# regfile_scoreboard

### Cell sizes after repair, regfile_scoreboard

Drawn at 1.5 px/um.
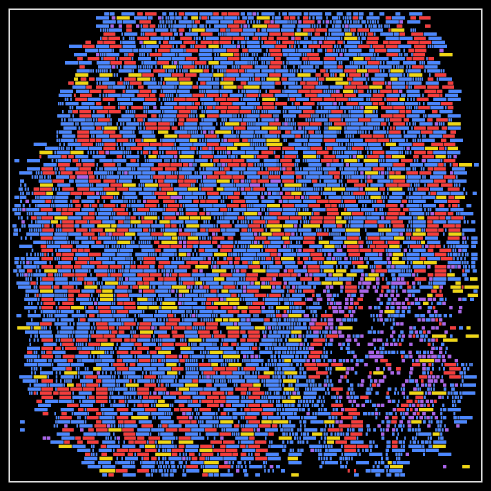

<file path="src/rtl/regfile_scoreboard.sv">
// Integer register file with write-first bypass and a per-register pending-write scoreboard.
// Decode reads operands and marks destinations on issue; write-back retires them.
module regfile_scoreboard #(
    parameter int unsigned NREGS    = 32,
    parameter int unsigned PEND_W   = 2,
    parameter int unsigned RESET_RF = 1
) (
    input  logic                        clk_i,
    input  logic                        rstn_i,

    input  logic                        regf_write_i,
    input  logic [$clog2(NREGS)-1:0]    regf_waddr_i,
    input  logic [31:0]                 regf_wdata_i,

    input  logic [$clog2(NREGS)-1:0]    rs1_addr_i,
    input  logic [$clog2(NREGS)-1:0]    rs2_addr_i,
    output logic [31:0]                 rs1_rdata_o,
    output logic [31:0]                 rs2_rdata_o,
    output logic                        rs1_busy_o,
    output logic                        rs2_busy_o,

    input  logic                        issue_i,
    input  logic [$clog2(NREGS)-1:0]    issue_rd_i,
    output logic                        issue_ready_o,

    input  logic                        flush_i
);

    localparam int unsigned AW   = $clog2(NREGS);
    localparam int unsigned XLEN = 32;
    localparam logic [PEND_W-1:0] CNT_MAX = {PEND_W{1'b1}};
    localparam logic [PEND_W-1:0] CNT_ONE = PEND_W'(1);

    logic [XLEN-1:0]   mem_q [NREGS];
    logic [PEND_W-1:0] cnt_q [NREGS];
    logic [PEND_W-1:0] cnt_d [NREGS];

    logic [NREGS-1:0]  inc_c;
    logic [NREGS-1:0]  dec_c;
    logic              wr_en_c;

    assign wr_en_c = regf_write_i && (regf_waddr_i != '0);

    // Per-register issue (inc) and retire (dec) strobes; untracked writes never decrement.
    always_comb begin
        inc_c = '0;
        dec_c = '0;
        for (int unsigned r = 1; r < NREGS; r++) begin
            inc_c[r] = issue_i && (issue_rd_i == AW'(r));
            dec_c[r] = regf_write_i && (regf_waddr_i == AW'(r)) && (cnt_q[r] != '0);
        end
    end

    // Pending counter next state; flush overrides inc/dec, saturation never wraps.
    always_comb begin
        for (int unsigned r = 0; r < NREGS; r++) begin
            cnt_d[r] = cnt_q[r];
        end
        for (int unsigned r = 1; r < NREGS; r++) begin
            if (flush_i) begin
                cnt_d[r] = '0;
            end else if (inc_c[r] && !dec_c[r]) begin
                if (cnt_q[r] != CNT_MAX) begin
                    cnt_d[r] = cnt_q[r] + CNT_ONE;
                end
            end else if (dec_c[r] && !inc_c[r]) begin
                cnt_d[r] = cnt_q[r] - CNT_ONE;
            end
        end
        cnt_d[0] = '0;
    end

    always_ff @(posedge clk_i or negedge rstn_i) begin
        if (!rstn_i) begin
            for (int unsigned r = 0; r < NREGS; r++) begin
                cnt_q[r] <= '0;
            end
        end else begin
            cnt_q <= cnt_d;
        end
    end

    // Storage: optionally cleared on reset; x0 writes are dropped.
    if (RESET_RF != 0) begin : g_rf_rst
        always_ff @(posedge clk_i or negedge rstn_i) begin
            if (!rstn_i) begin
                for (int unsigned r = 0; r < NREGS; r++) begin
                    mem_q[r] <= '0;
                end
            end else if (wr_en_c) begin
                mem_q[regf_waddr_i] <= regf_wdata_i;
            end
        end
    end else begin : g_rf_norst
        always_ff @(posedge clk_i) begin
            if (wr_en_c) begin
                mem_q[regf_waddr_i] <= regf_wdata_i;
            end
        end
    end

    // Operand reads: x0 is zero, a same-cycle retiring write wins over storage.
    assign rs1_rdata_o = (rs1_addr_i == '0) ? '0 :
                         (regf_write_i && (regf_waddr_i == rs1_addr_i)) ? regf_wdata_i :
                         mem_q[rs1_addr_i];
    assign rs2_rdata_o = (rs2_addr_i == '0) ? '0 :
                         (regf_write_i && (regf_waddr_i == rs2_addr_i)) ? regf_wdata_i :
                         mem_q[rs2_addr_i];

    // A last pending write retiring this cycle is covered by the bypass, so it is not busy.
    assign rs1_busy_o = (rs1_addr_i != '0) && (cnt_q[rs1_addr_i] != '0) &&
                        !(dec_c[rs1_addr_i] && (cnt_q[rs1_addr_i] == CNT_ONE));
    assign rs2_busy_o = (rs2_addr_i != '0) && (cnt_q[rs2_addr_i] != '0) &&
                        !(dec_c[rs2_addr_i] && (cnt_q[rs2_addr_i] == CNT_ONE));

    assign issue_ready_o = (issue_rd_i == '0) || (cnt_q[issue_rd_i] != CNT_MAX) ||
                           dec_c[issue_rd_i];

    a_issue_not_saturated : assert property (
        @(posedge clk_i) disable iff (!rstn_i) issue_i |-> issue_ready_o
    ) else $error("issue_i asserted while pending counter of issue_rd_i is saturated");

endmodule

</file>
<file path="config.mk">
export PLATFORM = sky130hd
export DESIGN_NAME = regfile_scoreboard
export DESIGN_NICKNAME = d
export VERILOG_FILES = /design/src/rtl/regfile_scoreboard.sv
export SDC_FILE = /design/constraint.sdc
export NUM_CORES = 2
export LEC_CHECK = 0
export CAP_MARGIN = 40
export CORE_UTILIZATION = 63
export DETAILED_ROUTE_END_ITERATION = 6
export HOLD_SLACK_MARGIN = 0.02
export PLACE_DENSITY = 0.81
export SLEW_MARGIN = 25
export SYNTH_ARGS = -nofsm -noshare
export SYNTH_HDL_FRONTEND = slang
export SYNTH_SLANG_ARGS = --single-unit
</file>
<file path="constraint.sdc">
create_clock -name clk_i -period 5 [get_ports clk_i]
set_input_delay 1.25 -clock clk_i [delete_from_list [all_inputs] [get_ports clk_i]]
set_output_delay 1.25 -clock clk_i [all_outputs]
set_load 0.01 [all_outputs]
</file>
# lfm_phase_gen_flat

$ cat src/rtl/lfm_phase_gen_if.sv
// ---------------------------------------------------------------------------
// lfm_phase_gen_if
// Purpose : groups the control/data signals between a burst requester and
//           the LFM sample-address generator.
// Signals : START        - one-cycle burst request (to generator)
//           F_START      - initial phase increment (to generator)
//           F_STEP       - per-sample increment delta, two's complement
//           NUM_SAMPLES  - burst length in samples (to generator)
//           OUT_READY    - READY from the output register (to generator)
//           ROM_ADDR     - sine ROM address (from generator)
//           SIGN_LFM_START_CALC / SIGN_LFM_STOP_CALC - burst framing pulses
//           BUSY         - generator busy with a burst
//           ERR          - rejected zero-length request pulse
// Modports: master drives requests, slave is the generator.
// ---------------------------------------------------------------------------
interface lfm_phase_gen_if #(
  parameter int PHASE_WIDTH = 32,
  parameter int ADDR_WIDTH  = 12,
  parameter int CNT_WIDTH   = 16
);
  logic                   START;
  logic [PHASE_WIDTH-1:0] F_START;
  logic [PHASE_WIDTH-1:0] F_STEP;
  logic [CNT_WIDTH-1:0]   NUM_SAMPLES;
  logic                   OUT_READY;
  logic [ADDR_WIDTH-1:0]  ROM_ADDR;
  logic                   SIGN_LFM_START_CALC;
  logic                   SIGN_LFM_STOP_CALC;
  logic                   BUSY;
  logic                   ERR;

  modport master (
    output START, F_START, F_STEP, NUM_SAMPLES, OUT_READY,
    input  ROM_ADDR, SIGN_LFM_START_CALC, SIGN_LFM_STOP_CALC, BUSY, ERR
  );

  modport slave (
    input  START, F_START, F_STEP, NUM_SAMPLES, OUT_READY,
    output ROM_ADDR, SIGN_LFM_START_CALC, SIGN_LFM_STOP_CALC, BUSY, ERR
  );
endinterface

$ cat src/rtl/lfm_phase_gen.sv
// ---------------------------------------------------------------------------
// lfm_phase_gen
// Purpose : chirp (LFM) sine-ROM address generator. A 32-bit phase
//           accumulator is advanced by an increment that itself grows by
//           F_STEP every sample; the top ADDR_WIDTH phase bits address the
//           ROM once per clock. Each burst is framed by START/STOP pulses.
// Ports   : CLK   - system clock, rising edge
//           RESET - asynchronous, active-high reset
//           bus   - lfm_phase_gen_if.slave (request inputs, ROM address,
//                   framing pulses, BUSY, ERR)
// ---------------------------------------------------------------------------
module lfm_phase_gen #(
  parameter int PHASE_WIDTH  = 32,
  parameter int ADDR_WIDTH   = 12,
  parameter int CNT_WIDTH    = 16,
  parameter int GUARD_CYCLES = 2
) (
  input  logic          CLK,
  input  logic          RESET,
  lfm_phase_gen_if.slave bus
);

  typedef enum logic [1:0] {
    ST_IDLE,
    ST_LOAD,
    ST_RUN,
    ST_WAIT
  } state_t;

  localparam int                    GW        = $clog2(GUARD_CYCLES + 1) + 1;
  localparam logic [GW-1:0]         GUARD_LIM = GW'(GUARD_CYCLES);
  localparam logic [GW-1:0]         GUARD_ONE = GW'(1);
  localparam logic [CNT_WIDTH-1:0]  CNT_ONE   = CNT_WIDTH'(1);

  state_t                  r_state, w_state_next;
  logic [PHASE_WIDTH-1:0]  r_phase, w_phase_next;
  logic [PHASE_WIDTH-1:0]  r_inc, w_inc_next;
  logic [PHASE_WIDTH-1:0]  r_step, w_step_next;
  logic [CNT_WIDTH-1:0]    r_num, w_num_next;
  logic [CNT_WIDTH-1:0]    r_cnt, w_cnt_next;
  logic [GW-1:0]           r_guard, w_guard_next;
  logic [ADDR_WIDTH-1:0]   r_rom_addr, w_rom_addr_next;
  logic                    r_start_calc, w_start_calc_next;
  logic                    r_stop_calc, w_stop_calc_next;
  logic                    r_busy, w_busy_next;
  logic                    r_err, w_err_next;

  // A sample is emitted on the edge leaving LOAD (sample 0) and on every
  // RUN edge until the counter reaches the burst length.
  logic w_emit;
  assign w_emit = (r_state == ST_LOAD) || ((r_state == ST_RUN) && (r_cnt != r_num));

  always_comb begin
    w_state_next      = r_state;
    w_phase_next      = r_phase;
    w_inc_next        = r_inc;
    w_step_next       = r_step;
    w_num_next        = r_num;
    w_cnt_next        = r_cnt;
    w_guard_next      = r_guard;
    w_rom_addr_next   = r_rom_addr;
    w_start_calc_next = 1'b0;
    w_stop_calc_next  = 1'b0;
    w_busy_next       = r_busy;
    w_err_next        = 1'b0;

    case (r_state)
      ST_IDLE: begin
        w_rom_addr_next = '0;
        if (bus.START && bus.OUT_READY) begin
          if (bus.NUM_SAMPLES != '0) begin
            // Accumulator is primed here so LOAD can already emit sample 0
            // on its outgoing edge.
            w_state_next = ST_LOAD;
            w_busy_next  = 1'b1;
            w_phase_next = '0;
            w_inc_next   = bus.F_START;
            w_step_next  = bus.F_STEP;
            w_num_next   = bus.NUM_SAMPLES;
            w_cnt_next   = '0;
          end else begin
            w_err_next = 1'b1;
          end
        end
      end

      ST_LOAD: begin
        w_state_next = ST_RUN;
      end

      ST_RUN: begin
        if (r_cnt == r_num) begin
          w_state_next = ST_WAIT;
          w_guard_next = '0;
        end
      end

      ST_WAIT: begin
        if ((r_guard >= GUARD_LIM) && bus.OUT_READY) begin
          w_state_next    = ST_IDLE;
          w_busy_next     = 1'b0;
          w_rom_addr_next = '0;
        end else if (r_guard < GUARD_LIM) begin
          w_guard_next = r_guard + GUARD_ONE;
        end
      end

      default: begin
        w_state_next = ST_IDLE;
      end
    endcase

    if (w_emit) begin
      w_rom_addr_next   = r_phase[PHASE_WIDTH-1 -: ADDR_WIDTH];
      w_start_calc_next = (r_cnt == '0);
      w_stop_calc_next  = (r_cnt == (r_num - CNT_ONE));
      // Modulo-2^N wrap of phase and increment is intentional (down-chirps).
      w_phase_next      = r_phase + r_inc;
      w_inc_next        = r_inc + r_step;
      w_cnt_next        = r_cnt + CNT_ONE;
    end
  end

  always_ff @(posedge CLK or posedge RESET) begin
    if (RESET) begin
      r_state      <= ST_IDLE;
      r_phase      <= '0;
      r_inc        <= '0;
      r_step       <= '0;
      r_num        <= '0;
      r_cnt        <= '0;
      r_guard      <= '0;
      r_rom_addr   <= '0;
      r_start_calc <= 1'b0;
      r_stop_calc  <= 1'b0;
      r_busy       <= 1'b0;
      r_err        <= 1'b0;
    end else begin
      r_state      <= w_state_next;
      r_phase      <= w_phase_next;
      r_inc        <= w_inc_next;
      r_step       <= w_step_next;
      r_num        <= w_num_next;
      r_cnt        <= w_cnt_next;
      r_guard      <= w_guard_next;
      r_rom_addr   <= w_rom_addr_next;
      r_start_calc <= w_start_calc_next;
      r_stop_calc  <= w_stop_calc_next;
      r_busy       <= w_busy_next;
      r_err        <= w_err_next;
    end
  end

  assign bus.ROM_ADDR            = r_rom_addr;
  assign bus.SIGN_LFM_START_CALC = r_start_calc;
  assign bus.SIGN_LFM_STOP_CALC  = r_stop_calc;
  assign bus.BUSY                = r_busy;
  assign bus.ERR                 = r_err;

endmodule

$ cat src/flat_wrapper.sv
// flat-port wrapper written by rule: the top's interface ports become plain ports
module lfm_phase_gen_flat 
#(
  parameter int PHASE_WIDTH  = 32,
  parameter int ADDR_WIDTH   = 12,
  parameter int CNT_WIDTH    = 16,
  parameter int GUARD_CYCLES = 2
)
  (CLK, RESET, bus_START, bus_F_START, bus_F_STEP, bus_NUM_SAMPLES, bus_OUT_READY, bus_ROM_ADDR, bus_SIGN_LFM_START_CALC, bus_SIGN_LFM_STOP_CALC, bus_BUSY, bus_ERR);
  lfm_phase_gen_if #(.PHASE_WIDTH(PHASE_WIDTH), .ADDR_WIDTH(ADDR_WIDTH), .CNT_WIDTH(CNT_WIDTH)) bus_i ();
  input  logic CLK;
  input  logic RESET;
  input wire logic [$bits(bus_i.START)-1:0] bus_START;
  input wire logic [$bits(bus_i.F_START)-1:0] bus_F_START;
  input wire logic [$bits(bus_i.F_STEP)-1:0] bus_F_STEP;
  input wire logic [$bits(bus_i.NUM_SAMPLES)-1:0] bus_NUM_SAMPLES;
  input wire logic [$bits(bus_i.OUT_READY)-1:0] bus_OUT_READY;
  output wire logic [$bits(bus_i.ROM_ADDR)-1:0] bus_ROM_ADDR;
  output wire logic [$bits(bus_i.SIGN_LFM_START_CALC)-1:0] bus_SIGN_LFM_START_CALC;
  output wire logic [$bits(bus_i.SIGN_LFM_STOP_CALC)-1:0] bus_SIGN_LFM_STOP_CALC;
  output wire logic [$bits(bus_i.BUSY)-1:0] bus_BUSY;
  output wire logic [$bits(bus_i.ERR)-1:0] bus_ERR;
  assign bus_i.START = bus_START;
  assign bus_i.F_START = bus_F_START;
  assign bus_i.F_STEP = bus_F_STEP;
  assign bus_i.NUM_SAMPLES = bus_NUM_SAMPLES;
  assign bus_i.OUT_READY = bus_OUT_READY;
  assign bus_ROM_ADDR = bus_i.ROM_ADDR;
  assign bus_SIGN_LFM_START_CALC = bus_i.SIGN_LFM_START_CALC;
  assign bus_SIGN_LFM_STOP_CALC = bus_i.SIGN_LFM_STOP_CALC;
  assign bus_BUSY = bus_i.BUSY;
  assign bus_ERR = bus_i.ERR;
  lfm_phase_gen #(.PHASE_WIDTH(PHASE_WIDTH), .ADDR_WIDTH(ADDR_WIDTH), .CNT_WIDTH(CNT_WIDTH), .GUARD_CYCLES(GUARD_CYCLES)) u_core (.CLK(CLK), .RESET(RESET), .bus(bus_i));
endmodule
$ cat config.mk
export PLATFORM = sky130hd
export DESIGN_NAME = lfm_phase_gen_flat
export DESIGN_NICKNAME = d
export VERILOG_FILES = /design/src/rtl/lfm_phase_gen_if.sv /design/src/rtl/lfm_phase_gen.sv /design/src/flat_wrapper.sv
export SDC_FILE = /design/constraint.sdc
export NUM_CORES = 1
export LEC_CHECK = 0
export CAP_MARGIN = 20
export CORE_MARGIN = 2
export CORE_UTILIZATION = 45
export CTS_CLUSTER_SIZE = 20
export DETAILED_ROUTE_END_ITERATION = 10
export MAX_ROUTING_LAYER = met4
export PLACE_DENSITY = 0.69
export SLEW_MARGIN = 15
export SYNTH_ARGS = -nofsm -noshare
export SYNTH_HDL_FRONTEND = slang
export SYNTH_SLANG_ARGS = --single-unit
$ cat constraint.sdc
create_clock -name CLK -period 7.05 [get_ports CLK]
set_clock_uncertainty 0.05 [all_clocks]
set_input_delay 1.0575 -clock CLK [delete_from_list [all_inputs] [get_ports CLK]]
set_output_delay 1.0575 -clock CLK [all_outputs]
set_load 0.03 [all_outputs]
# ext_link_rx

**src/rtl/ext_link_pkg.sv**
```systemverilog
// Shared definitions for the external serial link (receiver and transmitter).
// Holds the FSM state encodings, idle-line level and frame-length constants.
package ext_link_pkg;

    localparam int unsigned STATE_W         = 3;
    localparam int unsigned FRAME_DATA_BITS = 8;
    localparam logic        LINE_IDLE       = 1'b1;

    typedef enum logic [STATE_W-1:0] {
        ST_IDLE   = 3'd0,
        ST_START  = 3'd1,
        ST_DATA   = 3'd2,
        ST_PARITY = 3'd3,
        ST_STOP   = 3'd4,
        ST_ACK    = 3'd5
    } rx_state_e;

    // Even-parity bit that makes the total count of ones (data + parity) even.
    function automatic logic even_parity(input logic [FRAME_DATA_BITS-1:0] d);
        return ^d;
    endfunction

endpackage

```
**src/rtl/ext_rx_bit_timer.sv**
```systemverilog
// Loadable down-counter used for half-bit and full-bit delays.
// Ports: clk, reset (async high), load/load_val (restart the count),
//        expire_c (combinational, high for the one clock where count == 1,
//        so an action taken on it lands exactly load_val clocks after loading).
module ext_rx_bit_timer #(
    parameter int unsigned CNT_W = 14
) (
    input  logic             clk,
    input  logic             reset,
    input  logic             load,
    input  logic [CNT_W-1:0] load_val,
    output logic             expire_c
);

    logic [CNT_W-1:0] cnt;

    // Count down to zero and park there until reloaded.
    always_ff @(posedge clk or posedge reset) begin
        if (reset) begin
            cnt <= '0;
        end else if (load) begin
            cnt <= load_val;
        end else if (cnt != '0) begin
            cnt <= cnt - CNT_W'(1);
        end
    end

    assign expire_c = (cnt == CNT_W'(1));

endmodule

```
**src/rtl/ext_link_rx.sv**
```systemverilog
// External serial link receiver: 8N1 (optionally 8E1) frame capture with a
// one-entry output buffer and an ack pulse back to the remote transmitter.
// Optional feature macro: EXT_RX_PARITY_EN (adds an even-parity bit after DATA).
// Ports: clk, reset (async high), receiver_en (level enable),
//        ext_data_in (async serial line, idle high), ack_out (frame accepted),
//        rx_data/rx_valid/rx_ready (output byte handshake),
//        rx_state (FSM code for debug), frame_err (one-clock reject pulse).
module ext_link_rx #(
    parameter int unsigned CLKS_PER_BIT = 5208,
    parameter int unsigned ACK_CYCLES   = 16
) (
    input  logic       clk,
    input  logic       reset,
    input  logic       receiver_en,
    input  logic       ext_data_in,
    output logic       ack_out,
    output logic [7:0] rx_data,
    output logic       rx_valid,
    input  logic       rx_ready,
    output logic [2:0] rx_state,
    output logic       frame_err
);
    import ext_link_pkg::*;

    localparam int unsigned      CNT_W    = $clog2(CLKS_PER_BIT) + 1;
    localparam logic [CNT_W-1:0] FULL_BIT = CNT_W'(CLKS_PER_BIT);
    localparam logic [CNT_W-1:0] HALF_BIT = CNT_W'(CLKS_PER_BIT / 2);
    localparam logic [7:0]       ACK_LOAD = 8'(ACK_CYCLES);

    rx_state_e        state, state_nxt;
    logic             sync1, sync2, line_prev;
    logic [7:0]       shreg, shreg_nxt;
    logic [2:0]       bit_cnt, bit_cnt_nxt;
    logic [7:0]       ack_cnt, ack_cnt_nxt;
    logic             timer_load, bit_tick;
    logic [CNT_W-1:0] timer_val;
    logic             load_buf, frame_err_nxt, buf_free, line, fall, par_ok;

    assign line     = sync2;
    assign fall     = line_prev & ~line;
    assign buf_free = ~rx_valid | rx_ready;
    assign rx_state = state;

`ifdef EXT_RX_PARITY_EN
    logic par_err, par_err_nxt;
    assign par_ok = ~par_err;
`else
    assign par_ok = 1'b1;
`endif

    ext_rx_bit_timer #(.CNT_W(CNT_W)) u_bit_timer (
        .clk      (clk),
        .reset    (reset),
        .load     (timer_load),
        .load_val (timer_val),
        .expire_c (bit_tick)
    );

    // State register.
    always_ff @(posedge clk or posedge reset) begin
        if (reset) state <= ST_IDLE;
        else       state <= state_nxt;
    end

    // Next-state and datapath control.
    always_comb begin
        state_nxt     = state;
        shreg_nxt     = shreg;
        bit_cnt_nxt   = bit_cnt;
        ack_cnt_nxt   = ack_cnt;
        timer_load    = 1'b0;
        timer_val     = FULL_BIT;
        load_buf      = 1'b0;
        frame_err_nxt = 1'b0;
`ifdef EXT_RX_PARITY_EN
        par_err_nxt   = par_err;
`endif
        case (state)
            ST_IDLE: begin
                if (fall) begin
                    state_nxt   = ST_START;
                    bit_cnt_nxt = 3'd0;
                    timer_load  = 1'b1;
                    timer_val   = HALF_BIT;
                end
            end
            ST_START: begin
                // Mid-start-bit check rejects short glitches silently.
                if (bit_tick) begin
                    if (line == LINE_IDLE) begin
                        state_nxt = ST_IDLE;
                    end else begin
                        state_nxt  = ST_DATA;
                        timer_load = 1'b1;
                    end
                end
            end
            ST_DATA: begin
                if (bit_tick) begin
                    shreg_nxt   = {line, shreg[7:1]};
                    bit_cnt_nxt = bit_cnt + 3'd1;
                    timer_load  = 1'b1;
                    if (bit_cnt == 3'(FRAME_DATA_BITS - 1)) begin
`ifdef EXT_RX_PARITY_EN
                        state_nxt = ST_PARITY;
`else
                        state_nxt = ST_STOP;
`endif
                    end
                end
            end
`ifdef EXT_RX_PARITY_EN
            ST_PARITY: begin
                if (bit_tick) begin
                    par_err_nxt = (even_parity(shreg) != line);
                    timer_load  = 1'b1;
                    state_nxt   = ST_STOP;
                end
            end
`endif
            ST_STOP: begin
                if (bit_tick) begin
                    if (line && par_ok && buf_free) begin
                        load_buf    = 1'b1;
                        ack_cnt_nxt = ACK_LOAD;
                        state_nxt   = ST_ACK;
                    end else begin
                        frame_err_nxt = 1'b1;
                        state_nxt     = ST_IDLE;
                    end
                end
            end
            ST_ACK: begin
                ack_cnt_nxt = ack_cnt - 8'd1;
                if (ack_cnt <= 8'd1) state_nxt = ST_IDLE;
            end
            default: state_nxt = ST_IDLE;
        endcase

        // Disable overrides everything except the output buffer drain.
        if (!receiver_en) begin
            state_nxt     = ST_IDLE;
            load_buf      = 1'b0;
            frame_err_nxt = 1'b0;
        end
    end

    // Synchronizer, shift register, counters and registered outputs.
    always_ff @(posedge clk or posedge reset) begin
        if (reset) begin
            sync1     <= LINE_IDLE;
            sync2     <= LINE_IDLE;
            line_prev <= LINE_IDLE;
            shreg     <= 8'h00;
            bit_cnt   <= 3'd0;
            ack_cnt   <= 8'd0;
            rx_data   <= 8'h00;
            rx_valid  <= 1'b0;
            ack_out   <= 1'b0;
            frame_err <= 1'b0;
`ifdef EXT_RX_PARITY_EN
            par_err   <= 1'b0;
`endif
        end else begin
            sync1     <= ext_data_in;
            sync2     <= sync1;
            line_prev <= sync2;
            shreg     <= shreg_nxt;
            bit_cnt   <= bit_cnt_nxt;
            ack_cnt   <= ack_cnt_nxt;
            ack_out   <= (state_nxt == ST_ACK);
            frame_err <= frame_err_nxt;
`ifdef EXT_RX_PARITY_EN
            par_err   <= par_err_nxt;
`endif
            // A load in the same clock as a consume keeps rx_valid high.
            if (load_buf) begin
                rx_data  <= shreg;
                rx_valid <= 1'b1;
            end else if (rx_valid && rx_ready) begin
                rx_valid <= 1'b0;
            end
        end
    end

endmodule

```
**config.mk**
```make
export PLATFORM = sky130hd
export DESIGN_NAME = ext_link_rx
export DESIGN_NICKNAME = d
export VERILOG_FILES = /design/src/rtl/ext_link_pkg.sv /design/src/rtl/ext_rx_bit_timer.sv /design/src/rtl/ext_link_rx.sv
export SDC_FILE = /design/constraint.sdc
export NUM_CORES = 1
export LEC_CHECK = 0
export CAP_MARGIN = 10
export CORE_MARGIN = 2
export CORE_UTILIZATION = 45
export CTS_CLUSTER_DIAMETER = 80
export CTS_CLUSTER_SIZE = 16
export DETAILED_ROUTE_END_ITERATION = 10
export SYNTH_ARGS = -nofsm -noshare
export SYNTH_HDL_FRONTEND = slang
export SYNTH_SLANG_ARGS = --single-unit
```
**constraint.sdc**
```tcl
create_clock -name clk -period 3.4 [get_ports clk]
set_input_delay 0.68 -clock clk [delete_from_list [all_inputs] [get_ports clk]]
set_output_delay 0.68 -clock clk [all_outputs]
set_load 0.01 [all_outputs]
```

==> notes/layouts.md <==
Pictures saved along the way, in no particular order.

Placed standard cells.
image #1
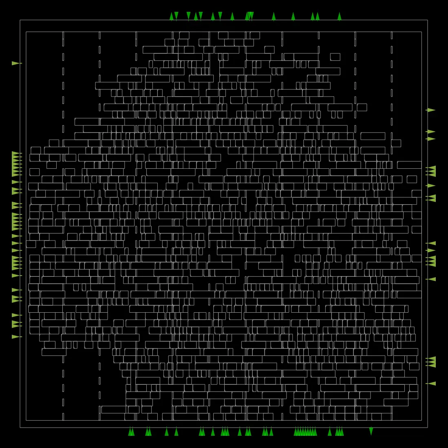
image #2
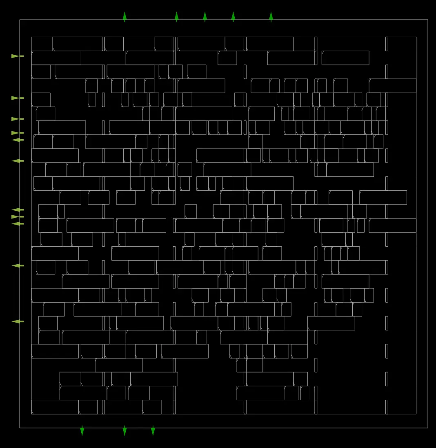
image #3
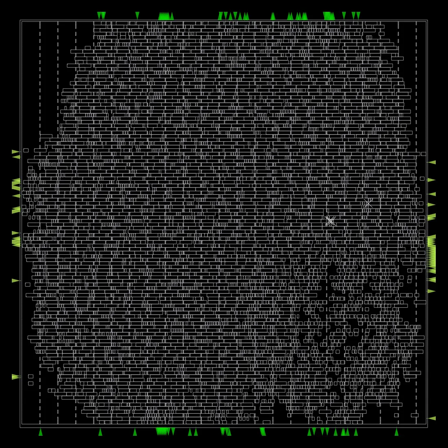
- most cells: image #3
- fewest sequential cells: image #2
lfm_phase_gen_flat -> image #1
ext_link_rx -> image #2
regfile_scoreboard -> image #3

### Wires at chosen ports, followed through buffers, lfm_phase_gen_flat

Drawn at 2 px/um.
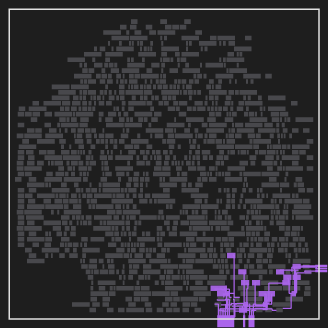
bus_NUM_SAMPLES -> purple  # bits 16, direction input, edge 13 bottom, 3 right, end cells 20, buffers 16, wire 441 um
Port Buf Inserts: 99
top-level I/O count: 100

==> out/results.txt, lfm_phase_gen_flat <==
Final HPWL DP: 17,700 um
first-pass GRT wire length: 41,700 um
Post-synth EDFFs: 0
routing usage on met3: 4.00%
met1 capacity usage during global routing: 29.2%
CTS tree: yes
total buffers and inverters traversed by the critical path: 1
Top cell area share: 36.8%
yosys cell count: 1,101
final clock period utilization by the worst path: 55.5%
largest buffer count on any clock path: 2
post-synthesis chip area from yosys: 10,100 um^2
Met2 Routed Length: 11,800 um
RSZ-0062 raised after global routing: no
PD cells: 573 nW/um^2
clkbuf count: 18
Inserted Diodes: 0
cell area after layout: 11,800 um^2
status: finished, final reports clean
final period demand of the worst path: 3.91 ns
number of antenna violations at the first check in global routing: 0
lfm_phase_gen_flat: placed cells by master, fill, tap and decap left out, types with 9 or more instances in the layout:
master             n
o21a_1             9
a21oi_1           71
nand4_1           16
dfrtp_1          149
clkdlybuf4s50_1   99
ha_1              71
a31oi_1           13
o211ai_1          10
o21bai_1           9
xor2_1            32
or2_2              9
nor3_1            20
mux2_2            57
and3_1            13
o21ai_0           88
mux2i_1           24
nand3_1           64
xnor2_1           39
o31ai_1           13
nor4_1            11
nor2_1            69
inv_1             26
a21o_1            34
nand2_1           92
clkbuf_16         17
a211oi_1          11
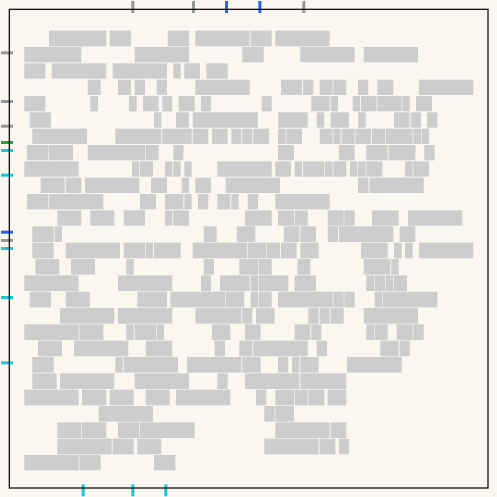
*Pin placement, ext_link_rx*
Drawn at 6 px/um. Pins as bars across the die edge, other pins in gray.
rx_data -> cyan  # pins 8, direction output, edge 5 left, 3 bottom
receiver_en -> green  # pins 1, direction input, edge left
rx_state -> blue  # pins 3, direction output, edge 2 top, 1 left
all pins by edge = 11 left, 5 top, 3 bottom

==> out/results.txt, ext_link_rx <==
die area: 6330 um^2
height of the die: 79.5 um
yosys cell count: 239
Met2 Routed Length: 2190 um
number of antenna violations at the first check in global routing: 0
flip-flop count of the largest register after layout: 14
multi-input gate share of total cell area: 41.9%
Final Max Slew Viols: 0
Final HPWL DP: 3550 um
final non-filler cell total: 332
post-synthesis xor/xnor area fraction: 2.39%
Port Buf Inserts: 18
depth of the most critical reg-to-reg path: 5
Comb area: 1230 um^2
Synth Cell Area: 2570 um^2
non-clock inverter count in the final layout: 10
Peak supply drop: 0.314 mV
post-route antenna net violation count: 0
commonest non-fill, non-tap cell in the layout: dfrtp_1
final count of negative-setup-slack endpoints: 0
number of remaining DRC errors: 0
largest area contributor in the netlist: dfrtp_1
status: finished, final reports clean
[ext_link_rx: synth_stat cells (all sizes together), types with 3 or more instances]
master,number
nor4,5
nand2b,3
a21oi,14
or3,3
inv,10
nor3b,7
dfrtp,47
o31ai,4
a22oi,4
buf,5
mux2,17
nor2,17
clkbuf,3
xor2,5
nor3,6
nand2,16
nand4,7
nand3b,3
and4,3
or4,4
and2,3
mux2i,6
o211ai,3
ha,7
o21ai,12
nand3,4
a211oi,4
dfstp,3
### Pin placement, regfile_scoreboard

Drawn at 1.5 px/um. Pins as bars across the die edge, other pins in gray.
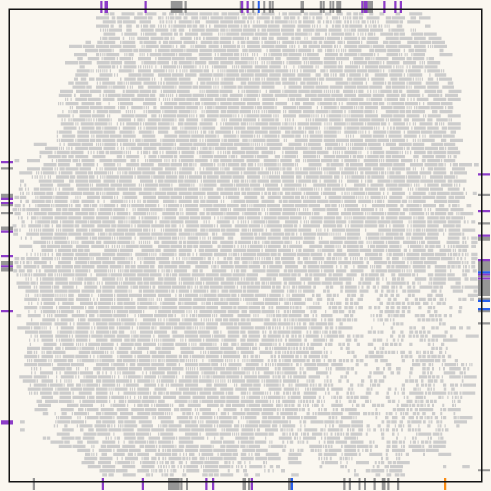
regf_wdata_i -> purple  # pins 32, direction input, edge 12 top, 9 left, 6 right, 5 bottom
rs1_addr_i -> blue  # pins 5, direction input, edge 3 right, 1 top, 1 bottom
flush_i -> orange  # pins 1, direction input, edge bottom

### Wires at chosen ports, followed through buffers, regfile_scoreboard

Drawn at 1 px/um.
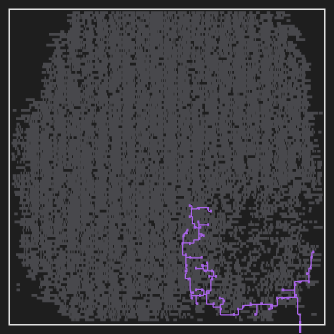
flush_i -> purple  # bits 1, direction input, edge bottom, end cells 62, buffers 1, wire 615 um

About 'Cell sizes after repair' of regfile_scoreboard:
drive 3 to 4 -> purple  # cells 414, share 7.1%, most used buf_4
drive 2 -> red  # cells 1,121, share 19%, most used mux4_2
drive 6 and up -> yellow  # cells 276, share 4.7%, most used clkbuf_16
drive 1 or less -> blue  # cells 4,044, share 69%, most used nand2_1

==> out/results.txt, regfile_scoreboard <==
dominant kind of cell by area: multi-input combinational cells
number of nets at floorplan: 5,673
largest clock skew in the final design: 0.0331 ns
Reg area: 27,200 um^2
count of fill cells added during filler insertion: 5,717
Crit path required time: 3.75 ns
depth of the most critical reg-to-reg path: 4
Taps Inserted: 1,276
number of antenna violations at the first check in global routing: 5
non-clock inverter count in the final layout: 5
post-layout total power: 26.5 mW
cell area after layout: 71,300 um^2
total number of vias: 52.3k
CTS tree: yes
number of remaining DRC errors: 5
status: complete, but fails checks
fraction of area in clock buffers and inverters: 5.43%
failing checks: design-rule violations
==> regfile_scoreboard: layer usage <==
| layer | up-vias | track usage (%) | share of wire (%) |
|---|---|---|---|
| met1 | 25500 | 59.2 | 30 |
| met4 | 6 | 36.1 | 9.4 |
| met3 | 1646 | 21.1 | 18 |
| li1 | 20000 | - | - |
| met2 | 5193 | 67.4 | 43 |
| met5 | - | 0.145 | 0.030 |
==> regfile_scoreboard: critical path, delay by kind of cell <==
family                 cells  cell delay, ns
AND/OR/NAND/NOR            2            0.13
buffers and inverters      6            1.04
multiplexers               3            1.20
AND-OR/OR-AND              1            0.07

# dwc_rsp0

### Wires at chosen ports, followed through buffers, dwc_rsp0

Drawn at 1.5 px/um.
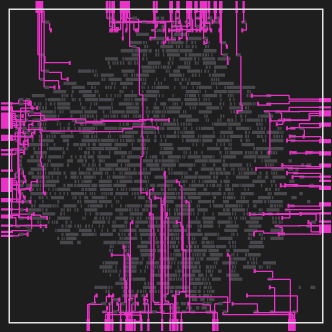

**config.mk**
```make
export PLATFORM = sky130hd
export DESIGN_NAME = dwc_rsp0
export DESIGN_NICKNAME = d
export VERILOG_FILES = /design/src/rtl/dwc_rsp0.sv
export SDC_FILE = /design/constraint.sdc
export NUM_CORES = 1
export LEC_CHECK = 0
export ABC_AREA = 1
export CORE_MARGIN = 3
export CORE_UTILIZATION = 30
export DETAILED_ROUTE_END_ITERATION = 10
export HOLD_SLACK_MARGIN = 0.05
export RECOVER_POWER = 100
export SLEW_MARGIN = 20
export SYNTH_ARGS = -nofsm -noshare
export SYNTH_HDL_FRONTEND = slang
export SYNTH_SLANG_ARGS = --single-unit
export TNS_END_PERCENT = 1
```
**constraint.sdc**
```tcl
create_clock -name clk -period 1.7 [get_ports clk]
set_clock_uncertainty 0.15 [all_clocks]
set_input_delay 0.34 -clock clk [delete_from_list [all_inputs] [get_ports clk]]
set_output_delay 0.34 -clock clk [all_outputs]
set_load 0.02 [all_outputs]
```
**src/rtl/dwc_rsp0.sv**
```systemverilog
// Response-path width down-converter: one wide co-processor word is unpacked into
// narrow words, least-significant word first, with a one-entry pending buffer.
module dwc_rsp0 #(
    parameter int NARROW_DATA_WIDTH = 32,
    parameter int WIDE_DATA_WIDTH   = 128,
    parameter int RSP_WORD_NUMBER   = WIDE_DATA_WIDTH / NARROW_DATA_WIDTH
) (
    input  logic                         clk,
    input  logic                         rst_n,
    input  logic                         dwc_rsp_valid,
    output logic                         dwc_rsp_ready,
    input  logic [WIDE_DATA_WIDTH-1:0]   dwc_rsp_rdata,
    output logic                         fifo_rsp_valid,
    input  logic                         fifo_rsp_ready,
    output logic [NARROW_DATA_WIDTH-1:0] fifo_rsp_rdata,
    output logic [1:0]                   state
);

    localparam int IDX_W = (RSP_WORD_NUMBER > 1) ? $clog2(RSP_WORD_NUMBER) : 1;
    localparam logic [IDX_W-1:0] LAST_IDX = IDX_W'(RSP_WORD_NUMBER - 1);

    typedef enum logic [1:0] {
        IDLE    = 2'b00,
        SEND    = 2'b01,
        FULL    = 2'b10,
        ILLEGAL = 2'b11
    } state_e;

    state_e                     state_q, state_d;
    logic [WIDE_DATA_WIDTH-1:0] act_buf_q, act_buf_d;
    logic [WIDE_DATA_WIDTH-1:0] pend_buf_q, pend_buf_d;
    logic [IDX_W-1:0]           idx_q, idx_d;

    logic in_hs;
    logic out_hs;
    logic last;

    // Handshake decode uses only registered state, so ready never depends on an input.
    assign dwc_rsp_ready  = (state_q != FULL);
    assign fifo_rsp_valid = (state_q == SEND) || (state_q == FULL);
    assign fifo_rsp_rdata = act_buf_q[idx_q*NARROW_DATA_WIDTH +: NARROW_DATA_WIDTH];
    assign state          = state_q;

    assign in_hs  = dwc_rsp_valid && dwc_rsp_ready;
    assign out_hs = fifo_rsp_valid && fifo_rsp_ready;
    assign last   = out_hs && (idx_q == LAST_IDX);

    always_comb begin
        state_d    = state_q;
        act_buf_d  = act_buf_q;
        pend_buf_d = pend_buf_q;
        idx_d      = idx_q;
        unique case (state_q)
            IDLE: begin
                if (in_hs) begin
                    act_buf_d = dwc_rsp_rdata;
                    idx_d     = '0;
                    state_d   = SEND;
                end
            end
            SEND: begin
                if (last) begin
                    idx_d = '0;
                    if (in_hs) begin
                        act_buf_d = dwc_rsp_rdata;
                    end else begin
                        state_d = IDLE;
                    end
                end else begin
                    if (out_hs) begin
                        idx_d = idx_q + IDX_W'(1);
                    end
                    // Arrival while still unpacking parks the new word behind the active one.
                    if (in_hs) begin
                        pend_buf_d = dwc_rsp_rdata;
                        state_d    = FULL;
                    end
                end
            end
            FULL: begin
                if (last) begin
                    act_buf_d = pend_buf_q;
                    idx_d     = '0;
                    state_d   = SEND;
                end else if (out_hs) begin
                    idx_d = idx_q + IDX_W'(1);
                end
            end
            default: begin
                idx_d   = '0;
                state_d = IDLE;
            end
        endcase
    end

    always_ff @(posedge clk or negedge rst_n) begin
        if (!rst_n) begin
            state_q    <= IDLE;
            act_buf_q  <= '0;
            pend_buf_q <= '0;
            idx_q      <= '0;
        end else begin
            state_q    <= state_d;
            act_buf_q  <= act_buf_d;
            pend_buf_q <= pend_buf_d;
            idx_q      <= idx_d;
        end
    end

endmodule

```
# ipv4_addr_extractor

**src/rtl/ipv4_addr_extractor.sv**
```systemverilog
// Extracts IPv4 source/destination addresses from a 1G receive byte stream and
// issues one look-up (destination) followed by one insert (source) per IPv4 frame.
module ipv4_addr_extractor #(
  parameter int IP_ADDR_W = 32,
  parameter int DATA_W    = 8,
  parameter int VLAN_EN   = 1,
  parameter int CNT_W     = 16
) (
  input  logic                 clk,
  input  logic                 rst,
  input  logic [DATA_W-1:0]    data_i,
  input  logic                 valid_i,
  input  logic                 sop_i,
  input  logic                 eop_i,
  output logic                 look_up_val_o,
  output logic                 insert_val_o,
  output logic [IP_ADDR_W-1:0] ip_addr_o,
  output logic [CNT_W-1:0]     drop_cnt_o
);

  typedef enum logic [1:0] {IDLE, HDR, DRAIN} state_t;

  localparam logic [15:0] ETH_IPV4 = 16'h0800;
  localparam logic [15:0] ETH_VLAN = 16'h8100;

  state_t               state_reg, state_next;
  logic [5:0]           byte_idx_reg, byte_idx_next;
  logic [7:0]           etype_hi_reg, etype_hi_next;
  logic                 vlan_reg, vlan_next;
  logic                 ip_known_reg, ip_known_next;
  logic [5:0]           base_reg, base_next;
  logic [IP_ADDR_W-1:0] src_reg, src_next;
  logic [IP_ADDR_W-1:0] dst_reg, dst_next;
  logic [5:0]           rel;
  logic [15:0]          etype;
  logic                 capture_evt;
  logic                 drop_evt;

  // Offset of the current byte from the start of the IPv4 header.
  assign rel   = byte_idx_reg - base_reg;
  assign etype = {etype_hi_reg, data_i};

  always_comb begin
    state_next    = state_reg;
    byte_idx_next = byte_idx_reg;
    etype_hi_next = etype_hi_reg;
    vlan_next     = vlan_reg;
    ip_known_next = ip_known_reg;
    base_next     = base_reg;
    src_next      = src_reg;
    dst_next      = dst_reg;
    capture_evt   = 1'b0;
    drop_evt      = 1'b0;

    if (valid_i) begin
      if (sop_i) begin
        byte_idx_next = 6'd1;
        vlan_next     = 1'b0;
        ip_known_next = 1'b0;
        if (eop_i) begin
          drop_evt   = 1'b1;
          state_next = IDLE;
        end else begin
          state_next = HDR;
        end
      end else if (state_reg != IDLE) begin
        if (byte_idx_reg != 6'd63)
          byte_idx_next = byte_idx_reg + 6'd1;

        if (state_reg == HDR) begin
          if (!ip_known_reg) begin
            if (byte_idx_reg == 6'd12 || byte_idx_reg == 6'd16)
              etype_hi_next = data_i;
            if (byte_idx_reg == 6'd13 || (vlan_reg && byte_idx_reg == 6'd17)) begin
              if (etype == ETH_IPV4) begin
                ip_known_next = 1'b1;
                base_next     = byte_idx_reg + 6'd1;
              end else if (VLAN_EN != 0 && !vlan_reg && etype == ETH_VLAN) begin
                vlan_next = 1'b1;
              end else begin
                state_next = DRAIN;
              end
            end
          end else if (rel == 6'd0 && (data_i[7:4] != 4'h4 || data_i[3:0] < 4'd5)) begin
            drop_evt   = 1'b1;
            state_next = DRAIN;
          end else begin
            if (rel >= 6'd12 && rel <= 6'd15)
              src_next = {src_reg[IP_ADDR_W-DATA_W-1:0], data_i};
            if (rel >= 6'd16 && rel <= 6'd19)
              dst_next = {dst_reg[IP_ADDR_W-DATA_W-1:0], data_i};
            if (rel == 6'd19) begin
              capture_evt = 1'b1;
              state_next  = DRAIN;
            end
          end

          // A recognised IPv4 frame ending before its destination address is malformed.
          if (eop_i) begin
            state_next = IDLE;
            if (ip_known_next && !capture_evt && !drop_evt)
              drop_evt = 1'b1;
          end
        end else if (eop_i) begin
          state_next = IDLE;
        end
      end
    end
  end

  always_ff @(posedge clk) begin
    if (rst) begin
      state_reg    <= IDLE;
      byte_idx_reg <= '0;
      etype_hi_reg <= '0;
      vlan_reg     <= 1'b0;
      ip_known_reg <= 1'b0;
      base_reg     <= '0;
      src_reg      <= '0;
      dst_reg      <= '0;
    end else begin
      state_reg    <= state_next;
      byte_idx_reg <= byte_idx_next;
      etype_hi_reg <= etype_hi_next;
      vlan_reg     <= vlan_next;
      ip_known_reg <= ip_known_next;
      base_reg     <= base_next;
      src_reg      <= src_next;
      dst_reg      <= dst_next;
    end
  end

  // Two-stage emission: destination look-up, then source insert on the next cycle.
  always_ff @(posedge clk) begin
    if (rst) begin
      look_up_val_o <= 1'b0;
      insert_val_o  <= 1'b0;
      ip_addr_o     <= '0;
      drop_cnt_o    <= '0;
    end else begin
      look_up_val_o <= capture_evt;
      insert_val_o  <= look_up_val_o;
      if (capture_evt)
        ip_addr_o <= dst_next;
      else if (look_up_val_o)
        ip_addr_o <= src_reg;
      if (drop_evt && drop_cnt_o != '1)
        drop_cnt_o <= drop_cnt_o + 1'b1;
    end
  end

endmodule

```
**config.mk**
```make
export PLATFORM = sky130hd
export DESIGN_NAME = ipv4_addr_extractor
export DESIGN_NICKNAME = d
export VERILOG_FILES = /design/src/rtl/ipv4_addr_extractor.sv
export SDC_FILE = /design/constraint.sdc
export NUM_CORES = 1
export LEC_CHECK = 0
export ABC_AREA = 1
export CAP_MARGIN = 20
export CORE_MARGIN = 2
export CORE_UTILIZATION = 40
export CTS_CLUSTER_DIAMETER = 200
export DETAILED_ROUTE_END_ITERATION = 12
export DONT_BUFFER_PORTS = 1
export PLACE_DENSITY_LB_ADDON = 0.25
export REMOVE_ABC_BUFFERS = 1
export SETUP_SLACK_MARGIN = 0.1
export SLEW_MARGIN = 20
export SYNTH_ARGS = -nofsm -noshare
export SYNTH_HDL_FRONTEND = slang
export SYNTH_SLANG_ARGS = --single-unit
```
**constraint.sdc**
```tcl
create_clock -name clk -period 2.5 [get_ports clk]
set_input_delay 0.25 -clock clk [delete_from_list [all_inputs] [get_ports clk]]
set_output_delay 0.25 -clock clk [all_outputs]
set_load 0.02 [all_outputs]
```
# conv_output_packer_flat

$ cat config.mk
export PLATFORM = sky130hd
export DESIGN_NAME = conv_output_packer_flat
export DESIGN_NICKNAME = d
export VERILOG_FILES = /design/src/rtl/conv_output_packer_pkg.sv /design/src/rtl/conv_output_packer_if.sv /design/src/rtl/conv_output_packer_row_bit_accum.sv /design/src/rtl/conv_output_packer.sv /design/src/flat_wrapper.sv
export SDC_FILE = /design/constraint.sdc
export NUM_CORES = 1
export LEC_CHECK = 0
export CORE_MARGIN = 5
export CORE_UTILIZATION = 50
export CTS_CLUSTER_SIZE = 8
export DETAILED_ROUTE_END_ITERATION = 10
export PLACE_DENSITY = 0.77
export SLEW_MARGIN = 20
export SYNTH_ARGS = -nofsm -noshare
export SYNTH_HDL_FRONTEND = slang
export SYNTH_SLANG_ARGS = --single-unit
$ cat constraint.sdc
create_clock -name clk -period 2.5 [get_ports clk]
set_input_delay 0.5 -clock clk [delete_from_list [all_inputs] [get_ports clk]]
set_output_delay 0.5 -clock clk [all_outputs]
set_load 0.005 [all_outputs]
$ cat src/rtl/conv_output_packer_pkg.sv
// Shared widths and FSM state type for the convolution output packer.
package conv_output_packer_pkg;

    localparam int CONV_DATA_W = 16;
    localparam int CONV_ADDR_W = 12;
    localparam int CONV_COL_W  = 4;

    typedef enum logic [1:0] {
        IDLE  = 2'd0,
        ACCUM = 2'd1,
        FLUSH = 2'd2,
        HDR   = 2'd3
    } packer_state_t;

endpackage

$ cat src/rtl/conv_output_packer_if.sv
// Pixel stream in and SRAM write port out; master drives pixels, slave is the packer.
interface conv_output_packer_if
    import conv_output_packer_pkg::*;
#(
    parameter int DATA_W = CONV_DATA_W,
    parameter int ADDR_W = CONV_ADDR_W,
    parameter int COL_W  = CONV_COL_W
);
    logic              pix_valid;
    logic              pix_bit;
    logic [COL_W-1:0]  pix_col;
    logic [ADDR_W-1:0] pix_waddr;
    logic              pix_row_last;

    logic              dut_sram_write_enable;
    logic [ADDR_W-1:0] dut_sram_write_address;
    logic [DATA_W-1:0] dut_sram_write_data;

    modport master (
        output pix_valid, pix_bit, pix_col, pix_waddr, pix_row_last,
        input  dut_sram_write_enable, dut_sram_write_address, dut_sram_write_data
    );

    modport slave (
        input  pix_valid, pix_bit, pix_col, pix_waddr, pix_row_last,
        output dut_sram_write_enable, dut_sram_write_address, dut_sram_write_data
    );
endinterface

$ cat src/rtl/conv_output_packer_row_bit_accum.sv
// Row accumulator: holds the partial row word, its address and a nonempty flag.
module row_bit_accum #(
    parameter int DATA_W = 16,
    parameter int ADDR_W = 12,
    parameter int COL_W  = 4
) (
    input  logic              clk,
    input  logic              reset_b,
    input  logic              clr,
    input  logic              set_en,
    input  logic              fresh,
    input  logic              row_end,
    input  logic [COL_W-1:0]  set_col,
    input  logic              set_bit,
    input  logic [ADDR_W-1:0] set_addr,
    output logic [DATA_W-1:0] acc,
    output logic [DATA_W-1:0] merged,
    output logic              nonempty,
    output logic [ADDR_W-1:0] row_addr
);
    // merged is the word including this cycle's pixel; fresh discards the held row first
    always_comb begin
        merged          = fresh ? '0 : acc;
        merged[set_col] = set_bit;
    end

    always_ff @(posedge clk) begin
        if (!reset_b) begin
            acc      <= '0;
            nonempty <= 1'b0;
            row_addr <= '0;
        end else if (clr) begin
            acc      <= '0;
            nonempty <= 1'b0;
        end else if (set_en) begin
            row_addr <= set_addr;
            if (row_end) begin
                acc      <= '0;
                nonempty <= 1'b0;
            end else begin
                acc      <= merged;
                nonempty <= 1'b1;
            end
        end
    end
endmodule

$ cat src/rtl/conv_output_packer.sv
// Packs per-pixel result bits into row words and owns the SRAM write port.
// Optional header word after each frame: define CONV_OUT_HDR_EN.
module conv_output_packer
    import conv_output_packer_pkg::*;
#(
    parameter int DATA_W = CONV_DATA_W,
    parameter int ADDR_W = CONV_ADDR_W,
    parameter int COL_W  = CONV_COL_W
`ifdef CONV_OUT_HDR_EN
    ,
    parameter logic [ADDR_W-1:0] HDR_ADDR = '0
`endif
) (
    input  logic              clk,
    input  logic              reset_b,
    input  logic              frame_start,
    input  logic              frame_done,
    conv_output_packer_if.slave bus,
    output logic              packer_busy,
    output logic [ADDR_W-1:0] rows_written
);
`ifdef CONV_OUT_HDR_EN
    localparam packer_state_t POST_FLUSH = HDR;
`else
    localparam packer_state_t POST_FLUSH = IDLE;
`endif

    packer_state_t     state, state_n;
    logic              wr_en, wr_en_n;
    logic [ADDR_W-1:0] wr_addr, wr_addr_n;
    logic [DATA_W-1:0] wr_data, wr_data_n;
    logic              row_inc, acc_clr;
    logic              accept, addr_chg, row_end;
    logic [DATA_W-1:0] acc, merged;
    logic              nonempty;
    logic [ADDR_W-1:0] row_addr;

    assign accept   = (state == ACCUM) && bus.pix_valid && !frame_start;
    assign addr_chg = accept && nonempty && (bus.pix_waddr != row_addr);
    // a row_last pixel that also changes address starts a new held row instead of
    // completing one, so only a single write is issued this cycle
    assign row_end  = bus.pix_row_last && !addr_chg;

    row_bit_accum #(.DATA_W(DATA_W), .ADDR_W(ADDR_W), .COL_W(COL_W)) u_accum (
        .clk      (clk),
        .reset_b  (reset_b),
        .clr      (acc_clr),
        .set_en   (accept),
        .fresh    (addr_chg),
        .row_end  (row_end),
        .set_col  (bus.pix_col),
        .set_bit  (bus.pix_bit),
        .set_addr (bus.pix_waddr),
        .acc      (acc),
        .merged   (merged),
        .nonempty (nonempty),
        .row_addr (row_addr)
    );

    always_ff @(posedge clk) begin
        if (!reset_b) state <= IDLE;
        else          state <= state_n;
    end

    always_comb begin
        state_n   = state;
        wr_en_n   = 1'b0;
        wr_addr_n = wr_addr;
        wr_data_n = wr_data;
        row_inc   = 1'b0;
        acc_clr   = 1'b0;
        case (state)
            IDLE: begin
                if (frame_start) state_n = ACCUM;
            end
            ACCUM: begin
                if (addr_chg) begin
                    wr_en_n   = 1'b1;
                    wr_addr_n = row_addr;
                    wr_data_n = acc;
                    row_inc   = 1'b1;
                end else if (accept && bus.pix_row_last) begin
                    wr_en_n   = 1'b1;
                    wr_addr_n = bus.pix_waddr;
                    wr_data_n = merged;
                    row_inc   = 1'b1;
                end
                if (frame_done)
                    state_n = (accept ? !row_end : nonempty) ? FLUSH : POST_FLUSH;
            end
            FLUSH: begin
                wr_en_n   = 1'b1;
                wr_addr_n = row_addr;
                wr_data_n = acc;
                row_inc   = 1'b1;
                acc_clr   = 1'b1;
                state_n   = POST_FLUSH;
            end
`ifdef CONV_OUT_HDR_EN
            HDR: begin
                wr_en_n   = 1'b1;
                wr_addr_n = HDR_ADDR;
                wr_data_n = DATA_W'(rows_written);
                state_n   = IDLE;
            end
`endif
            default: state_n = IDLE;
        endcase
        // a new frame abandons anything held from the previous one
        if (frame_start) begin
            state_n = ACCUM;
            wr_en_n = 1'b0;
            row_inc = 1'b0;
            acc_clr = 1'b1;
        end
    end

    always_ff @(posedge clk) begin
        if (!reset_b) begin
            wr_en        <= 1'b0;
            wr_addr      <= '0;
            wr_data      <= '0;
            rows_written <= '0;
        end else begin
            wr_en <= wr_en_n;
            if (wr_en_n) begin
                wr_addr <= wr_addr_n;
                wr_data <= wr_data_n;
            end
            if (frame_start)  rows_written <= '0;
            else if (row_inc) rows_written <= rows_written + 1'b1;
        end
    end

    assign bus.dut_sram_write_enable  = wr_en;
    assign bus.dut_sram_write_address = wr_addr;
    assign bus.dut_sram_write_data    = wr_data;
    assign packer_busy                = (state != IDLE) || wr_en;
endmodule

$ cat src/flat_wrapper.sv
// flat-port wrapper written by rule: the top's interface ports become plain ports
module conv_output_packer_flat import conv_output_packer_pkg::*;
#(
    parameter int DATA_W = CONV_DATA_W,
    parameter int ADDR_W = CONV_ADDR_W,
    parameter int COL_W  = CONV_COL_W

)
  (clk, reset_b, frame_start, frame_done, packer_busy, rows_written, bus_pix_valid, bus_pix_bit, bus_pix_col, bus_pix_waddr, bus_pix_row_last, bus_dut_sram_write_enable, bus_dut_sram_write_address, bus_dut_sram_write_data);
  conv_output_packer_if #(.DATA_W(DATA_W), .ADDR_W(ADDR_W), .COL_W(COL_W)) bus_i ();
  input  logic clk;
  input  logic reset_b;
  input  logic frame_start;
  input  logic frame_done;
  output logic packer_busy;
  output logic [ADDR_W-1:0] rows_written;
  input wire logic [$bits(bus_i.pix_valid)-1:0] bus_pix_valid;
  input wire logic [$bits(bus_i.pix_bit)-1:0] bus_pix_bit;
  input wire logic [$bits(bus_i.pix_col)-1:0] bus_pix_col;
  input wire logic [$bits(bus_i.pix_waddr)-1:0] bus_pix_waddr;
  input wire logic [$bits(bus_i.pix_row_last)-1:0] bus_pix_row_last;
  output wire logic [$bits(bus_i.dut_sram_write_enable)-1:0] bus_dut_sram_write_enable;
  output wire logic [$bits(bus_i.dut_sram_write_address)-1:0] bus_dut_sram_write_address;
  output wire logic [$bits(bus_i.dut_sram_write_data)-1:0] bus_dut_sram_write_data;
  assign bus_i.pix_valid = bus_pix_valid;
  assign bus_i.pix_bit = bus_pix_bit;
  assign bus_i.pix_col = bus_pix_col;
  assign bus_i.pix_waddr = bus_pix_waddr;
  assign bus_i.pix_row_last = bus_pix_row_last;
  assign bus_dut_sram_write_enable = bus_i.dut_sram_write_enable;
  assign bus_dut_sram_write_address = bus_i.dut_sram_write_address;
  assign bus_dut_sram_write_data = bus_i.dut_sram_write_data;
  conv_output_packer #(.DATA_W(DATA_W), .ADDR_W(ADDR_W), .COL_W(COL_W)) u_core (.clk(clk), .reset_b(reset_b), .frame_start(frame_start), .frame_done(frame_done), .bus(bus_i), .packer_busy(packer_busy), .rows_written(rows_written));
endmodule
### Cell sizes after repair, dwc_rsp0

Drawn at 2 px/um.
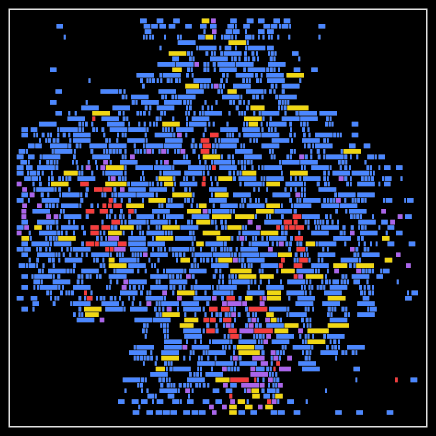
drive 3 to 4 -> purple  # cells 97, share 5.4%, most used buf_4
drive 1 or less -> blue  # cells 1,556, share 86%, most used nand2_1
drive 6 and up -> yellow  # cells 94, share 5.2%, most used clkbuf_16
drive 2 -> red  # cells 62, share 3.4%, most used o22ai_2

Notes on 'Wires at chosen ports, followed through buffers' of dwc_rsp0 above:
dwc_rsp_rdata -> magenta  # bits 128, direction input, edge 40 top, 32 left, 30 bottom, 26 right, end cells 128, buffers 128, wire 4,730 um

==> out/results.txt, dwc_rsp0 <==
Syn-to-layout area delta: 35.3%
failing checks: negative setup slack
largest buffer count on any clock path: 3
status: complete, but fails checks
hold slack: 0.221 ns
number of nets at floorplan: 1,731
area fraction in and, or, nand and nor cells after synthesis: 22.5%
top-level I/O count: 168
startpoint types: register
Worst Slack Setup Final: -0.636 ns
post-layout total power: 33.0 mW
total global routing track utilization: 18.8%
wire length per cell after detailed routing: 17.6 um
post-synthesis chip area from yosys: 12,200 um^2
clock share of power: 21.0%
final count of negative-setup-slack endpoints: 294
Final Max Slew Viols: 0
[dwc_rsp0: synth_stat cells]
master / count
o21ai_1: 39
inv_4: 1
o22ai_1: 32
buf_2: 59
buf_6: 13
o21ai_0: 286
nand2_1: 656
dfrtp_1: 260
buf_1: 1
nand3_1: 4
clkbuf_1: 29
inv_1: 133
inv_2: 2
buf_4: 3
nor2_1: 69
nand3_2: 2
ha_1: 5
[dwc_rsp0: repair_timing]
action                                  4_1_cts  5_1_grt
resized                                     246       25
hold endpoints to repair                    260        0
hold buffers                                  1        0
setup buffers                                 3        0
endpoints found under the setup margin      294      296
pin swaps                                     3        2
cloned                                        3        1
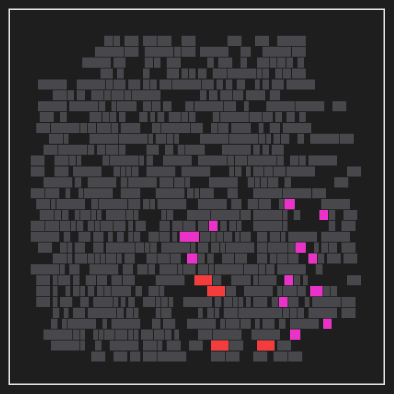
*Selected gate families, conv_output_packer_flat*
Drawn at 4 px/um.
AND and OR gates -> magenta  # cells 12
adder and majority cells -> red  # cells 4, where bottom center
commonest non-fill, non-tap cell in the layout: dfxtp_1
multi-input gate share of total cell area: 39.6%

==> out/results.txt, conv_output_packer_flat <==
number of distinct standard cells referenced by the synthesized netlist: 46
largest clock skew in the final design: 0.0123 ns
first-iteration detailed-routing DRC count: 222
status: finished, final reports clean
depth of the most critical reg-to-reg path: 7
number of nets in the layout: 529
synth cell count leaders: dfxtp_1 (72), o21ai_0 (55), nand2_1 (35)
Hold Buf Count CTS: 0
ys flop type: dfxtp_1
path type of the worst setup path: primary input to register
P_leak: 1.74 nW
sequential cell area fraction in the yosys report: 41.4%
final core utilization: 67.9%
yosys cell count: 428
mux contribution to synthesized area: 0.288%
[conv_output_packer_flat: area by class of cell]
type	count	area (um^2)
inverters	21	78.8
clock inverters	4	51.3
well taps	96	120
fillers	559	2180
flip-flops and latches	72	1440
clock buffers	12	155
multi-input cells	304	1820
repair buffers	94	941
[conv_output_packer_flat: routing by layer]
layer  vias to the layer above  routed length [um]  track usage [%]
met1                      1683                4130             28.7
met2                       156                4680             36.7
li1                       1695                   -                -
met3                        21                 674             4.99
met4                         0                 182             9.65
met5                         -                   0                0
### Cell sizes after repair, ipv4_addr_extractor

Drawn at 4 px/um.
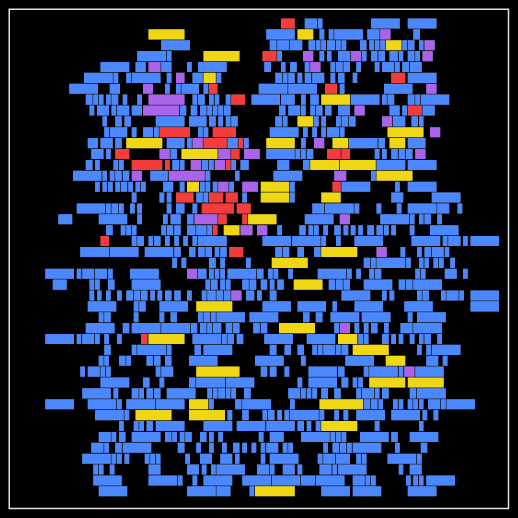
drive 1 or less -> blue  # cells 711, share 87%, most used nor2_1
drive 6 and up -> yellow  # cells 40, share 4.9%, most used clkbuf_16
drive 3 to 4 -> purple  # cells 37, share 4.5%, most used buf_4
drive 2 -> red  # cells 30, share 3.7%, most used nand3_2
Worst Slack Setup Final: 0.104 ns
Syn-to-layout area delta: 21.6%
cell area after layout: 7050 um^2
Plain + repair buffers: 41

### Pin placement, ipv4_addr_extractor

Drawn at 4 px/um. Pins as bars across the die edge, other pins in gray.
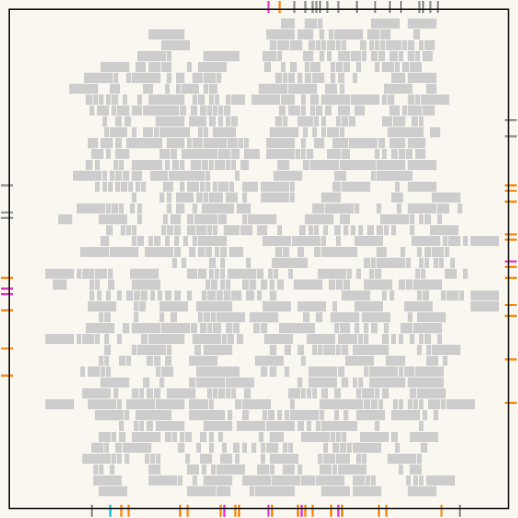
data_i -> magenta  # pins 8, direction input, edge 4 bottom, 2 left, 1 right, 1 top
look_up_val_o -> cyan  # pins 1, direction output, edge bottom
ip_addr_o -> orange  # pins 32, direction output, edge 16 bottom, 11 right, 4 left, 1 top
all pins by edge = 23 bottom, 17 top, 14 right, 9 left

==> out/results.txt, ipv4_addr_extractor <==
status: finished, final reports clean
relative area of non-clock buffer cells in the final design: 6.00%
Top cell area share: 44.9%
largest buffer count on any clock path: 2
largest clock skew in the final design: 0.0103 ns
switching power share of the total: 21.8%
RSZ-0062 raised after global routing: yes
routability-driven placement congestion ratio: 0.848
number of placed instances with taps included: 950
reg2reg setup slack: 0.10 ns
highest clock rate: 0.417 GHz
power attributed to combinational cells: 0.144 mW
fraction of area in clock buffers and inverters: 8.61%
top library cells by usage in the layout, fill and taps aside: nor2_1 (149), nand2_1 (136), dfxtp_1 (128), o21ai_0 (67), inv_1 (54)
worst hold path endpoint: ip_addr_o[3]
proportion of cell area occupied by registers: 37.0%
internal power: 3.71 mW
largest power group: clock
synth cell count leaders: nor2_1 (151), nand2_1 (139), dfxtp_1 (130)
sequential cell area fraction in the yosys report: 44.9%
worst hold stages: 2
worst reg2reg startpoint: byte_idx_reg[0]
Comb area: 2950 um^2
[ipv4_addr_extractor: metrics by stage]
stage,util (%),cell area [um^2],total power [mW],setup WS (ns)
after global routing,49.1,7050,4.89,0.0260
after floorplan,-,5600,2.19,-1.00
after CTS,47.9,6880,4.77,0.107
after global placement,42.1,6050,2.21,0.0904
after detailed placement,42.1,6050,2.21,-0.0740
final,49.1,7050,4.74,0.104
[ipv4_addr_extractor: kinds of logic after synthesis]
group | after synthesis
xor gates and xnor gates | 18
adders and majority gates | 10
DFF | 130
AOI/OAI and AO/OA | 164
and+or+nand+nor | 359
buffers and inverters | 107

# wb_stage_flat

### Placed standard cells, wb_stage_flat

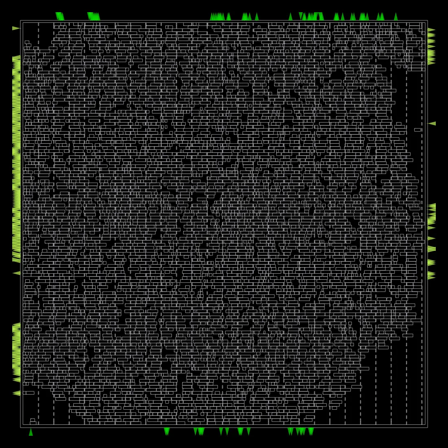

==> config.mk <==
export PLATFORM = sky130hd
export DESIGN_NAME = wb_stage_flat
export DESIGN_NICKNAME = d
export VERILOG_FILES = /design/src/rtl/wb_stage_pkg.sv /design/src/rtl/wb_stage_if.sv /design/src/rtl/wb_stage_register_file.sv /design/src/rtl/wb_stage.sv /design/src/flat_wrapper.sv
export SDC_FILE = /design/constraint.sdc
export NUM_CORES = 2
export LEC_CHECK = 0
export CAP_MARGIN = 20
export CELL_PAD_IN_SITES_DETAIL_PLACEMENT = 0
export CELL_PAD_IN_SITES_GLOBAL_PLACEMENT = 1
export CORE_MARGIN = 2
export CORE_UTILIZATION = 46
export CTS_CLUSTER_SIZE = 12
export DETAILED_ROUTE_END_ITERATION = 10
export PLACE_DENSITY_LB_ADDON = 0.1
export SYNTH_ARGS = -nofsm -noshare
export SYNTH_HDL_FRONTEND = slang
export SYNTH_HIERARCHICAL = 1
export SYNTH_SLANG_ARGS = --single-unit
==> constraint.sdc <==
create_clock -name clock -period 2.66 [get_ports clock]
set_input_delay 0.266 -clock clock [delete_from_list [all_inputs] [get_ports clock]]
set_output_delay 0.266 -clock clock [all_outputs]
set_load 0.1 [all_outputs]
==> src/rtl/wb_stage_pkg.sv <==
// Shared core types: datapath widths, the IO-to-WB bus and the WB back-pass bus.
// The three packages are kept in one file so they compile in dependency order.
package cpu_core_params;
    localparam int CPU_DATA_WIDTH         = 32;
    localparam int REGISTER_COUNT         = 32;
    localparam int REGISTER_ADDRESS_WIDTH = $clog2(REGISTER_COUNT);

    typedef logic [CPU_DATA_WIDTH-1:0]         CpuData;
    typedef logic [31:0]                       ProgramCount;
    typedef logic [REGISTER_ADDRESS_WIDTH-1:0] RegisterAddress;
endpackage

package io_stage_params;
    import cpu_core_params::*;

    typedef struct packed {
        logic           valid;
        ProgramCount    program_count;
        CpuData         final_result;
        RegisterAddress register_file_address;
        logic           register_file_write_enabled;
    } IOToWBData;
endpackage

package wb_stage_params;
    import cpu_core_params::*;

    localparam int DEBUG_WRITE_ENABLE_WIDTH = 4;

    typedef struct packed {
        logic           valid;
        RegisterAddress write_register;
        CpuData         write_data;
    } WBToIDBackPassData;
endpackage

==> src/rtl/wb_stage_if.sv <==
// Upstream handshake plus debug trace port of the writeback stage.
// The slave side is the stage itself; the master side is the IO stage / trace consumer.
interface wb_stage_if;
    import cpu_core_params::*;
    import io_stage_params::*;
    import wb_stage_params::*;

    IOToWBData                             io_to_wb_bus;
    logic                                  wb_allow_in;
    logic                                  debug_trace_ready;
    ProgramCount                           debug_program_count;
    logic [DEBUG_WRITE_ENABLE_WIDTH-1:0]   debug_register_write_enable;
    RegisterAddress                        debug_register_write_number;
    CpuData                                debug_register_write_data;

    modport master (
        output io_to_wb_bus,
        output debug_trace_ready,
        input  wb_allow_in,
        input  debug_program_count,
        input  debug_register_write_enable,
        input  debug_register_write_number,
        input  debug_register_write_data
    );

    modport slave (
        input  io_to_wb_bus,
        input  debug_trace_ready,
        output wb_allow_in,
        output debug_program_count,
        output debug_register_write_enable,
        output debug_register_write_number,
        output debug_register_write_data
    );
endinterface

==> src/rtl/wb_stage_register_file.sv <==
// Architectural register file: one write port, two combinational read ports.
// Reads see a same-cycle write (write-first); r0 always reads as zero.
module register_file
    import cpu_core_params::*;
(
    input  logic           clock,
    input  logic           reset,
    input  logic           write_enable,
    input  RegisterAddress write_address,
    input  CpuData         write_data,
    input  RegisterAddress read_address_1,
    input  RegisterAddress read_address_2,
    output CpuData         read_data_1,
    output CpuData         read_data_2
);

    CpuData registers [REGISTER_COUNT];

    always_ff @(posedge clock or negedge reset) begin
        if (!reset) begin
            for (int i = 0; i < REGISTER_COUNT; i++) begin
                registers[i] <= '0;
            end
        end else if (write_enable && write_address != '0) begin
            registers[write_address] <= write_data;
        end
    end

    // The bypass lets decode use a value retiring in this very cycle.
    always_comb begin
        read_data_1 = registers[read_address_1];
        if (read_address_1 == '0) begin
            read_data_1 = '0;
        end else if (write_enable && write_address == read_address_1) begin
            read_data_1 = write_data;
        end
    end

    always_comb begin
        read_data_2 = registers[read_address_2];
        if (read_address_2 == '0) begin
            read_data_2 = '0;
        end else if (write_enable && write_address == read_address_2) begin
            read_data_2 = write_data;
        end
    end

endmodule

==> src/rtl/wb_stage.sv <==
// Writeback stage: one pipeline register, register-file commit, forwarding
// back-pass, debug trace port stalled by debug_trace_ready, retire counter.
module wb_stage
    import cpu_core_params::*, io_stage_params::*, wb_stage_params::*;
(
    input  logic              clock,
    input  logic              reset,
    wb_stage_if.slave         io_wb,
    output WBToIDBackPassData wb_to_id_back_pass_bus,
    input  RegisterAddress    read_address_1,
    input  RegisterAddress    read_address_2,
    output CpuData            read_data_1,
    output CpuData            read_data_2,
    output logic [31:0]       retired_count
);

    logic      wb_valid;
    IOToWBData wb_data;
    logic      wb_ready_go;
    logic      wb_allow_in;
    logic      fire;
    logic      commit_enable;
    logic      unused_captured_valid;

    assign wb_ready_go   = io_wb.debug_trace_ready;
    assign fire          = wb_valid & wb_ready_go;
    assign wb_allow_in   = ~wb_valid | wb_ready_go;
    assign commit_enable = fire & wb_data.register_file_write_enabled
                         & (wb_data.register_file_address != '0);
    assign unused_captured_valid = wb_data.valid;

    assign io_wb.wb_allow_in = wb_allow_in;

    // A bubble clears wb_valid but leaves the previous payload in place.
    always_ff @(posedge clock or negedge reset) begin
        if (!reset) begin
            wb_valid <= 1'b0;
            wb_data  <= '0;
        end else if (wb_allow_in) begin
            wb_valid <= io_wb.io_to_wb_bus.valid;
            if (io_wb.io_to_wb_bus.valid) begin
                wb_data <= io_wb.io_to_wb_bus;
            end
        end
    end

    always_ff @(posedge clock or negedge reset) begin
        if (!reset) begin
            retired_count <= '0;
        end else if (fire) begin
            retired_count <= retired_count + 32'd1;
        end
    end

    register_file u_register_file (
        .clock          (clock),
        .reset          (reset),
        .write_enable   (commit_enable),
        .write_address  (wb_data.register_file_address),
        .write_data     (wb_data.final_result),
        .read_address_1 (read_address_1),
        .read_address_2 (read_address_2),
        .read_data_1    (read_data_1),
        .read_data_2    (read_data_2)
    );

    // Forwarding does not wait for the trace consumer.
    always_comb begin
        wb_to_id_back_pass_bus.valid          = wb_valid & wb_data.register_file_write_enabled;
        wb_to_id_back_pass_bus.write_register = wb_data.register_file_address;
        wb_to_id_back_pass_bus.write_data     = wb_data.final_result;
    end

    always_comb begin
        io_wb.debug_register_write_enable = {DEBUG_WRITE_ENABLE_WIDTH{commit_enable}};
        io_wb.debug_program_count         = '0;
        io_wb.debug_register_write_number = '0;
        io_wb.debug_register_write_data   = '0;
        if (wb_valid) begin
            io_wb.debug_program_count         = wb_data.program_count;
            io_wb.debug_register_write_number = wb_data.register_file_address;
            io_wb.debug_register_write_data   = wb_data.final_result;
        end
    end

endmodule

==> src/flat_wrapper.sv <==
// flat-port wrapper written by rule: the top's interface ports become plain ports
module wb_stage_flat import cpu_core_params::*, io_stage_params::*, wb_stage_params::*;
  (clock, reset, wb_to_id_back_pass_bus, read_address_1, read_address_2, read_data_1, read_data_2, retired_count, io_wb_io_to_wb_bus, io_wb_debug_trace_ready, io_wb_wb_allow_in, io_wb_debug_program_count, io_wb_debug_register_write_enable, io_wb_debug_register_write_number, io_wb_debug_register_write_data);
  wb_stage_if io_wb_i ();
  input  logic clock;
  input  logic reset;
  output WBToIDBackPassData wb_to_id_back_pass_bus;
  input  RegisterAddress read_address_1;
  input  RegisterAddress read_address_2;
  output CpuData read_data_1;
  output CpuData read_data_2;
  output logic [31:0] retired_count;
  input wire logic [$bits(io_wb_i.io_to_wb_bus)-1:0] io_wb_io_to_wb_bus;
  input wire logic [$bits(io_wb_i.debug_trace_ready)-1:0] io_wb_debug_trace_ready;
  output wire logic [$bits(io_wb_i.wb_allow_in)-1:0] io_wb_wb_allow_in;
  output wire logic [$bits(io_wb_i.debug_program_count)-1:0] io_wb_debug_program_count;
  output wire logic [$bits(io_wb_i.debug_register_write_enable)-1:0] io_wb_debug_register_write_enable;
  output wire logic [$bits(io_wb_i.debug_register_write_number)-1:0] io_wb_debug_register_write_number;
  output wire logic [$bits(io_wb_i.debug_register_write_data)-1:0] io_wb_debug_register_write_data;
  assign io_wb_i.io_to_wb_bus = io_wb_io_to_wb_bus;
  assign io_wb_i.debug_trace_ready = io_wb_debug_trace_ready;
  assign io_wb_wb_allow_in = io_wb_i.wb_allow_in;
  assign io_wb_debug_program_count = io_wb_i.debug_program_count;
  assign io_wb_debug_register_write_enable = io_wb_i.debug_register_write_enable;
  assign io_wb_debug_register_write_number = io_wb_i.debug_register_write_number;
  assign io_wb_debug_register_write_data = io_wb_i.debug_register_write_data;
  wb_stage u_core (.clock(clock), .reset(reset), .io_wb(io_wb_i), .wb_to_id_back_pass_bus(wb_to_id_back_pass_bus), .read_address_1(read_address_1), .read_address_2(read_address_2), .read_data_1(read_data_1), .read_data_2(read_data_2), .retired_count(retired_count));
endmodule
# regbus_cmd_master

$ cat src/rtl/regbus_cmd_master.sv
// Byte-stream command master: decodes write/read frames into register-bus
// strobes and streams read data back as four response bytes.
module regbus_cmd_master #(
  parameter int RD_TIMEOUT    = 15,
  parameter int FRAME_TIMEOUT = 65535
) (
  input  logic        clk,
  input  logic        rstb,
  input  logic [7:0]  rx_data,
  input  logic        rx_valid,
  output logic        rx_ready,
  output logic [7:0]  tx_data,
  output logic        tx_valid,
  input  logic        tx_ready,
  output logic        wr_en,
  output logic [3:0]  be,
  output logic [15:0] wr_addr,
  output logic [31:0] wdata,
  output logic        rd_en,
  output logic [15:0] rd_addr,
  input  logic [31:0] rdata,
  input  logic        rd_rdy,
  output logic        busy,
  output logic [7:0]  err_cnt
);

  localparam logic [7:0]  OP_WR  = 8'h57;
  localparam logic [7:0]  OP_RD  = 8'h52;
  localparam logic [15:0] R_LAST = 16'(RD_TIMEOUT - 1);
  localparam logic [15:0] F_LAST = 16'(FRAME_TIMEOUT - 1);
  localparam logic [31:0] RD_BAD = 32'hDEADBEEF;

  typedef enum logic [3:0] {
    S_IDLE,
    S_ADDR_HI,
    S_ADDR_LO,
    S_BE,
    S_DATA,
    S_WR_ISSUE,
    S_RD_ISSUE,
    S_RD_WAIT,
    S_TX
  } state_t;

  state_t      state_q, state_d;
  logic        is_rd_q, is_rd_d;
  logic [15:0] addr_q, addr_d;
  logic [3:0]  be_sh_q, be_sh_d;
  logic [31:0] data_q, data_d;
  logic [1:0]  dcnt_q, dcnt_d;
  logic [15:0] fcnt_q, fcnt_d;
  logic [15:0] wcnt_q, wcnt_d;
  logic [31:0] tx_sh_q, tx_sh_d;
  logic [1:0]  tcnt_q, tcnt_d;
  logic [7:0]  err_q, err_d;

  logic        rx_ready_q, rx_ready_d;
  logic        busy_q, busy_d;
  logic        wr_en_q, wr_en_d;
  logic        rd_en_q, rd_en_d;
  logic        tx_valid_q, tx_valid_d;
  logic [15:0] wr_addr_q, wr_addr_d;
  logic [15:0] rd_addr_q, rd_addr_d;
  logic [3:0]  be_q, be_d;
  logic [31:0] wdata_q, wdata_d;

  logic rx_acc;
  logic tx_acc;
  logic in_frame;
  logic f_abort;
  logic err_inc;

  assign rx_acc   = rx_valid & rx_ready_q;
  assign tx_acc   = tx_valid_q & tx_ready;
  assign in_frame = (state_q == S_ADDR_HI) || (state_q == S_ADDR_LO) ||
                    (state_q == S_BE) || (state_q == S_DATA);

  always_comb begin
    state_d = state_q;
    is_rd_d = is_rd_q;
    addr_d  = addr_q;
    be_sh_d = be_sh_q;
    data_d  = data_q;
    dcnt_d  = dcnt_q;
    fcnt_d  = fcnt_q;
    wcnt_d  = wcnt_q;
    tx_sh_d = tx_sh_q;
    tcnt_d  = tcnt_q;
    f_abort = 1'b0;
    err_inc = 1'b0;

    // Inter-byte idle timer, restarted by every accepted frame byte
    if (in_frame) begin
      if (rx_acc) begin
        fcnt_d = '0;
      end else if (fcnt_q == F_LAST) begin
        f_abort = 1'b1;
      end else begin
        fcnt_d = fcnt_q + 16'd1;
      end
    end

    unique case (state_q)
      S_IDLE: begin
        if (rx_acc) begin
          if (rx_data == OP_WR || rx_data == OP_RD) begin
            state_d = S_ADDR_HI;
            is_rd_d = (rx_data == OP_RD);
            fcnt_d  = '0;
          end else begin
            err_inc = 1'b1;
          end
        end
      end
      S_ADDR_HI: begin
        if (rx_acc) begin
          addr_d[15:8] = rx_data;
          state_d      = S_ADDR_LO;
        end
      end
      S_ADDR_LO: begin
        if (rx_acc) begin
          addr_d[7:0] = rx_data;
          state_d     = is_rd_q ? S_RD_ISSUE : S_BE;
        end
      end
      S_BE: begin
        if (rx_acc) begin
          be_sh_d = rx_data[3:0];
          dcnt_d  = '0;
          state_d = S_DATA;
        end
      end
      S_DATA: begin
        if (rx_acc) begin
          data_d = {data_q[23:0], rx_data};
          dcnt_d = dcnt_q + 2'd1;
          if (dcnt_q == 2'd3) state_d = S_WR_ISSUE;
        end
      end
      S_WR_ISSUE: begin
        state_d = S_IDLE;
      end
      S_RD_ISSUE: begin
        wcnt_d  = '0;
        state_d = S_RD_WAIT;
      end
      S_RD_WAIT: begin
        if (rd_rdy) begin
          tx_sh_d = rdata;
          tcnt_d  = '0;
          state_d = S_TX;
        end else if (wcnt_q == R_LAST) begin
          tx_sh_d = RD_BAD;
          tcnt_d  = '0;
          err_inc = 1'b1;
          state_d = S_TX;
        end else begin
          wcnt_d = wcnt_q + 16'd1;
        end
      end
      S_TX: begin
        if (tx_acc) begin
          tx_sh_d = {tx_sh_q[23:0], 8'h00};
          tcnt_d  = tcnt_q + 2'd1;
          if (tcnt_q == 2'd3) state_d = S_IDLE;
        end
      end
      default: begin
        state_d = S_IDLE;
      end
    endcase

    if (f_abort) begin
      state_d = S_IDLE;
      err_inc = 1'b1;
    end

    err_d = (err_inc && err_q != 8'hFF) ? err_q + 8'd1 : err_q;

    // Outputs are registered copies of the decode of the next state
    rx_ready_d = (state_d == S_IDLE) || (state_d == S_ADDR_HI) ||
                 (state_d == S_ADDR_LO) || (state_d == S_BE) ||
                 (state_d == S_DATA);
    busy_d     = (state_d != S_IDLE);
    wr_en_d    = (state_d == S_WR_ISSUE);
    rd_en_d    = (state_d == S_RD_ISSUE);
    tx_valid_d = (state_d == S_TX);

    wr_addr_d = wr_addr_q;
    be_d      = be_q;
    wdata_d   = wdata_q;
    rd_addr_d = rd_addr_q;
    if (wr_en_d) begin
      wr_addr_d = addr_d;
      be_d      = be_sh_d;
      wdata_d   = data_d;
    end
    if (rd_en_d) begin
      rd_addr_d = addr_d;
    end
  end

  always_ff @(posedge clk or negedge rstb) begin
    if (!rstb) begin
      state_q    <= S_IDLE;
      is_rd_q    <= 1'b0;
      addr_q     <= '0;
      be_sh_q    <= '0;
      data_q     <= '0;
      dcnt_q     <= '0;
      fcnt_q     <= '0;
      wcnt_q     <= '0;
      tx_sh_q    <= '0;
      tcnt_q     <= '0;
      err_q      <= '0;
      rx_ready_q <= 1'b0;
      busy_q     <= 1'b0;
      wr_en_q    <= 1'b0;
      rd_en_q    <= 1'b0;
      tx_valid_q <= 1'b0;
      wr_addr_q  <= '0;
      rd_addr_q  <= '0;
      be_q       <= '0;
      wdata_q    <= '0;
    end else begin
      state_q    <= state_d;
      is_rd_q    <= is_rd_d;
      addr_q     <= addr_d;
      be_sh_q    <= be_sh_d;
      data_q     <= data_d;
      dcnt_q     <= dcnt_d;
      fcnt_q     <= fcnt_d;
      wcnt_q     <= wcnt_d;
      tx_sh_q    <= tx_sh_d;
      tcnt_q     <= tcnt_d;
      err_q      <= err_d;
      rx_ready_q <= rx_ready_d;
      busy_q     <= busy_d;
      wr_en_q    <= wr_en_d;
      rd_en_q    <= rd_en_d;
      tx_valid_q <= tx_valid_d;
      wr_addr_q  <= wr_addr_d;
      rd_addr_q  <= rd_addr_d;
      be_q       <= be_d;
      wdata_q    <= wdata_d;
    end
  end

  assign rx_ready = rx_ready_q;
  assign tx_data  = tx_sh_q[31:24];
  assign tx_valid = tx_valid_q;
  assign wr_en    = wr_en_q;
  assign be       = be_q;
  assign wr_addr  = wr_addr_q;
  assign wdata    = wdata_q;
  assign rd_en    = rd_en_q;
  assign rd_addr  = rd_addr_q;
  assign busy     = busy_q;
  assign err_cnt  = err_q;

endmodule

$ cat config.mk
export PLATFORM = sky130hd
export DESIGN_NAME = regbus_cmd_master
export DESIGN_NICKNAME = d
export VERILOG_FILES = /design/src/rtl/regbus_cmd_master.sv
export SDC_FILE = /design/constraint.sdc
export NUM_CORES = 1
export LEC_CHECK = 0
export ABC_AREA = 0
export ABC_CLOCK_PERIOD_IN_PS = 4400
export CAP_MARGIN = 40
export CELL_PAD_IN_SITES_DETAIL_PLACEMENT = 1
export CELL_PAD_IN_SITES_GLOBAL_PLACEMENT = 2
export CORE_MARGIN = 2
export CORE_UTILIZATION = 35
export CTS_CLUSTER_SIZE = 40
export DETAILED_ROUTE_END_ITERATION = 12
export PLACE_DENSITY = 0.9
export REMOVE_ABC_BUFFERS = 1
export SYNTH_ARGS = -nofsm -noshare
export SYNTH_HDL_FRONTEND = slang
export SYNTH_SLANG_ARGS = --single-unit
export TNS_END_PERCENT = 30
$ cat constraint.sdc
create_clock -name clk -period 4.4 [get_ports clk]
set_clock_uncertainty 0.15 [all_clocks]
set_input_delay 0.88 -clock clk [delete_from_list [all_inputs] [get_ports clk]]
set_output_delay 0.88 -clock clk [all_outputs]
set_load 0.01 [all_outputs]
# fetch_unit

$ cat src/rtl/fetch_unit.sv
// Instruction fetch unit: issues one instruction-memory request at a time and
// queues the returned words, with their PCs, in a two-entry buffer for decode.
module fetch_unit (
    input  logic        i_clk,
    input  logic        i_reset_n,
    input  logic [31:0] i_pc,
    input  logic [31:0] i_pc_plus_4,
    input  logic        i_flush,
    output logic        o_pc_advance,
    output logic        o_imem_req,
    output logic [31:0] o_imem_addr,
    input  logic        i_imem_ack,
    input  logic [31:0] i_imem_rdata,
    output logic        o_instr_valid,
    output logic [31:0] o_instr,
    output logic [31:0] o_instr_pc,
    output logic [31:0] o_instr_pc_plus_4,
    input  logic        i_instr_ready
);

    typedef enum logic [1:0] {
        S_IDLE,
        S_REQ,
        S_DRAIN
    } state_t;

    typedef struct packed {
        logic [31:0] instr;
        logic [31:0] pc;
        logic [31:0] pc_plus_4;
    } entry_t;

    state_t      r_state;
    state_t      w_state_next;
    logic        r_req;
    logic [31:0] r_addr;
    logic [31:0] r_pc_plus_4;
    logic [1:0]  r_count;
    entry_t      r_head;
    entry_t      r_tail;

    logic        w_pop_req;
    logic        w_pop;
    logic        w_push;
    logic        w_issue;
    logic        w_advance;
    logic [1:0]  w_count_after_pop;
    entry_t      w_new;
    logic        w_unused_pc_lsbs;

    // Addresses are word-aligned, so the low PC bits never reach the memory.
    assign w_unused_pc_lsbs = ^i_pc[1:0];

    // The issue decision looks at occupancy as if this cycle's pop already
    // happened; a flush blocks issue anyway, so it is not folded in here.
    assign w_pop_req         = (r_count != 2'd0) && i_instr_ready;
    assign w_count_after_pop = r_count - {1'b0, w_pop_req};
    assign w_pop             = w_pop_req && !i_flush;
    assign w_new             = '{instr: i_imem_rdata, pc: r_addr, pc_plus_4: r_pc_plus_4};

    always_comb begin
        // NOTE: every output of this block gets a default first, so no path leaves one unassigned and no latch is inferred.
        w_state_next = r_state;
        w_issue      = 1'b0;
        w_push       = 1'b0;
        w_advance    = 1'b0;
        unique case (r_state)
            S_IDLE: begin
                if (!i_flush && (w_count_after_pop < 2'd2)) begin
                    w_issue      = 1'b1;
                    w_state_next = S_REQ;
                end
            end
            S_REQ: begin
                if (i_imem_ack) begin
                    w_state_next = S_IDLE;
                    if (!i_flush) begin
                        w_push    = 1'b1;
                        w_advance = 1'b1;
                    end
                end else if (i_flush) begin
                    w_state_next = S_DRAIN;
                end
            end
            S_DRAIN: begin
                // The response to the flushed request is still owed; swallow it.
                if (i_imem_ack) begin
                    w_state_next = S_IDLE;
                end
            end
            default: w_state_next = S_IDLE;
        endcase
    end

    always_ff @(posedge i_clk or negedge i_reset_n) begin
        // NOTE: sequential state uses non-blocking assignments so every register samples pre-edge values.
        if (!i_reset_n) begin
            r_state <= S_IDLE;
        end else begin
            r_state <= w_state_next;
        end
    end

    // Request stays high through REQ and DRAIN; address only moves on issue.
    always_ff @(posedge i_clk or negedge i_reset_n) begin
        if (!i_reset_n) begin
            r_req       <= 1'b0;
            r_addr      <= 32'd0;
            r_pc_plus_4 <= 32'd0;
        end else begin
            r_req <= (w_state_next != S_IDLE);
            if (w_issue) begin
                r_addr      <= {i_pc[31:2], 2'b00};
                r_pc_plus_4 <= i_pc_plus_4;
            end
        end
    end

    always_ff @(posedge i_clk or negedge i_reset_n) begin
        // NOTE: buffer storage is reset too, so the head outputs read zero out of reset rather than X.
        if (!i_reset_n) begin
            r_count <= 2'd0;
            r_head  <= '0;
            r_tail  <= '0;
        end else if (i_flush) begin
            r_count <= 2'd0;
        end else begin
            unique case ({w_push, w_pop})
                2'b10: begin
                    if (r_count == 2'd0) begin
                        r_head <= w_new;
                    end else begin
                        r_tail <= w_new;
                    end
                    r_count <= r_count + 2'd1;
                end
                2'b01: begin
                    r_head  <= r_tail;
                    r_count <= r_count - 2'd1;
                end
                2'b11: begin
                    if (r_count == 2'd1) begin
                        r_head <= w_new;
                    end else begin
                        r_head <= r_tail;
                        r_tail <= w_new;
                    end
                end
                default: ;
            endcase
        end
    end

    assign o_pc_advance      = w_advance;
    assign o_imem_req        = r_req;
    assign o_imem_addr       = r_addr;
    assign o_instr_valid     = (r_count != 2'd0);
    assign o_instr           = r_head.instr;
    assign o_instr_pc        = r_head.pc;
    assign o_instr_pc_plus_4 = r_head.pc_plus_4;

endmodule

$ cat config.mk
export PLATFORM = sky130hd
export DESIGN_NAME = fetch_unit
export DESIGN_NICKNAME = d
export VERILOG_FILES = /design/src/rtl/fetch_unit.sv
export SDC_FILE = /design/constraint.sdc
export NUM_CORES = 1
export LEC_CHECK = 0
export CORE_MARGIN = 5
export CORE_UTILIZATION = 30
export CTS_CLUSTER_SIZE = 28
export DETAILED_ROUTE_END_ITERATION = 8
export DONT_BUFFER_PORTS = 1
export GPL_ROUTABILITY_DRIVEN = 1
export GPL_TIMING_DRIVEN = 0
export PLACE_DENSITY = 0.5
export RECOVER_POWER = 50
export SYNTH_ARGS = -nofsm -noshare
export SYNTH_HDL_FRONTEND = slang
export SYNTH_SLANG_ARGS = --single-unit
$ cat constraint.sdc
create_clock -name i_clk -period 3.6 [get_ports i_clk]
set_clock_uncertainty 0.1 [all_clocks]
set_input_delay 0.54 -clock i_clk [delete_from_list [all_inputs] [get_ports i_clk]]
set_output_delay 0.54 -clock i_clk [all_outputs]
set_load 0.02 [all_outputs]

==> gallery <==
Pin placement.
(a)
Drawn at 1 px/um. Pins as bars across the die edge, other pins in gray.
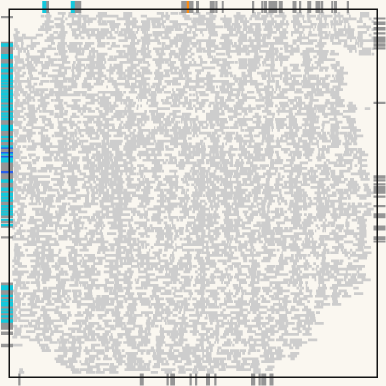
(b)
Drawn at 2 px/um. Pins as bars across the die edge, other pins in gray.
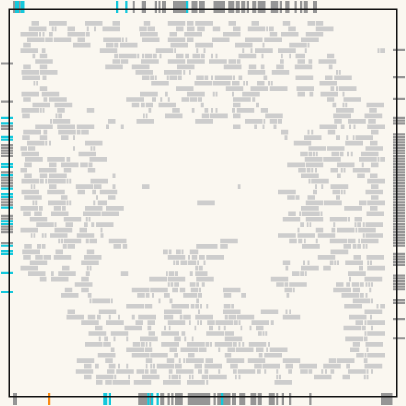
(c)
Drawn at 3 px/um. Pins as bars across the die edge, other pins in gray.
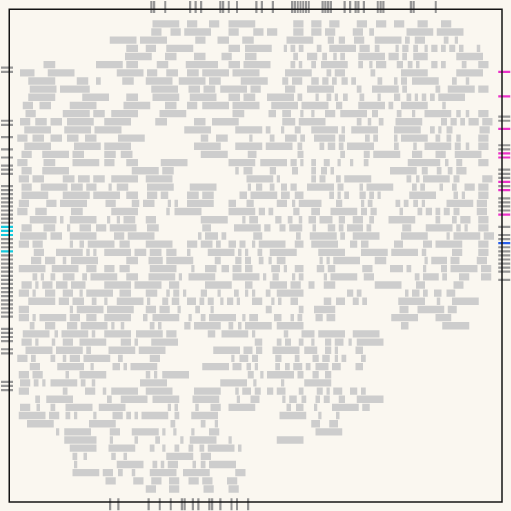
wb_stage_flat is (a).
regbus_cmd_master is (c).
fetch_unit is (b).
- smallest die: (c)
- fewest pins: (c)

Key to (a):
io_wb_io_to_wb_bus -> cyan  # pins 71, direction input, edge 65 left, 6 top
io_wb_debug_register_write_enable -> blue  # pins 4, direction output, edge left
io_wb_wb_allow_in -> orange  # pins 1, direction output, edge top

### Wires at chosen ports, followed through buffers, wb_stage_flat

Drawn at 1 px/um.
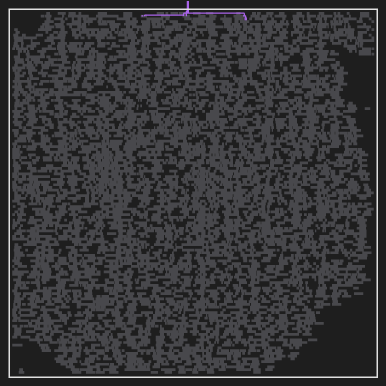
io_wb_wb_allow_in -> purple  # bits 1, direction output, edge top, end cells 1, buffers 2, wire 119 um

About 'Placed standard cells' of wb_stage_flat:
final non-filler cell total: 6,739
Taps Inserted: 1,755

==> out/results.txt, wb_stage_flat <==
failing checks: negative setup slack
cell type of the slowest stage on the worst timing path: dfrtp_2
timing startpoint of the critical path: u_core/wb_to_id_back_pass_bus[32]
top library cells by usage in the layout, fill and taps aside: dfrtp_1 (1,123), mux2_2 (981), buf_4 (513), mux4_2 (389), buf_12 (290)
number of remaining DRC errors: 0
max_cap viols: 0
Final Max Slew Viols: 0
register share of total power: 39.7%
ys flop type: dfrtp_1
status: complete, but fails checks
number of nets at floorplan: 4,352
worst reg2reg startpoint: u_core/wb_to_id_back_pass_bus[35]
power dissipated in the clock network: 18.5 mW
total number of vias: 43.4k
Worst Slack Setup Final: -0.870 ns
warning count from the yosys run: 6
number of placed instances with taps included: 6,421
final count of negative-setup-slack endpoints: 982
PD cells: 776 nW/um^2
placed inst area: 71,000 um^2
CTS tree: yes
largest clock skew in the final design: 0.0273 ns
wb_stage_flat: layout make-up:
type / count / area [um^2] / area share, %
antenna: 3 / 7.51 / 0.00957
inverter: 6 / 22.5 / 0.0287
clock inverter: 45 / 440 / 0.561
sequential: 1127 / 28200 / 35.9
timing repair buffer: 968 / 11900 / 15.2
multi-input combinational: 2640 / 31700 / 40.4
tap: 1755 / 2200 / 2.80
clock buffer: 195 / 3930 / 5.01
### Placed standard cells, regbus_cmd_master

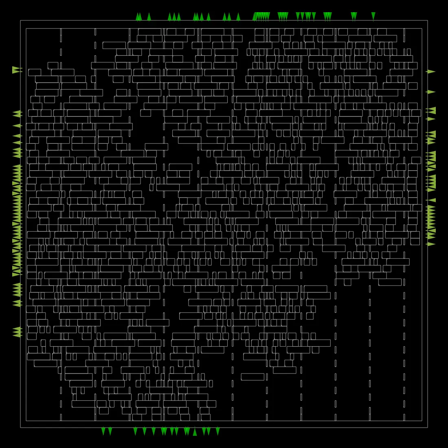
final non-filler cell total: 1,281
proportion of cell area occupied by registers: 45.1%

### Cell sizes after repair, regbus_cmd_master

Drawn at 3 px/um.
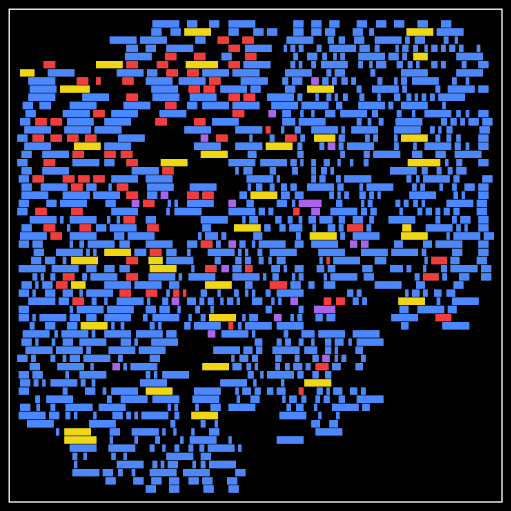
drive 1 or less -> blue  # cells 813, share 85%, most used dfrtp_1
drive 6 and up -> yellow  # cells 35, share 3.7%, most used clkbuf_16
drive 3 to 4 -> purple  # cells 20, share 2.1%, most used buf_4
drive 2 -> red  # cells 83, share 8.7%, most used mux2_2
Worst Slack Setup Final: 1.18 ns
Plain + repair buffers: 149
Syn-to-layout area delta: 27.9%
cell area after layout: 11,400 um^2

==> out/results.txt, regbus_cmd_master <==
status: finished, final reports clean
placed inst area: 10,600 um^2
yosys cell count: 814
transition at the pin with the smallest max-transition slack: 0.774 ns
top routing layer in use: met5
syn avg cell area: 11.0 um^2
largest net degree at the start of global routing: 72
final clock period utilization by the worst path: 73.2%
largest area contributor in the netlist: dfrtp_1
Post-CTS Resized: 0
number of nets in the layout: 989
slew margin rel.: 48.4%
count of fill cells added during filler insertion: 2,725
Reg clk slew, reported paths: 0.06 ns
Top cell area share: 57.7%
non-clock inverter count in the final layout: 32
power dissipated in the clock network: 2.06 mW
Peak supply drop: 0.283 mV
reg2reg setup slack: 1.60 ns
post-layout total power: 5.89 mW
Inserted Diodes: 0
total routed wirelength: 22,700 um
final period demand of the worst path: 3.22 ns
==> regbus_cmd_master: kinds of logic after synthesis <==
logic type / share of synthesized area (%)
AND-OR/OR-AND: 9.86
XOR/XNOR: 2.26
adder cells (fa/ha/maj): 0.981
buffers and inverters: 4.20
flip-flops: 57.7
multiplexers: 10.6
AND/OR/NAND/NOR: 14.3
==> regbus_cmd_master: worst register-to-register path, delay by kind of cell (launching register included) <==
family / cells / cell delay [ns]
compound gates: 1 / 0.16
flops: 1 / 0.68
simple gates: 4 / 1.73
### Cell sizes after repair, fetch_unit

Drawn at 2 px/um.
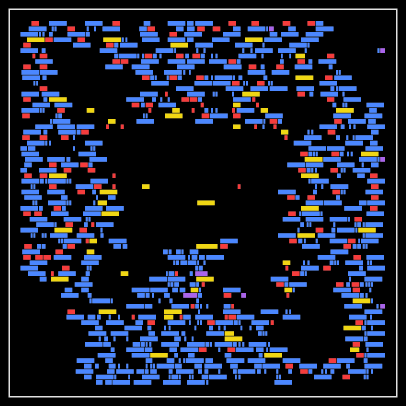
drive 3 to 4 -> purple  # cells 7, share 0.82%, most used buf_4
drive 1 or less -> blue  # cells 656, share 77%, most used dfrtp_1
drive 6 and up -> yellow  # cells 49, share 5.7%, most used clkbuf_16
drive 2 -> red  # cells 142, share 17%, most used mux2_2

==> out/results.txt, fetch_unit <==
register share of total power: 54.6%
failing checks: negative hold slack
Inserted Diodes: 1
overall overflow remaining after global route: 0
largest net degree at the start of global routing: 256
Final HPWL DP: 16,300 um
most flop-heavy register: r_tail
status: complete, but fails checks
height of the die: 193 um
multi-input gate share of total cell area: 28.3%
CP endpoint kind: register
routed via count divided by cell count: 4.71
transition at the pin with the smallest max-transition slack: 0.683 ns
Tool Warnings: 33
sequential power: 6.26 mW
met1 capacity usage during global routing: 16.9%
first-pass GRT wire length: 38,000 um
vias in the first global route: 6,461
hold slack: -0.401 ns
Combinational Power Share: 21.4%
largest buffer count on any clock path: 3
Comb area: 3310 um^2
total count of hold-check failures in the final report: 255
number of placed instances with taps included: 1,234
clock share of power: 24.0%
-- fetch_unit: kinds of logic (layout without fill, tap and decap cells) --
kind of cell | count (synthesis) | count (layout) | synth area share, %
other | 1 | 5 | 0.0373
adders and majority gates | 2 | 2 | 0.249
AOI/OAI and AO/OA | 106 | 106 | 6.59
muxes | 157 | 157 | 17.6
DFF | 255 | 255 | 63.5
and+or+nand+nor | 202 | 202 | 8.09
buffers and inverters | 57 | 125 | 3.69
xor gates and xnor gates | 3 | 3 | 0.262

# gpu_line_rasterizer

File: config.mk
export PLATFORM = sky130hd
export DESIGN_NAME = gpu_line_rasterizer
export DESIGN_NICKNAME = d
export VERILOG_FILES = /design/src/rtl/gpu_pkg.sv /design/src/rtl/gpu_bresenham_step.sv /design/src/rtl/gpu_line_rasterizer.sv
export SDC_FILE = /design/constraint.sdc
export NUM_CORES = 1
export LEC_CHECK = 0
export CAP_MARGIN = 15
export CELL_PAD_IN_SITES_DETAIL_PLACEMENT = 1
export CELL_PAD_IN_SITES_GLOBAL_PLACEMENT = 1
export CORE_UTILIZATION = 40
export CTS_CLUSTER_DIAMETER = 30
export CTS_CLUSTER_SIZE = 28
export DETAILED_ROUTE_END_ITERATION = 8
export GPL_TIMING_DRIVEN = 1
export MAX_ROUTING_LAYER = met4
export PLACE_DENSITY = 0.87
export SLEW_MARGIN = 20
export SYNTH_ARGS = -nofsm -noshare
export SYNTH_HDL_FRONTEND = slang
export SYNTH_SLANG_ARGS = --single-unit
File: constraint.sdc
create_clock -name clk -period 4.69 [get_ports clk]
set_input_delay 0.938 -clock clk [delete_from_list [all_inputs] [get_ports clk]]
set_output_delay 0.938 -clock clk [all_outputs]
set_load 0.02 [all_outputs]
File: src/rtl/gpu_pkg.sv
// Shared GPU definitions: coordinate/colour widths, raster FSM states and the
// pixel record passed from the rasterizer to the frame-buffer writer.
package gpu_pkg;

  localparam int WIDTH_BITS   = 10;
  localparam int HEIGHT_BITS  = 9;
  localparam int CHANNEL_BITS = 8;
  // Two extra bits hold the sign plus the doubling in e2 = 2*err.
  localparam int ERR_BITS     = ((WIDTH_BITS > HEIGHT_BITS) ? WIDTH_BITS : HEIGHT_BITS) + 2;

  typedef logic signed [ERR_BITS-1:0] err_t;

  typedef enum logic [2:0] {
    ST_IDLE,
    ST_SETUP,
    ST_DRAW,
    ST_DONE,
    ST_WAIT_LOW
  } raster_state_t;

  typedef struct packed {
    logic [WIDTH_BITS-1:0]   x;
    logic [HEIGHT_BITS-1:0]  y;
    logic [CHANNEL_BITS-1:0] r;
    logic [CHANNEL_BITS-1:0] g;
    logic [CHANNEL_BITS-1:0] b;
  } pixel_t;

endpackage

File: src/rtl/gpu_bresenham_step.sv
// One combinational Bresenham step: next pixel position and error term.
module gpu_bresenham_step
  import gpu_pkg::*;
(
  input  logic [WIDTH_BITS-1:0]  cur_x,
  input  logic [HEIGHT_BITS-1:0] cur_y,
  input  err_t                   err,
  input  err_t                   dx,
  input  err_t                   dy,
  input  logic                   sx_neg,
  input  logic                   sy_neg,
  output logic [WIDTH_BITS-1:0]  next_x,
  output logic [HEIGHT_BITS-1:0] next_y,
  output err_t                   next_err
);

  err_t e2;
  logic step_x;
  logic step_y;

  always_comb begin
    e2     = err <<< 1;
    step_x = (e2 >= dy);
    step_y = (e2 <= dx);
    // Both terms come from the pre-step err, so a diagonal step adds dx+dy.
    next_err = err + (step_x ? dy : err_t'(0)) + (step_y ? dx : err_t'(0));
    next_x   = cur_x;
    next_y   = cur_y;
    if (step_x) next_x = sx_neg ? cur_x - WIDTH_BITS'(1) : cur_x + WIDTH_BITS'(1);
    if (step_y) next_y = sy_neg ? cur_y - HEIGHT_BITS'(1) : cur_y + HEIGHT_BITS'(1);
  end

endmodule

File: src/rtl/gpu_line_rasterizer.sv
// Line rasterizer: latches a line request from the decoder and emits one
// Bresenham pixel per valid/ready handshake, then pulses finished_o.
module gpu_line_rasterizer
  import gpu_pkg::*;
(
  input  logic                    clk,
  input  logic                    rst,
  input  logic                    draw_line_i,
  input  logic [WIDTH_BITS-1:0]   x1_i,
  input  logic [HEIGHT_BITS-1:0]  y1_i,
  input  logic [WIDTH_BITS-1:0]   x2_i,
  input  logic [HEIGHT_BITS-1:0]  y2_i,
  input  logic [CHANNEL_BITS-1:0] r_i,
  input  logic [CHANNEL_BITS-1:0] g_i,
  input  logic [CHANNEL_BITS-1:0] b_i,
  input  logic                    px_ready_i,
  output logic                    px_valid_o,
  output logic [WIDTH_BITS-1:0]   px_x_o,
  output logic [HEIGHT_BITS-1:0]  px_y_o,
  output logic [CHANNEL_BITS-1:0] px_r_o,
  output logic [CHANNEL_BITS-1:0] px_g_o,
  output logic [CHANNEL_BITS-1:0] px_b_o,
  output logic                    busy_o,
  output logic                    finished_o
);

  raster_state_t          state;
  pixel_t                 start_q;
  logic [WIDTH_BITS-1:0]  x2_q;
  logic [HEIGHT_BITS-1:0] y2_q;
  pixel_t                 pix;
  err_t                   dx, dy, err;
  logic                   sx_neg, sy_neg;

  logic [WIDTH_BITS-1:0]  adx;
  logic [HEIGHT_BITS-1:0] ady;
  err_t                   dx_c, dy_c;
  logic [WIDTH_BITS-1:0]  next_x;
  logic [HEIGHT_BITS-1:0] next_y;
  err_t                   next_err;

  always_comb begin
    adx  = (x2_q >= start_q.x) ? x2_q - start_q.x : start_q.x - x2_q;
    ady  = (y2_q >= start_q.y) ? y2_q - start_q.y : start_q.y - y2_q;
    dx_c = err_t'(adx);
    dy_c = -err_t'(ady);
  end

  gpu_bresenham_step u_step (
    .cur_x    (pix.x),
    .cur_y    (pix.y),
    .err      (err),
    .dx       (dx),
    .dy       (dy),
    .sx_neg   (sx_neg),
    .sy_neg   (sy_neg),
    .next_x   (next_x),
    .next_y   (next_y),
    .next_err (next_err)
  );

  always_ff @(posedge clk or posedge rst) begin
    if (rst) begin
      state      <= ST_IDLE;
      start_q    <= '0;
      x2_q       <= '0;
      y2_q       <= '0;
      pix        <= '0;
      dx         <= '0;
      dy         <= '0;
      err        <= '0;
      sx_neg     <= 1'b0;
      sy_neg     <= 1'b0;
      px_valid_o <= 1'b0;
      finished_o <= 1'b0;
    end else begin
      case (state)
        ST_IDLE: if (draw_line_i) begin
          start_q <= '{x: x1_i, y: y1_i, r: r_i, g: g_i, b: b_i};
          x2_q    <= x2_i;
          y2_q    <= y2_i;
          state   <= ST_SETUP;
        end
        ST_SETUP: begin
          dx         <= dx_c;
          dy         <= dy_c;
          err        <= dx_c + dy_c;
          sx_neg     <= !(start_q.x < x2_q);
          sy_neg     <= !(start_q.y < y2_q);
          pix        <= start_q;
          px_valid_o <= 1'b1;
          state      <= ST_DRAW;
        end
        ST_DRAW: if (px_ready_i) begin
          if (pix.x == x2_q && pix.y == y2_q) begin
            px_valid_o <= 1'b0;
            finished_o <= 1'b1;
            state      <= ST_DONE;
          end else begin
            pix.x <= next_x;
            pix.y <= next_y;
            err   <= next_err;
          end
        end
        ST_DONE: begin
          finished_o <= 1'b0;
          state      <= ST_WAIT_LOW;
        end
        // Decoder holds draw_line_i high; wait for it to drop before re-arming.
        ST_WAIT_LOW: if (!draw_line_i) state <= ST_IDLE;
        default: state <= ST_IDLE;
      endcase
    end
  end

  assign busy_o = (state != ST_IDLE);
  assign px_x_o = pix.x;
  assign px_y_o = pix.y;
  assign px_r_o = pix.r;
  assign px_g_o = pix.g;
  assign px_b_o = pix.b;

endmodule

# fifo_wr_arbiter_flat

==> src/rtl/fifo_wr_arbiter_if.sv <==
// rtl/fifo_wr_arbiter_if.sv - requester/FIFO-side signal bundle for the write arbiter
interface fifo_wr_arbiter_if #(
  parameter int DATA_WIDTH = 8,
  parameter int NUM_REQ    = 4
);
  logic [NUM_REQ-1:0]            reqIn;
  logic [NUM_REQ*DATA_WIDTH-1:0] reqDataIn;
  logic [NUM_REQ-1:0]            reqAckOut;
  logic [NUM_REQ-1:0]            grantOut;
  logic                          fifoIsFullIn;
  logic                          fifoWrEnOut;
  logic [DATA_WIDTH-1:0]         fifoWrDataOut;
  logic                          busyOut;

  // Arbiter view
  modport slave (
    input  reqIn, reqDataIn, fifoIsFullIn,
    output reqAckOut, grantOut, fifoWrEnOut, fifoWrDataOut, busyOut
  );

  // Environment view (requesters plus FIFO)
  modport master (
    output reqIn, reqDataIn, fifoIsFullIn,
    input  reqAckOut, grantOut, fifoWrEnOut, fifoWrDataOut, busyOut
  );
endinterface

==> src/rtl/fifo_wr_arbiter.sv <==
// rtl/fifo_wr_arbiter.sv - round-robin burst arbiter feeding one shared FIFO write port
module fifo_wr_arbiter #(
  parameter int DATA_WIDTH = 8,
  parameter int NUM_REQ    = 4,
  parameter int BURST_LEN  = 4
) (
  input logic              clkIn,
  input logic              rstNIn,
  fifo_wr_arbiter_if.slave bus
);
  localparam int IW = (NUM_REQ > 1) ? $clog2(NUM_REQ) : 1;
  localparam int CW = $clog2(BURST_LEN + 1);

  typedef enum logic {IDLE, BURST} stateT;

  stateT              state;
  logic [NUM_REQ-1:0] grantReg;
  logic [IW-1:0]      ownerIdx;
  logic [IW-1:0]      lastGrant;
  logic [CW-1:0]      burstCnt;

  logic               winFound;
  logic [IW-1:0]      winIdx;
  logic [IW:0]        cand;
  logic               ownerReq;
  logic               xfer;
  logic               lastWord;

  // Round-robin search starting just after the previous winner; the loop
  // runs from lowest to highest priority so the nearest requester wins last.
  always_comb begin
    winFound = 1'b0;
    winIdx   = '0;
    cand     = '0;
    for (int k = NUM_REQ; k >= 1; k--) begin
      cand = {1'b0, lastGrant} + (IW+1)'(k);
      if (cand >= (IW+1)'(NUM_REQ)) begin
        cand = cand - (IW+1)'(NUM_REQ);
      end
      if (bus.reqIn[cand[IW-1:0]]) begin
        winFound = 1'b1;
        winIdx   = cand[IW-1:0];
      end
    end
  end

  // Only the owner's request matters; grantReg is zero outside a burst.
  assign ownerReq = |(bus.reqIn & grantReg);
  assign xfer     = (state == BURST) && ownerReq && !bus.fifoIsFullIn;
  assign lastWord = (burstCnt == CW'(BURST_LEN - 1));

  assign bus.fifoWrEnOut   = xfer;
  assign bus.reqAckOut     = xfer ? grantReg : '0;
  assign bus.grantOut      = grantReg;
  assign bus.busyOut       = (state == BURST);
  assign bus.fifoWrDataOut = (state == BURST) ?
                             bus.reqDataIn[ownerIdx*DATA_WIDTH +: DATA_WIDTH] : '0;

  // Arbitrate in IDLE, then own the FIFO until the burst fills or the owner drops.
  always_ff @(posedge clkIn or negedge rstNIn) begin
    if (!rstNIn) begin
      state     <= IDLE;
      grantReg  <= '0;
      ownerIdx  <= '0;
      lastGrant <= IW'(NUM_REQ - 1);
      burstCnt  <= '0;
    end else begin
      case (state)
        IDLE: begin
          if (winFound) begin
            state     <= BURST;
            grantReg  <= NUM_REQ'(1) << winIdx;
            ownerIdx  <= winIdx;
            lastGrant <= winIdx;
            burstCnt  <= '0;
          end
        end
        BURST: begin
          if (xfer) begin
            burstCnt <= burstCnt + CW'(1);
          end
          if (!ownerReq || (xfer && lastWord)) begin
            state    <= IDLE;
            grantReg <= '0;
          end
        end
        default: begin
          state    <= IDLE;
          grantReg <= '0;
        end
      endcase
    end
  end
endmodule

==> src/flat_wrapper.sv <==
// flat-port wrapper written by rule: the top's interface ports become plain ports
module fifo_wr_arbiter_flat 
#(
  parameter int DATA_WIDTH = 8,
  parameter int NUM_REQ    = 4,
  parameter int BURST_LEN  = 4
)
  (clkIn, rstNIn, bus_reqIn, bus_reqDataIn, bus_fifoIsFullIn, bus_reqAckOut, bus_grantOut, bus_fifoWrEnOut, bus_fifoWrDataOut, bus_busyOut);
  fifo_wr_arbiter_if #(.DATA_WIDTH(DATA_WIDTH), .NUM_REQ(NUM_REQ)) bus_i ();
  input logic clkIn;
  input logic rstNIn;
  input wire logic [$bits(bus_i.reqIn)-1:0] bus_reqIn;
  input wire logic [$bits(bus_i.reqDataIn)-1:0] bus_reqDataIn;
  input wire logic [$bits(bus_i.fifoIsFullIn)-1:0] bus_fifoIsFullIn;
  output wire logic [$bits(bus_i.reqAckOut)-1:0] bus_reqAckOut;
  output wire logic [$bits(bus_i.grantOut)-1:0] bus_grantOut;
  output wire logic [$bits(bus_i.fifoWrEnOut)-1:0] bus_fifoWrEnOut;
  output wire logic [$bits(bus_i.fifoWrDataOut)-1:0] bus_fifoWrDataOut;
  output wire logic [$bits(bus_i.busyOut)-1:0] bus_busyOut;
  assign bus_i.reqIn = bus_reqIn;
  assign bus_i.reqDataIn = bus_reqDataIn;
  assign bus_i.fifoIsFullIn = bus_fifoIsFullIn;
  assign bus_reqAckOut = bus_i.reqAckOut;
  assign bus_grantOut = bus_i.grantOut;
  assign bus_fifoWrEnOut = bus_i.fifoWrEnOut;
  assign bus_fifoWrDataOut = bus_i.fifoWrDataOut;
  assign bus_busyOut = bus_i.busyOut;
  fifo_wr_arbiter #(.DATA_WIDTH(DATA_WIDTH), .NUM_REQ(NUM_REQ), .BURST_LEN(BURST_LEN)) u_core (.clkIn(clkIn), .rstNIn(rstNIn), .bus(bus_i));
endmodule
==> config.mk <==
export PLATFORM = sky130hd
export DESIGN_NAME = fifo_wr_arbiter_flat
export DESIGN_NICKNAME = d
export VERILOG_FILES = /design/src/rtl/fifo_wr_arbiter_if.sv /design/src/rtl/fifo_wr_arbiter.sv /design/src/flat_wrapper.sv
export SDC_FILE = /design/constraint.sdc
export NUM_CORES = 1
export LEC_CHECK = 0
export CAP_MARGIN = 30
export CORE_ASPECT_RATIO = 1.1
export CORE_MARGIN = 2
export CORE_UTILIZATION = 41
export CTS_BUF_LIST = sky130_fd_sc_hd__clkbuf_8
export DETAILED_ROUTE_END_ITERATION = 6
export PLACE_DENSITY = 0.85
export SETUP_SLACK_MARGIN = 0.15
export SLEW_MARGIN = 20
export SYNTH_ARGS = -nofsm -noshare
export SYNTH_HDL_FRONTEND = slang
export SYNTH_SLANG_ARGS = --single-unit
==> constraint.sdc <==
create_clock -name clkIn -period 3.1 [get_ports clkIn]
set_input_delay 0.31 -clock clkIn [delete_from_list [all_inputs] [get_ports clkIn]]
set_output_delay 0.31 -clock clkIn [all_outputs]
set_load 0.01 [all_outputs]
### Pin placement, fifo_wr_arbiter_flat

Drawn at 10 px/um. Pins as bars across the die edge, other pins in gray.
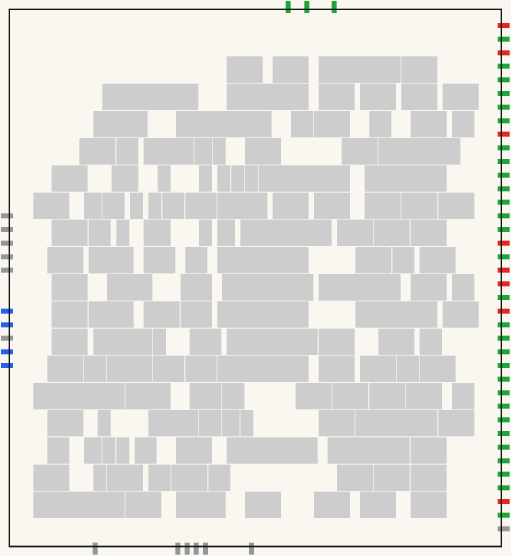
bus_fifoWrDataOut -> red  # pins 8, direction output, edge right
bus_grantOut -> blue  # pins 4, direction output, edge left
bus_reqDataIn -> green  # pins 32, direction input, edge 29 right, 3 top
die boundary width: 49.1 um
height of the die: 53.6 um
Port Buf Inserts: 56

### Wires at chosen ports, followed through buffers, fifo_wr_arbiter_flat

Drawn at 4 px/um.
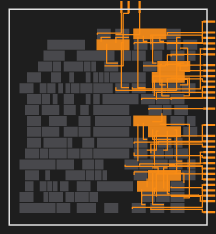
bus_reqDataIn -> orange  # bits 32, direction input, edge 29 right, 3 top, end cells 8, buffers 32, wire 740 um

==> out/results.txt, fifo_wr_arbiter_flat <==
count of fill cells added during filler insertion: 162
total count of hold-check failures in the final report: 0
depth of the most critical reg-to-reg path: 4
warning count from the yosys run: 0
Top cell area share: 27.3%
Compound-Gate Fraction of Synth Area: 16.9%
Critical Path, Cell by Cell: mux4_2 -> and2_1 -> clkdlybuf4s50_1
sink count of the clock tree: 12
synth cell count leaders: and2_1 (12), nand2_1 (11), dfrtp_1 (10)
critical path's top delay family: flip-flops
worst reg2reg startpoint: u_core.lastGrant[0]
Final Max Slew Viols: 0
Reg clk slew, reported paths: 0.06 ns
status: finished, final reports clean
Reg area: 303 um^2
Post-CTS Repair Setup Buffers: 0
sequential cells: 12
met1 capacity usage during global routing: 24.0%
top routing layer in use: met4
critical path fanouts, max: 9
number of nets in the layout: 182
#MultiIn Comb: 67
Syn-to-layout area delta: 68.4%
-- fifo_wr_arbiter_flat: flip-flops by register name, indices dropped and copies added, names as in the netlist --
| name | count |
|---|---|
| u_core.burstCnt | 3 |
| u_core.bus.busyOut | 1 |
| u_core.bus.grantOut | 4 |
| u_core.lastGrant | 2 |
| u_core.ownerIdx | 2 |
-- fifo_wr_arbiter_flat: worst reg2reg max path, stage by stage (launching register included) --
cell and delay, ns:
dfstp_2 0.54, nand2b_1 0.14, nand2_1 0.08, a211oi_1 0.49, a21oi_1 0.13
### Selected gate families, gpu_line_rasterizer

Drawn at 3 px/um.
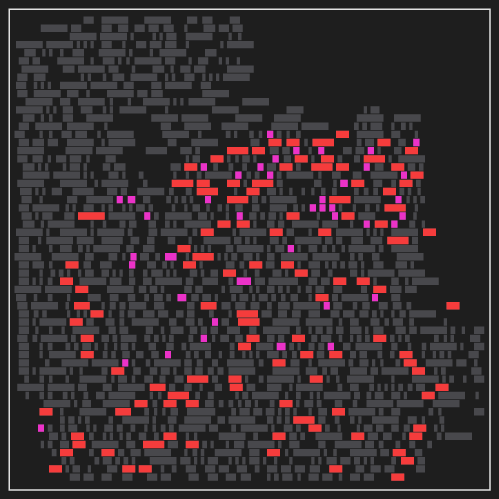
AND and OR gates -> magenta  # cells 42
adder and majority cells -> red  # cells 111
multi-input gate share of total cell area: 48.1%
final non-filler cell total: 1,569

==> out/results.txt, gpu_line_rasterizer <==
post-synthesis xor/xnor area fraction: 5.54%
die area: 25,500 um^2
proportion of register bits with asynchronous set or reset after synthesis: 100%
number of placed instances with taps included: 1,532
Taps Inserted: 324
capture point of the critical path: err[10]
status: finished, final reports clean
warning count from the yosys run: 0
path type of the worst setup path: register to register
Stages on worst setup path: 18
commonest non-fill, non-tap cell in the layout: nand2_1
fraction of area in clock buffers and inverters: 4.93%
Hold Buf Count CTS: 0
clkbuf count: 17
wire length per cell after detailed routing: 20.3 um
synth cell count leaders: nand2_1 (182), dfrtp_1 (145), o21ai_0 (96)
-- gpu_line_rasterizer: registers in the layout, indices dropped and copies added (netlist names) --
signal	flops
y2_q	9
px_y_o	9
px_valid_o	1
px_r_o	8
sy_neg	1
px_x_o	10
state	3
x2_q	10
dx	10
dy	12
start_q	43
finished_o	1
sx_neg	1
px_b_o	8
px_g_o	8
err	11
-- gpu_line_rasterizer: per-layer routing --
metal | routed length [um] | up-vias
met5 | 0 | -
met3 | 1060 | 65
met4 | 872 | 0
met2 | 16200 | 213
met1 | 13700 | 4355
li1 | - | 4045


==> notes/layouts.md <==
Pictures saved along the way, in no particular order.

Placed standard cells.
shot_01.png
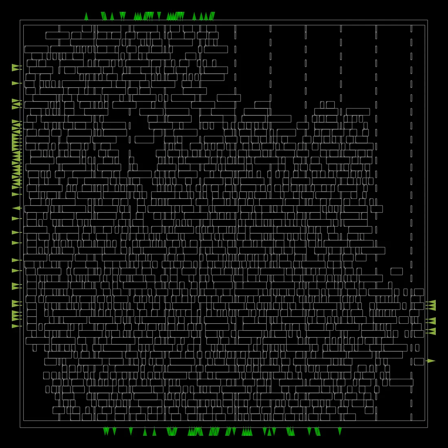
shot_02.png
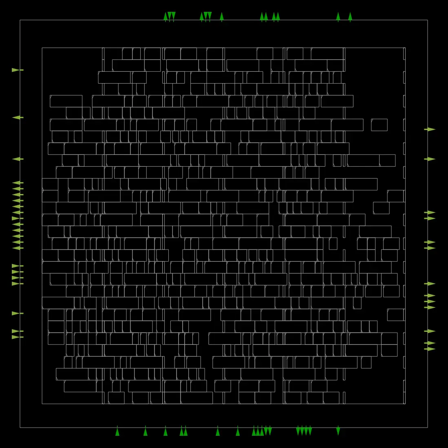
shot_03.png
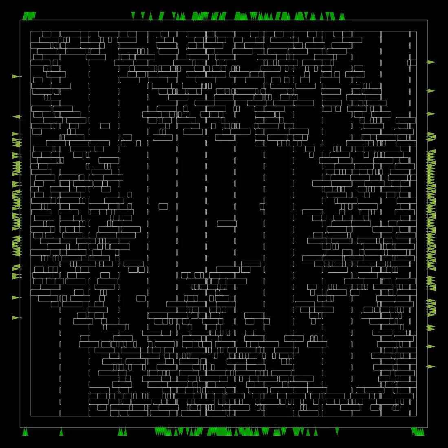
shot_04.png
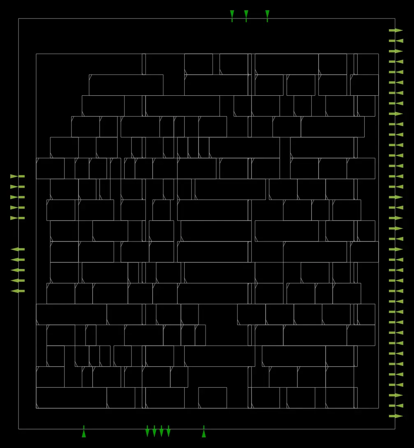
shot_05.png
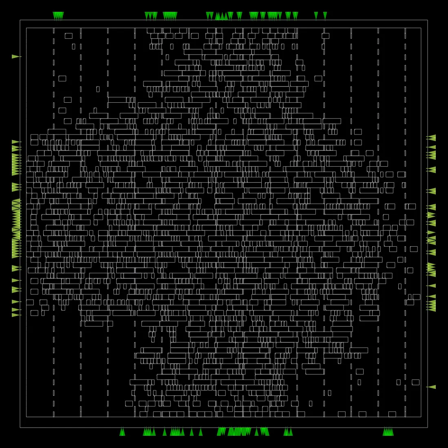
shot_06.png
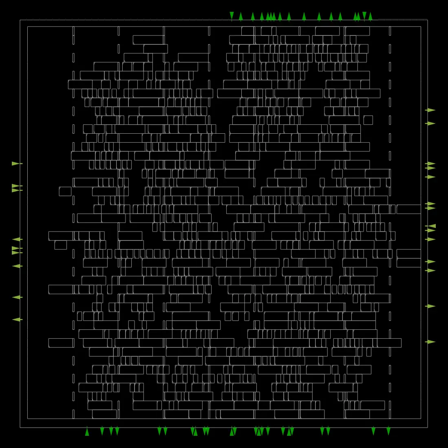
conv_output_packer_flat: shot_02.png
dwc_rsp0: shot_05.png
ipv4_addr_extractor: shot_06.png
fetch_unit: shot_03.png
gpu_line_rasterizer: shot_01.png
fifo_wr_arbiter_flat: shot_04.png
The one with the fewest sequential cells is shot_04.png.
The one with the fewest cells is shot_04.png.


==> notes/layouts.md <==
Pictures saved along the way, in no particular order.

Cell sizes after repair.
panel A
Drawn at 3 px/um.
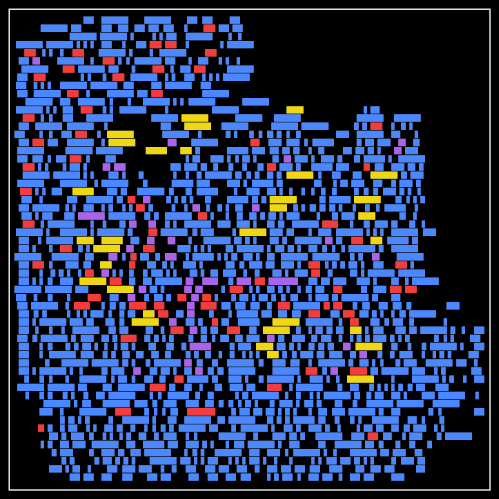
panel B
Drawn at 3 px/um.
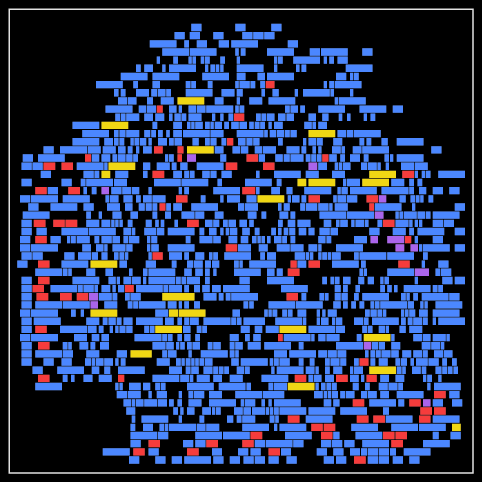
panel C
Drawn at 10 px/um.
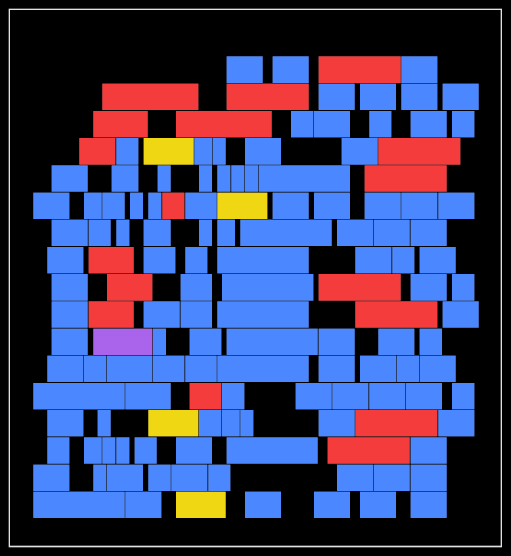
panel D
Drawn at 6 px/um.
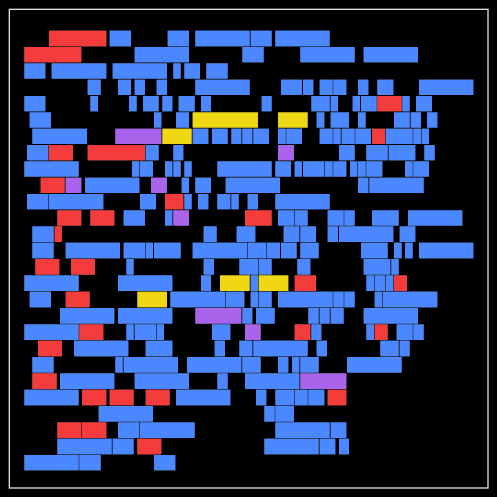
panel E
Drawn at 4 px/um.
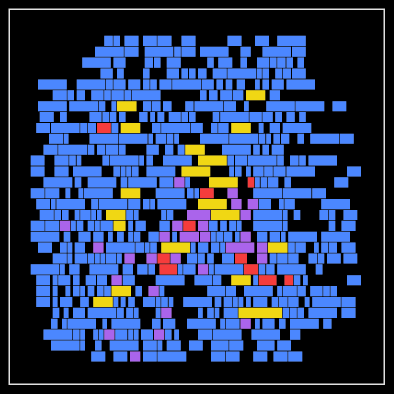
gpu_line_rasterizer is panel A.
conv_output_packer_flat is panel E.
lfm_phase_gen_flat is panel B.
fifo_wr_arbiter_flat is panel C.
ext_link_rx is panel D.
- fewest cells: panel C
- smallest die: panel C

Power and IR drop assume default switching activity.
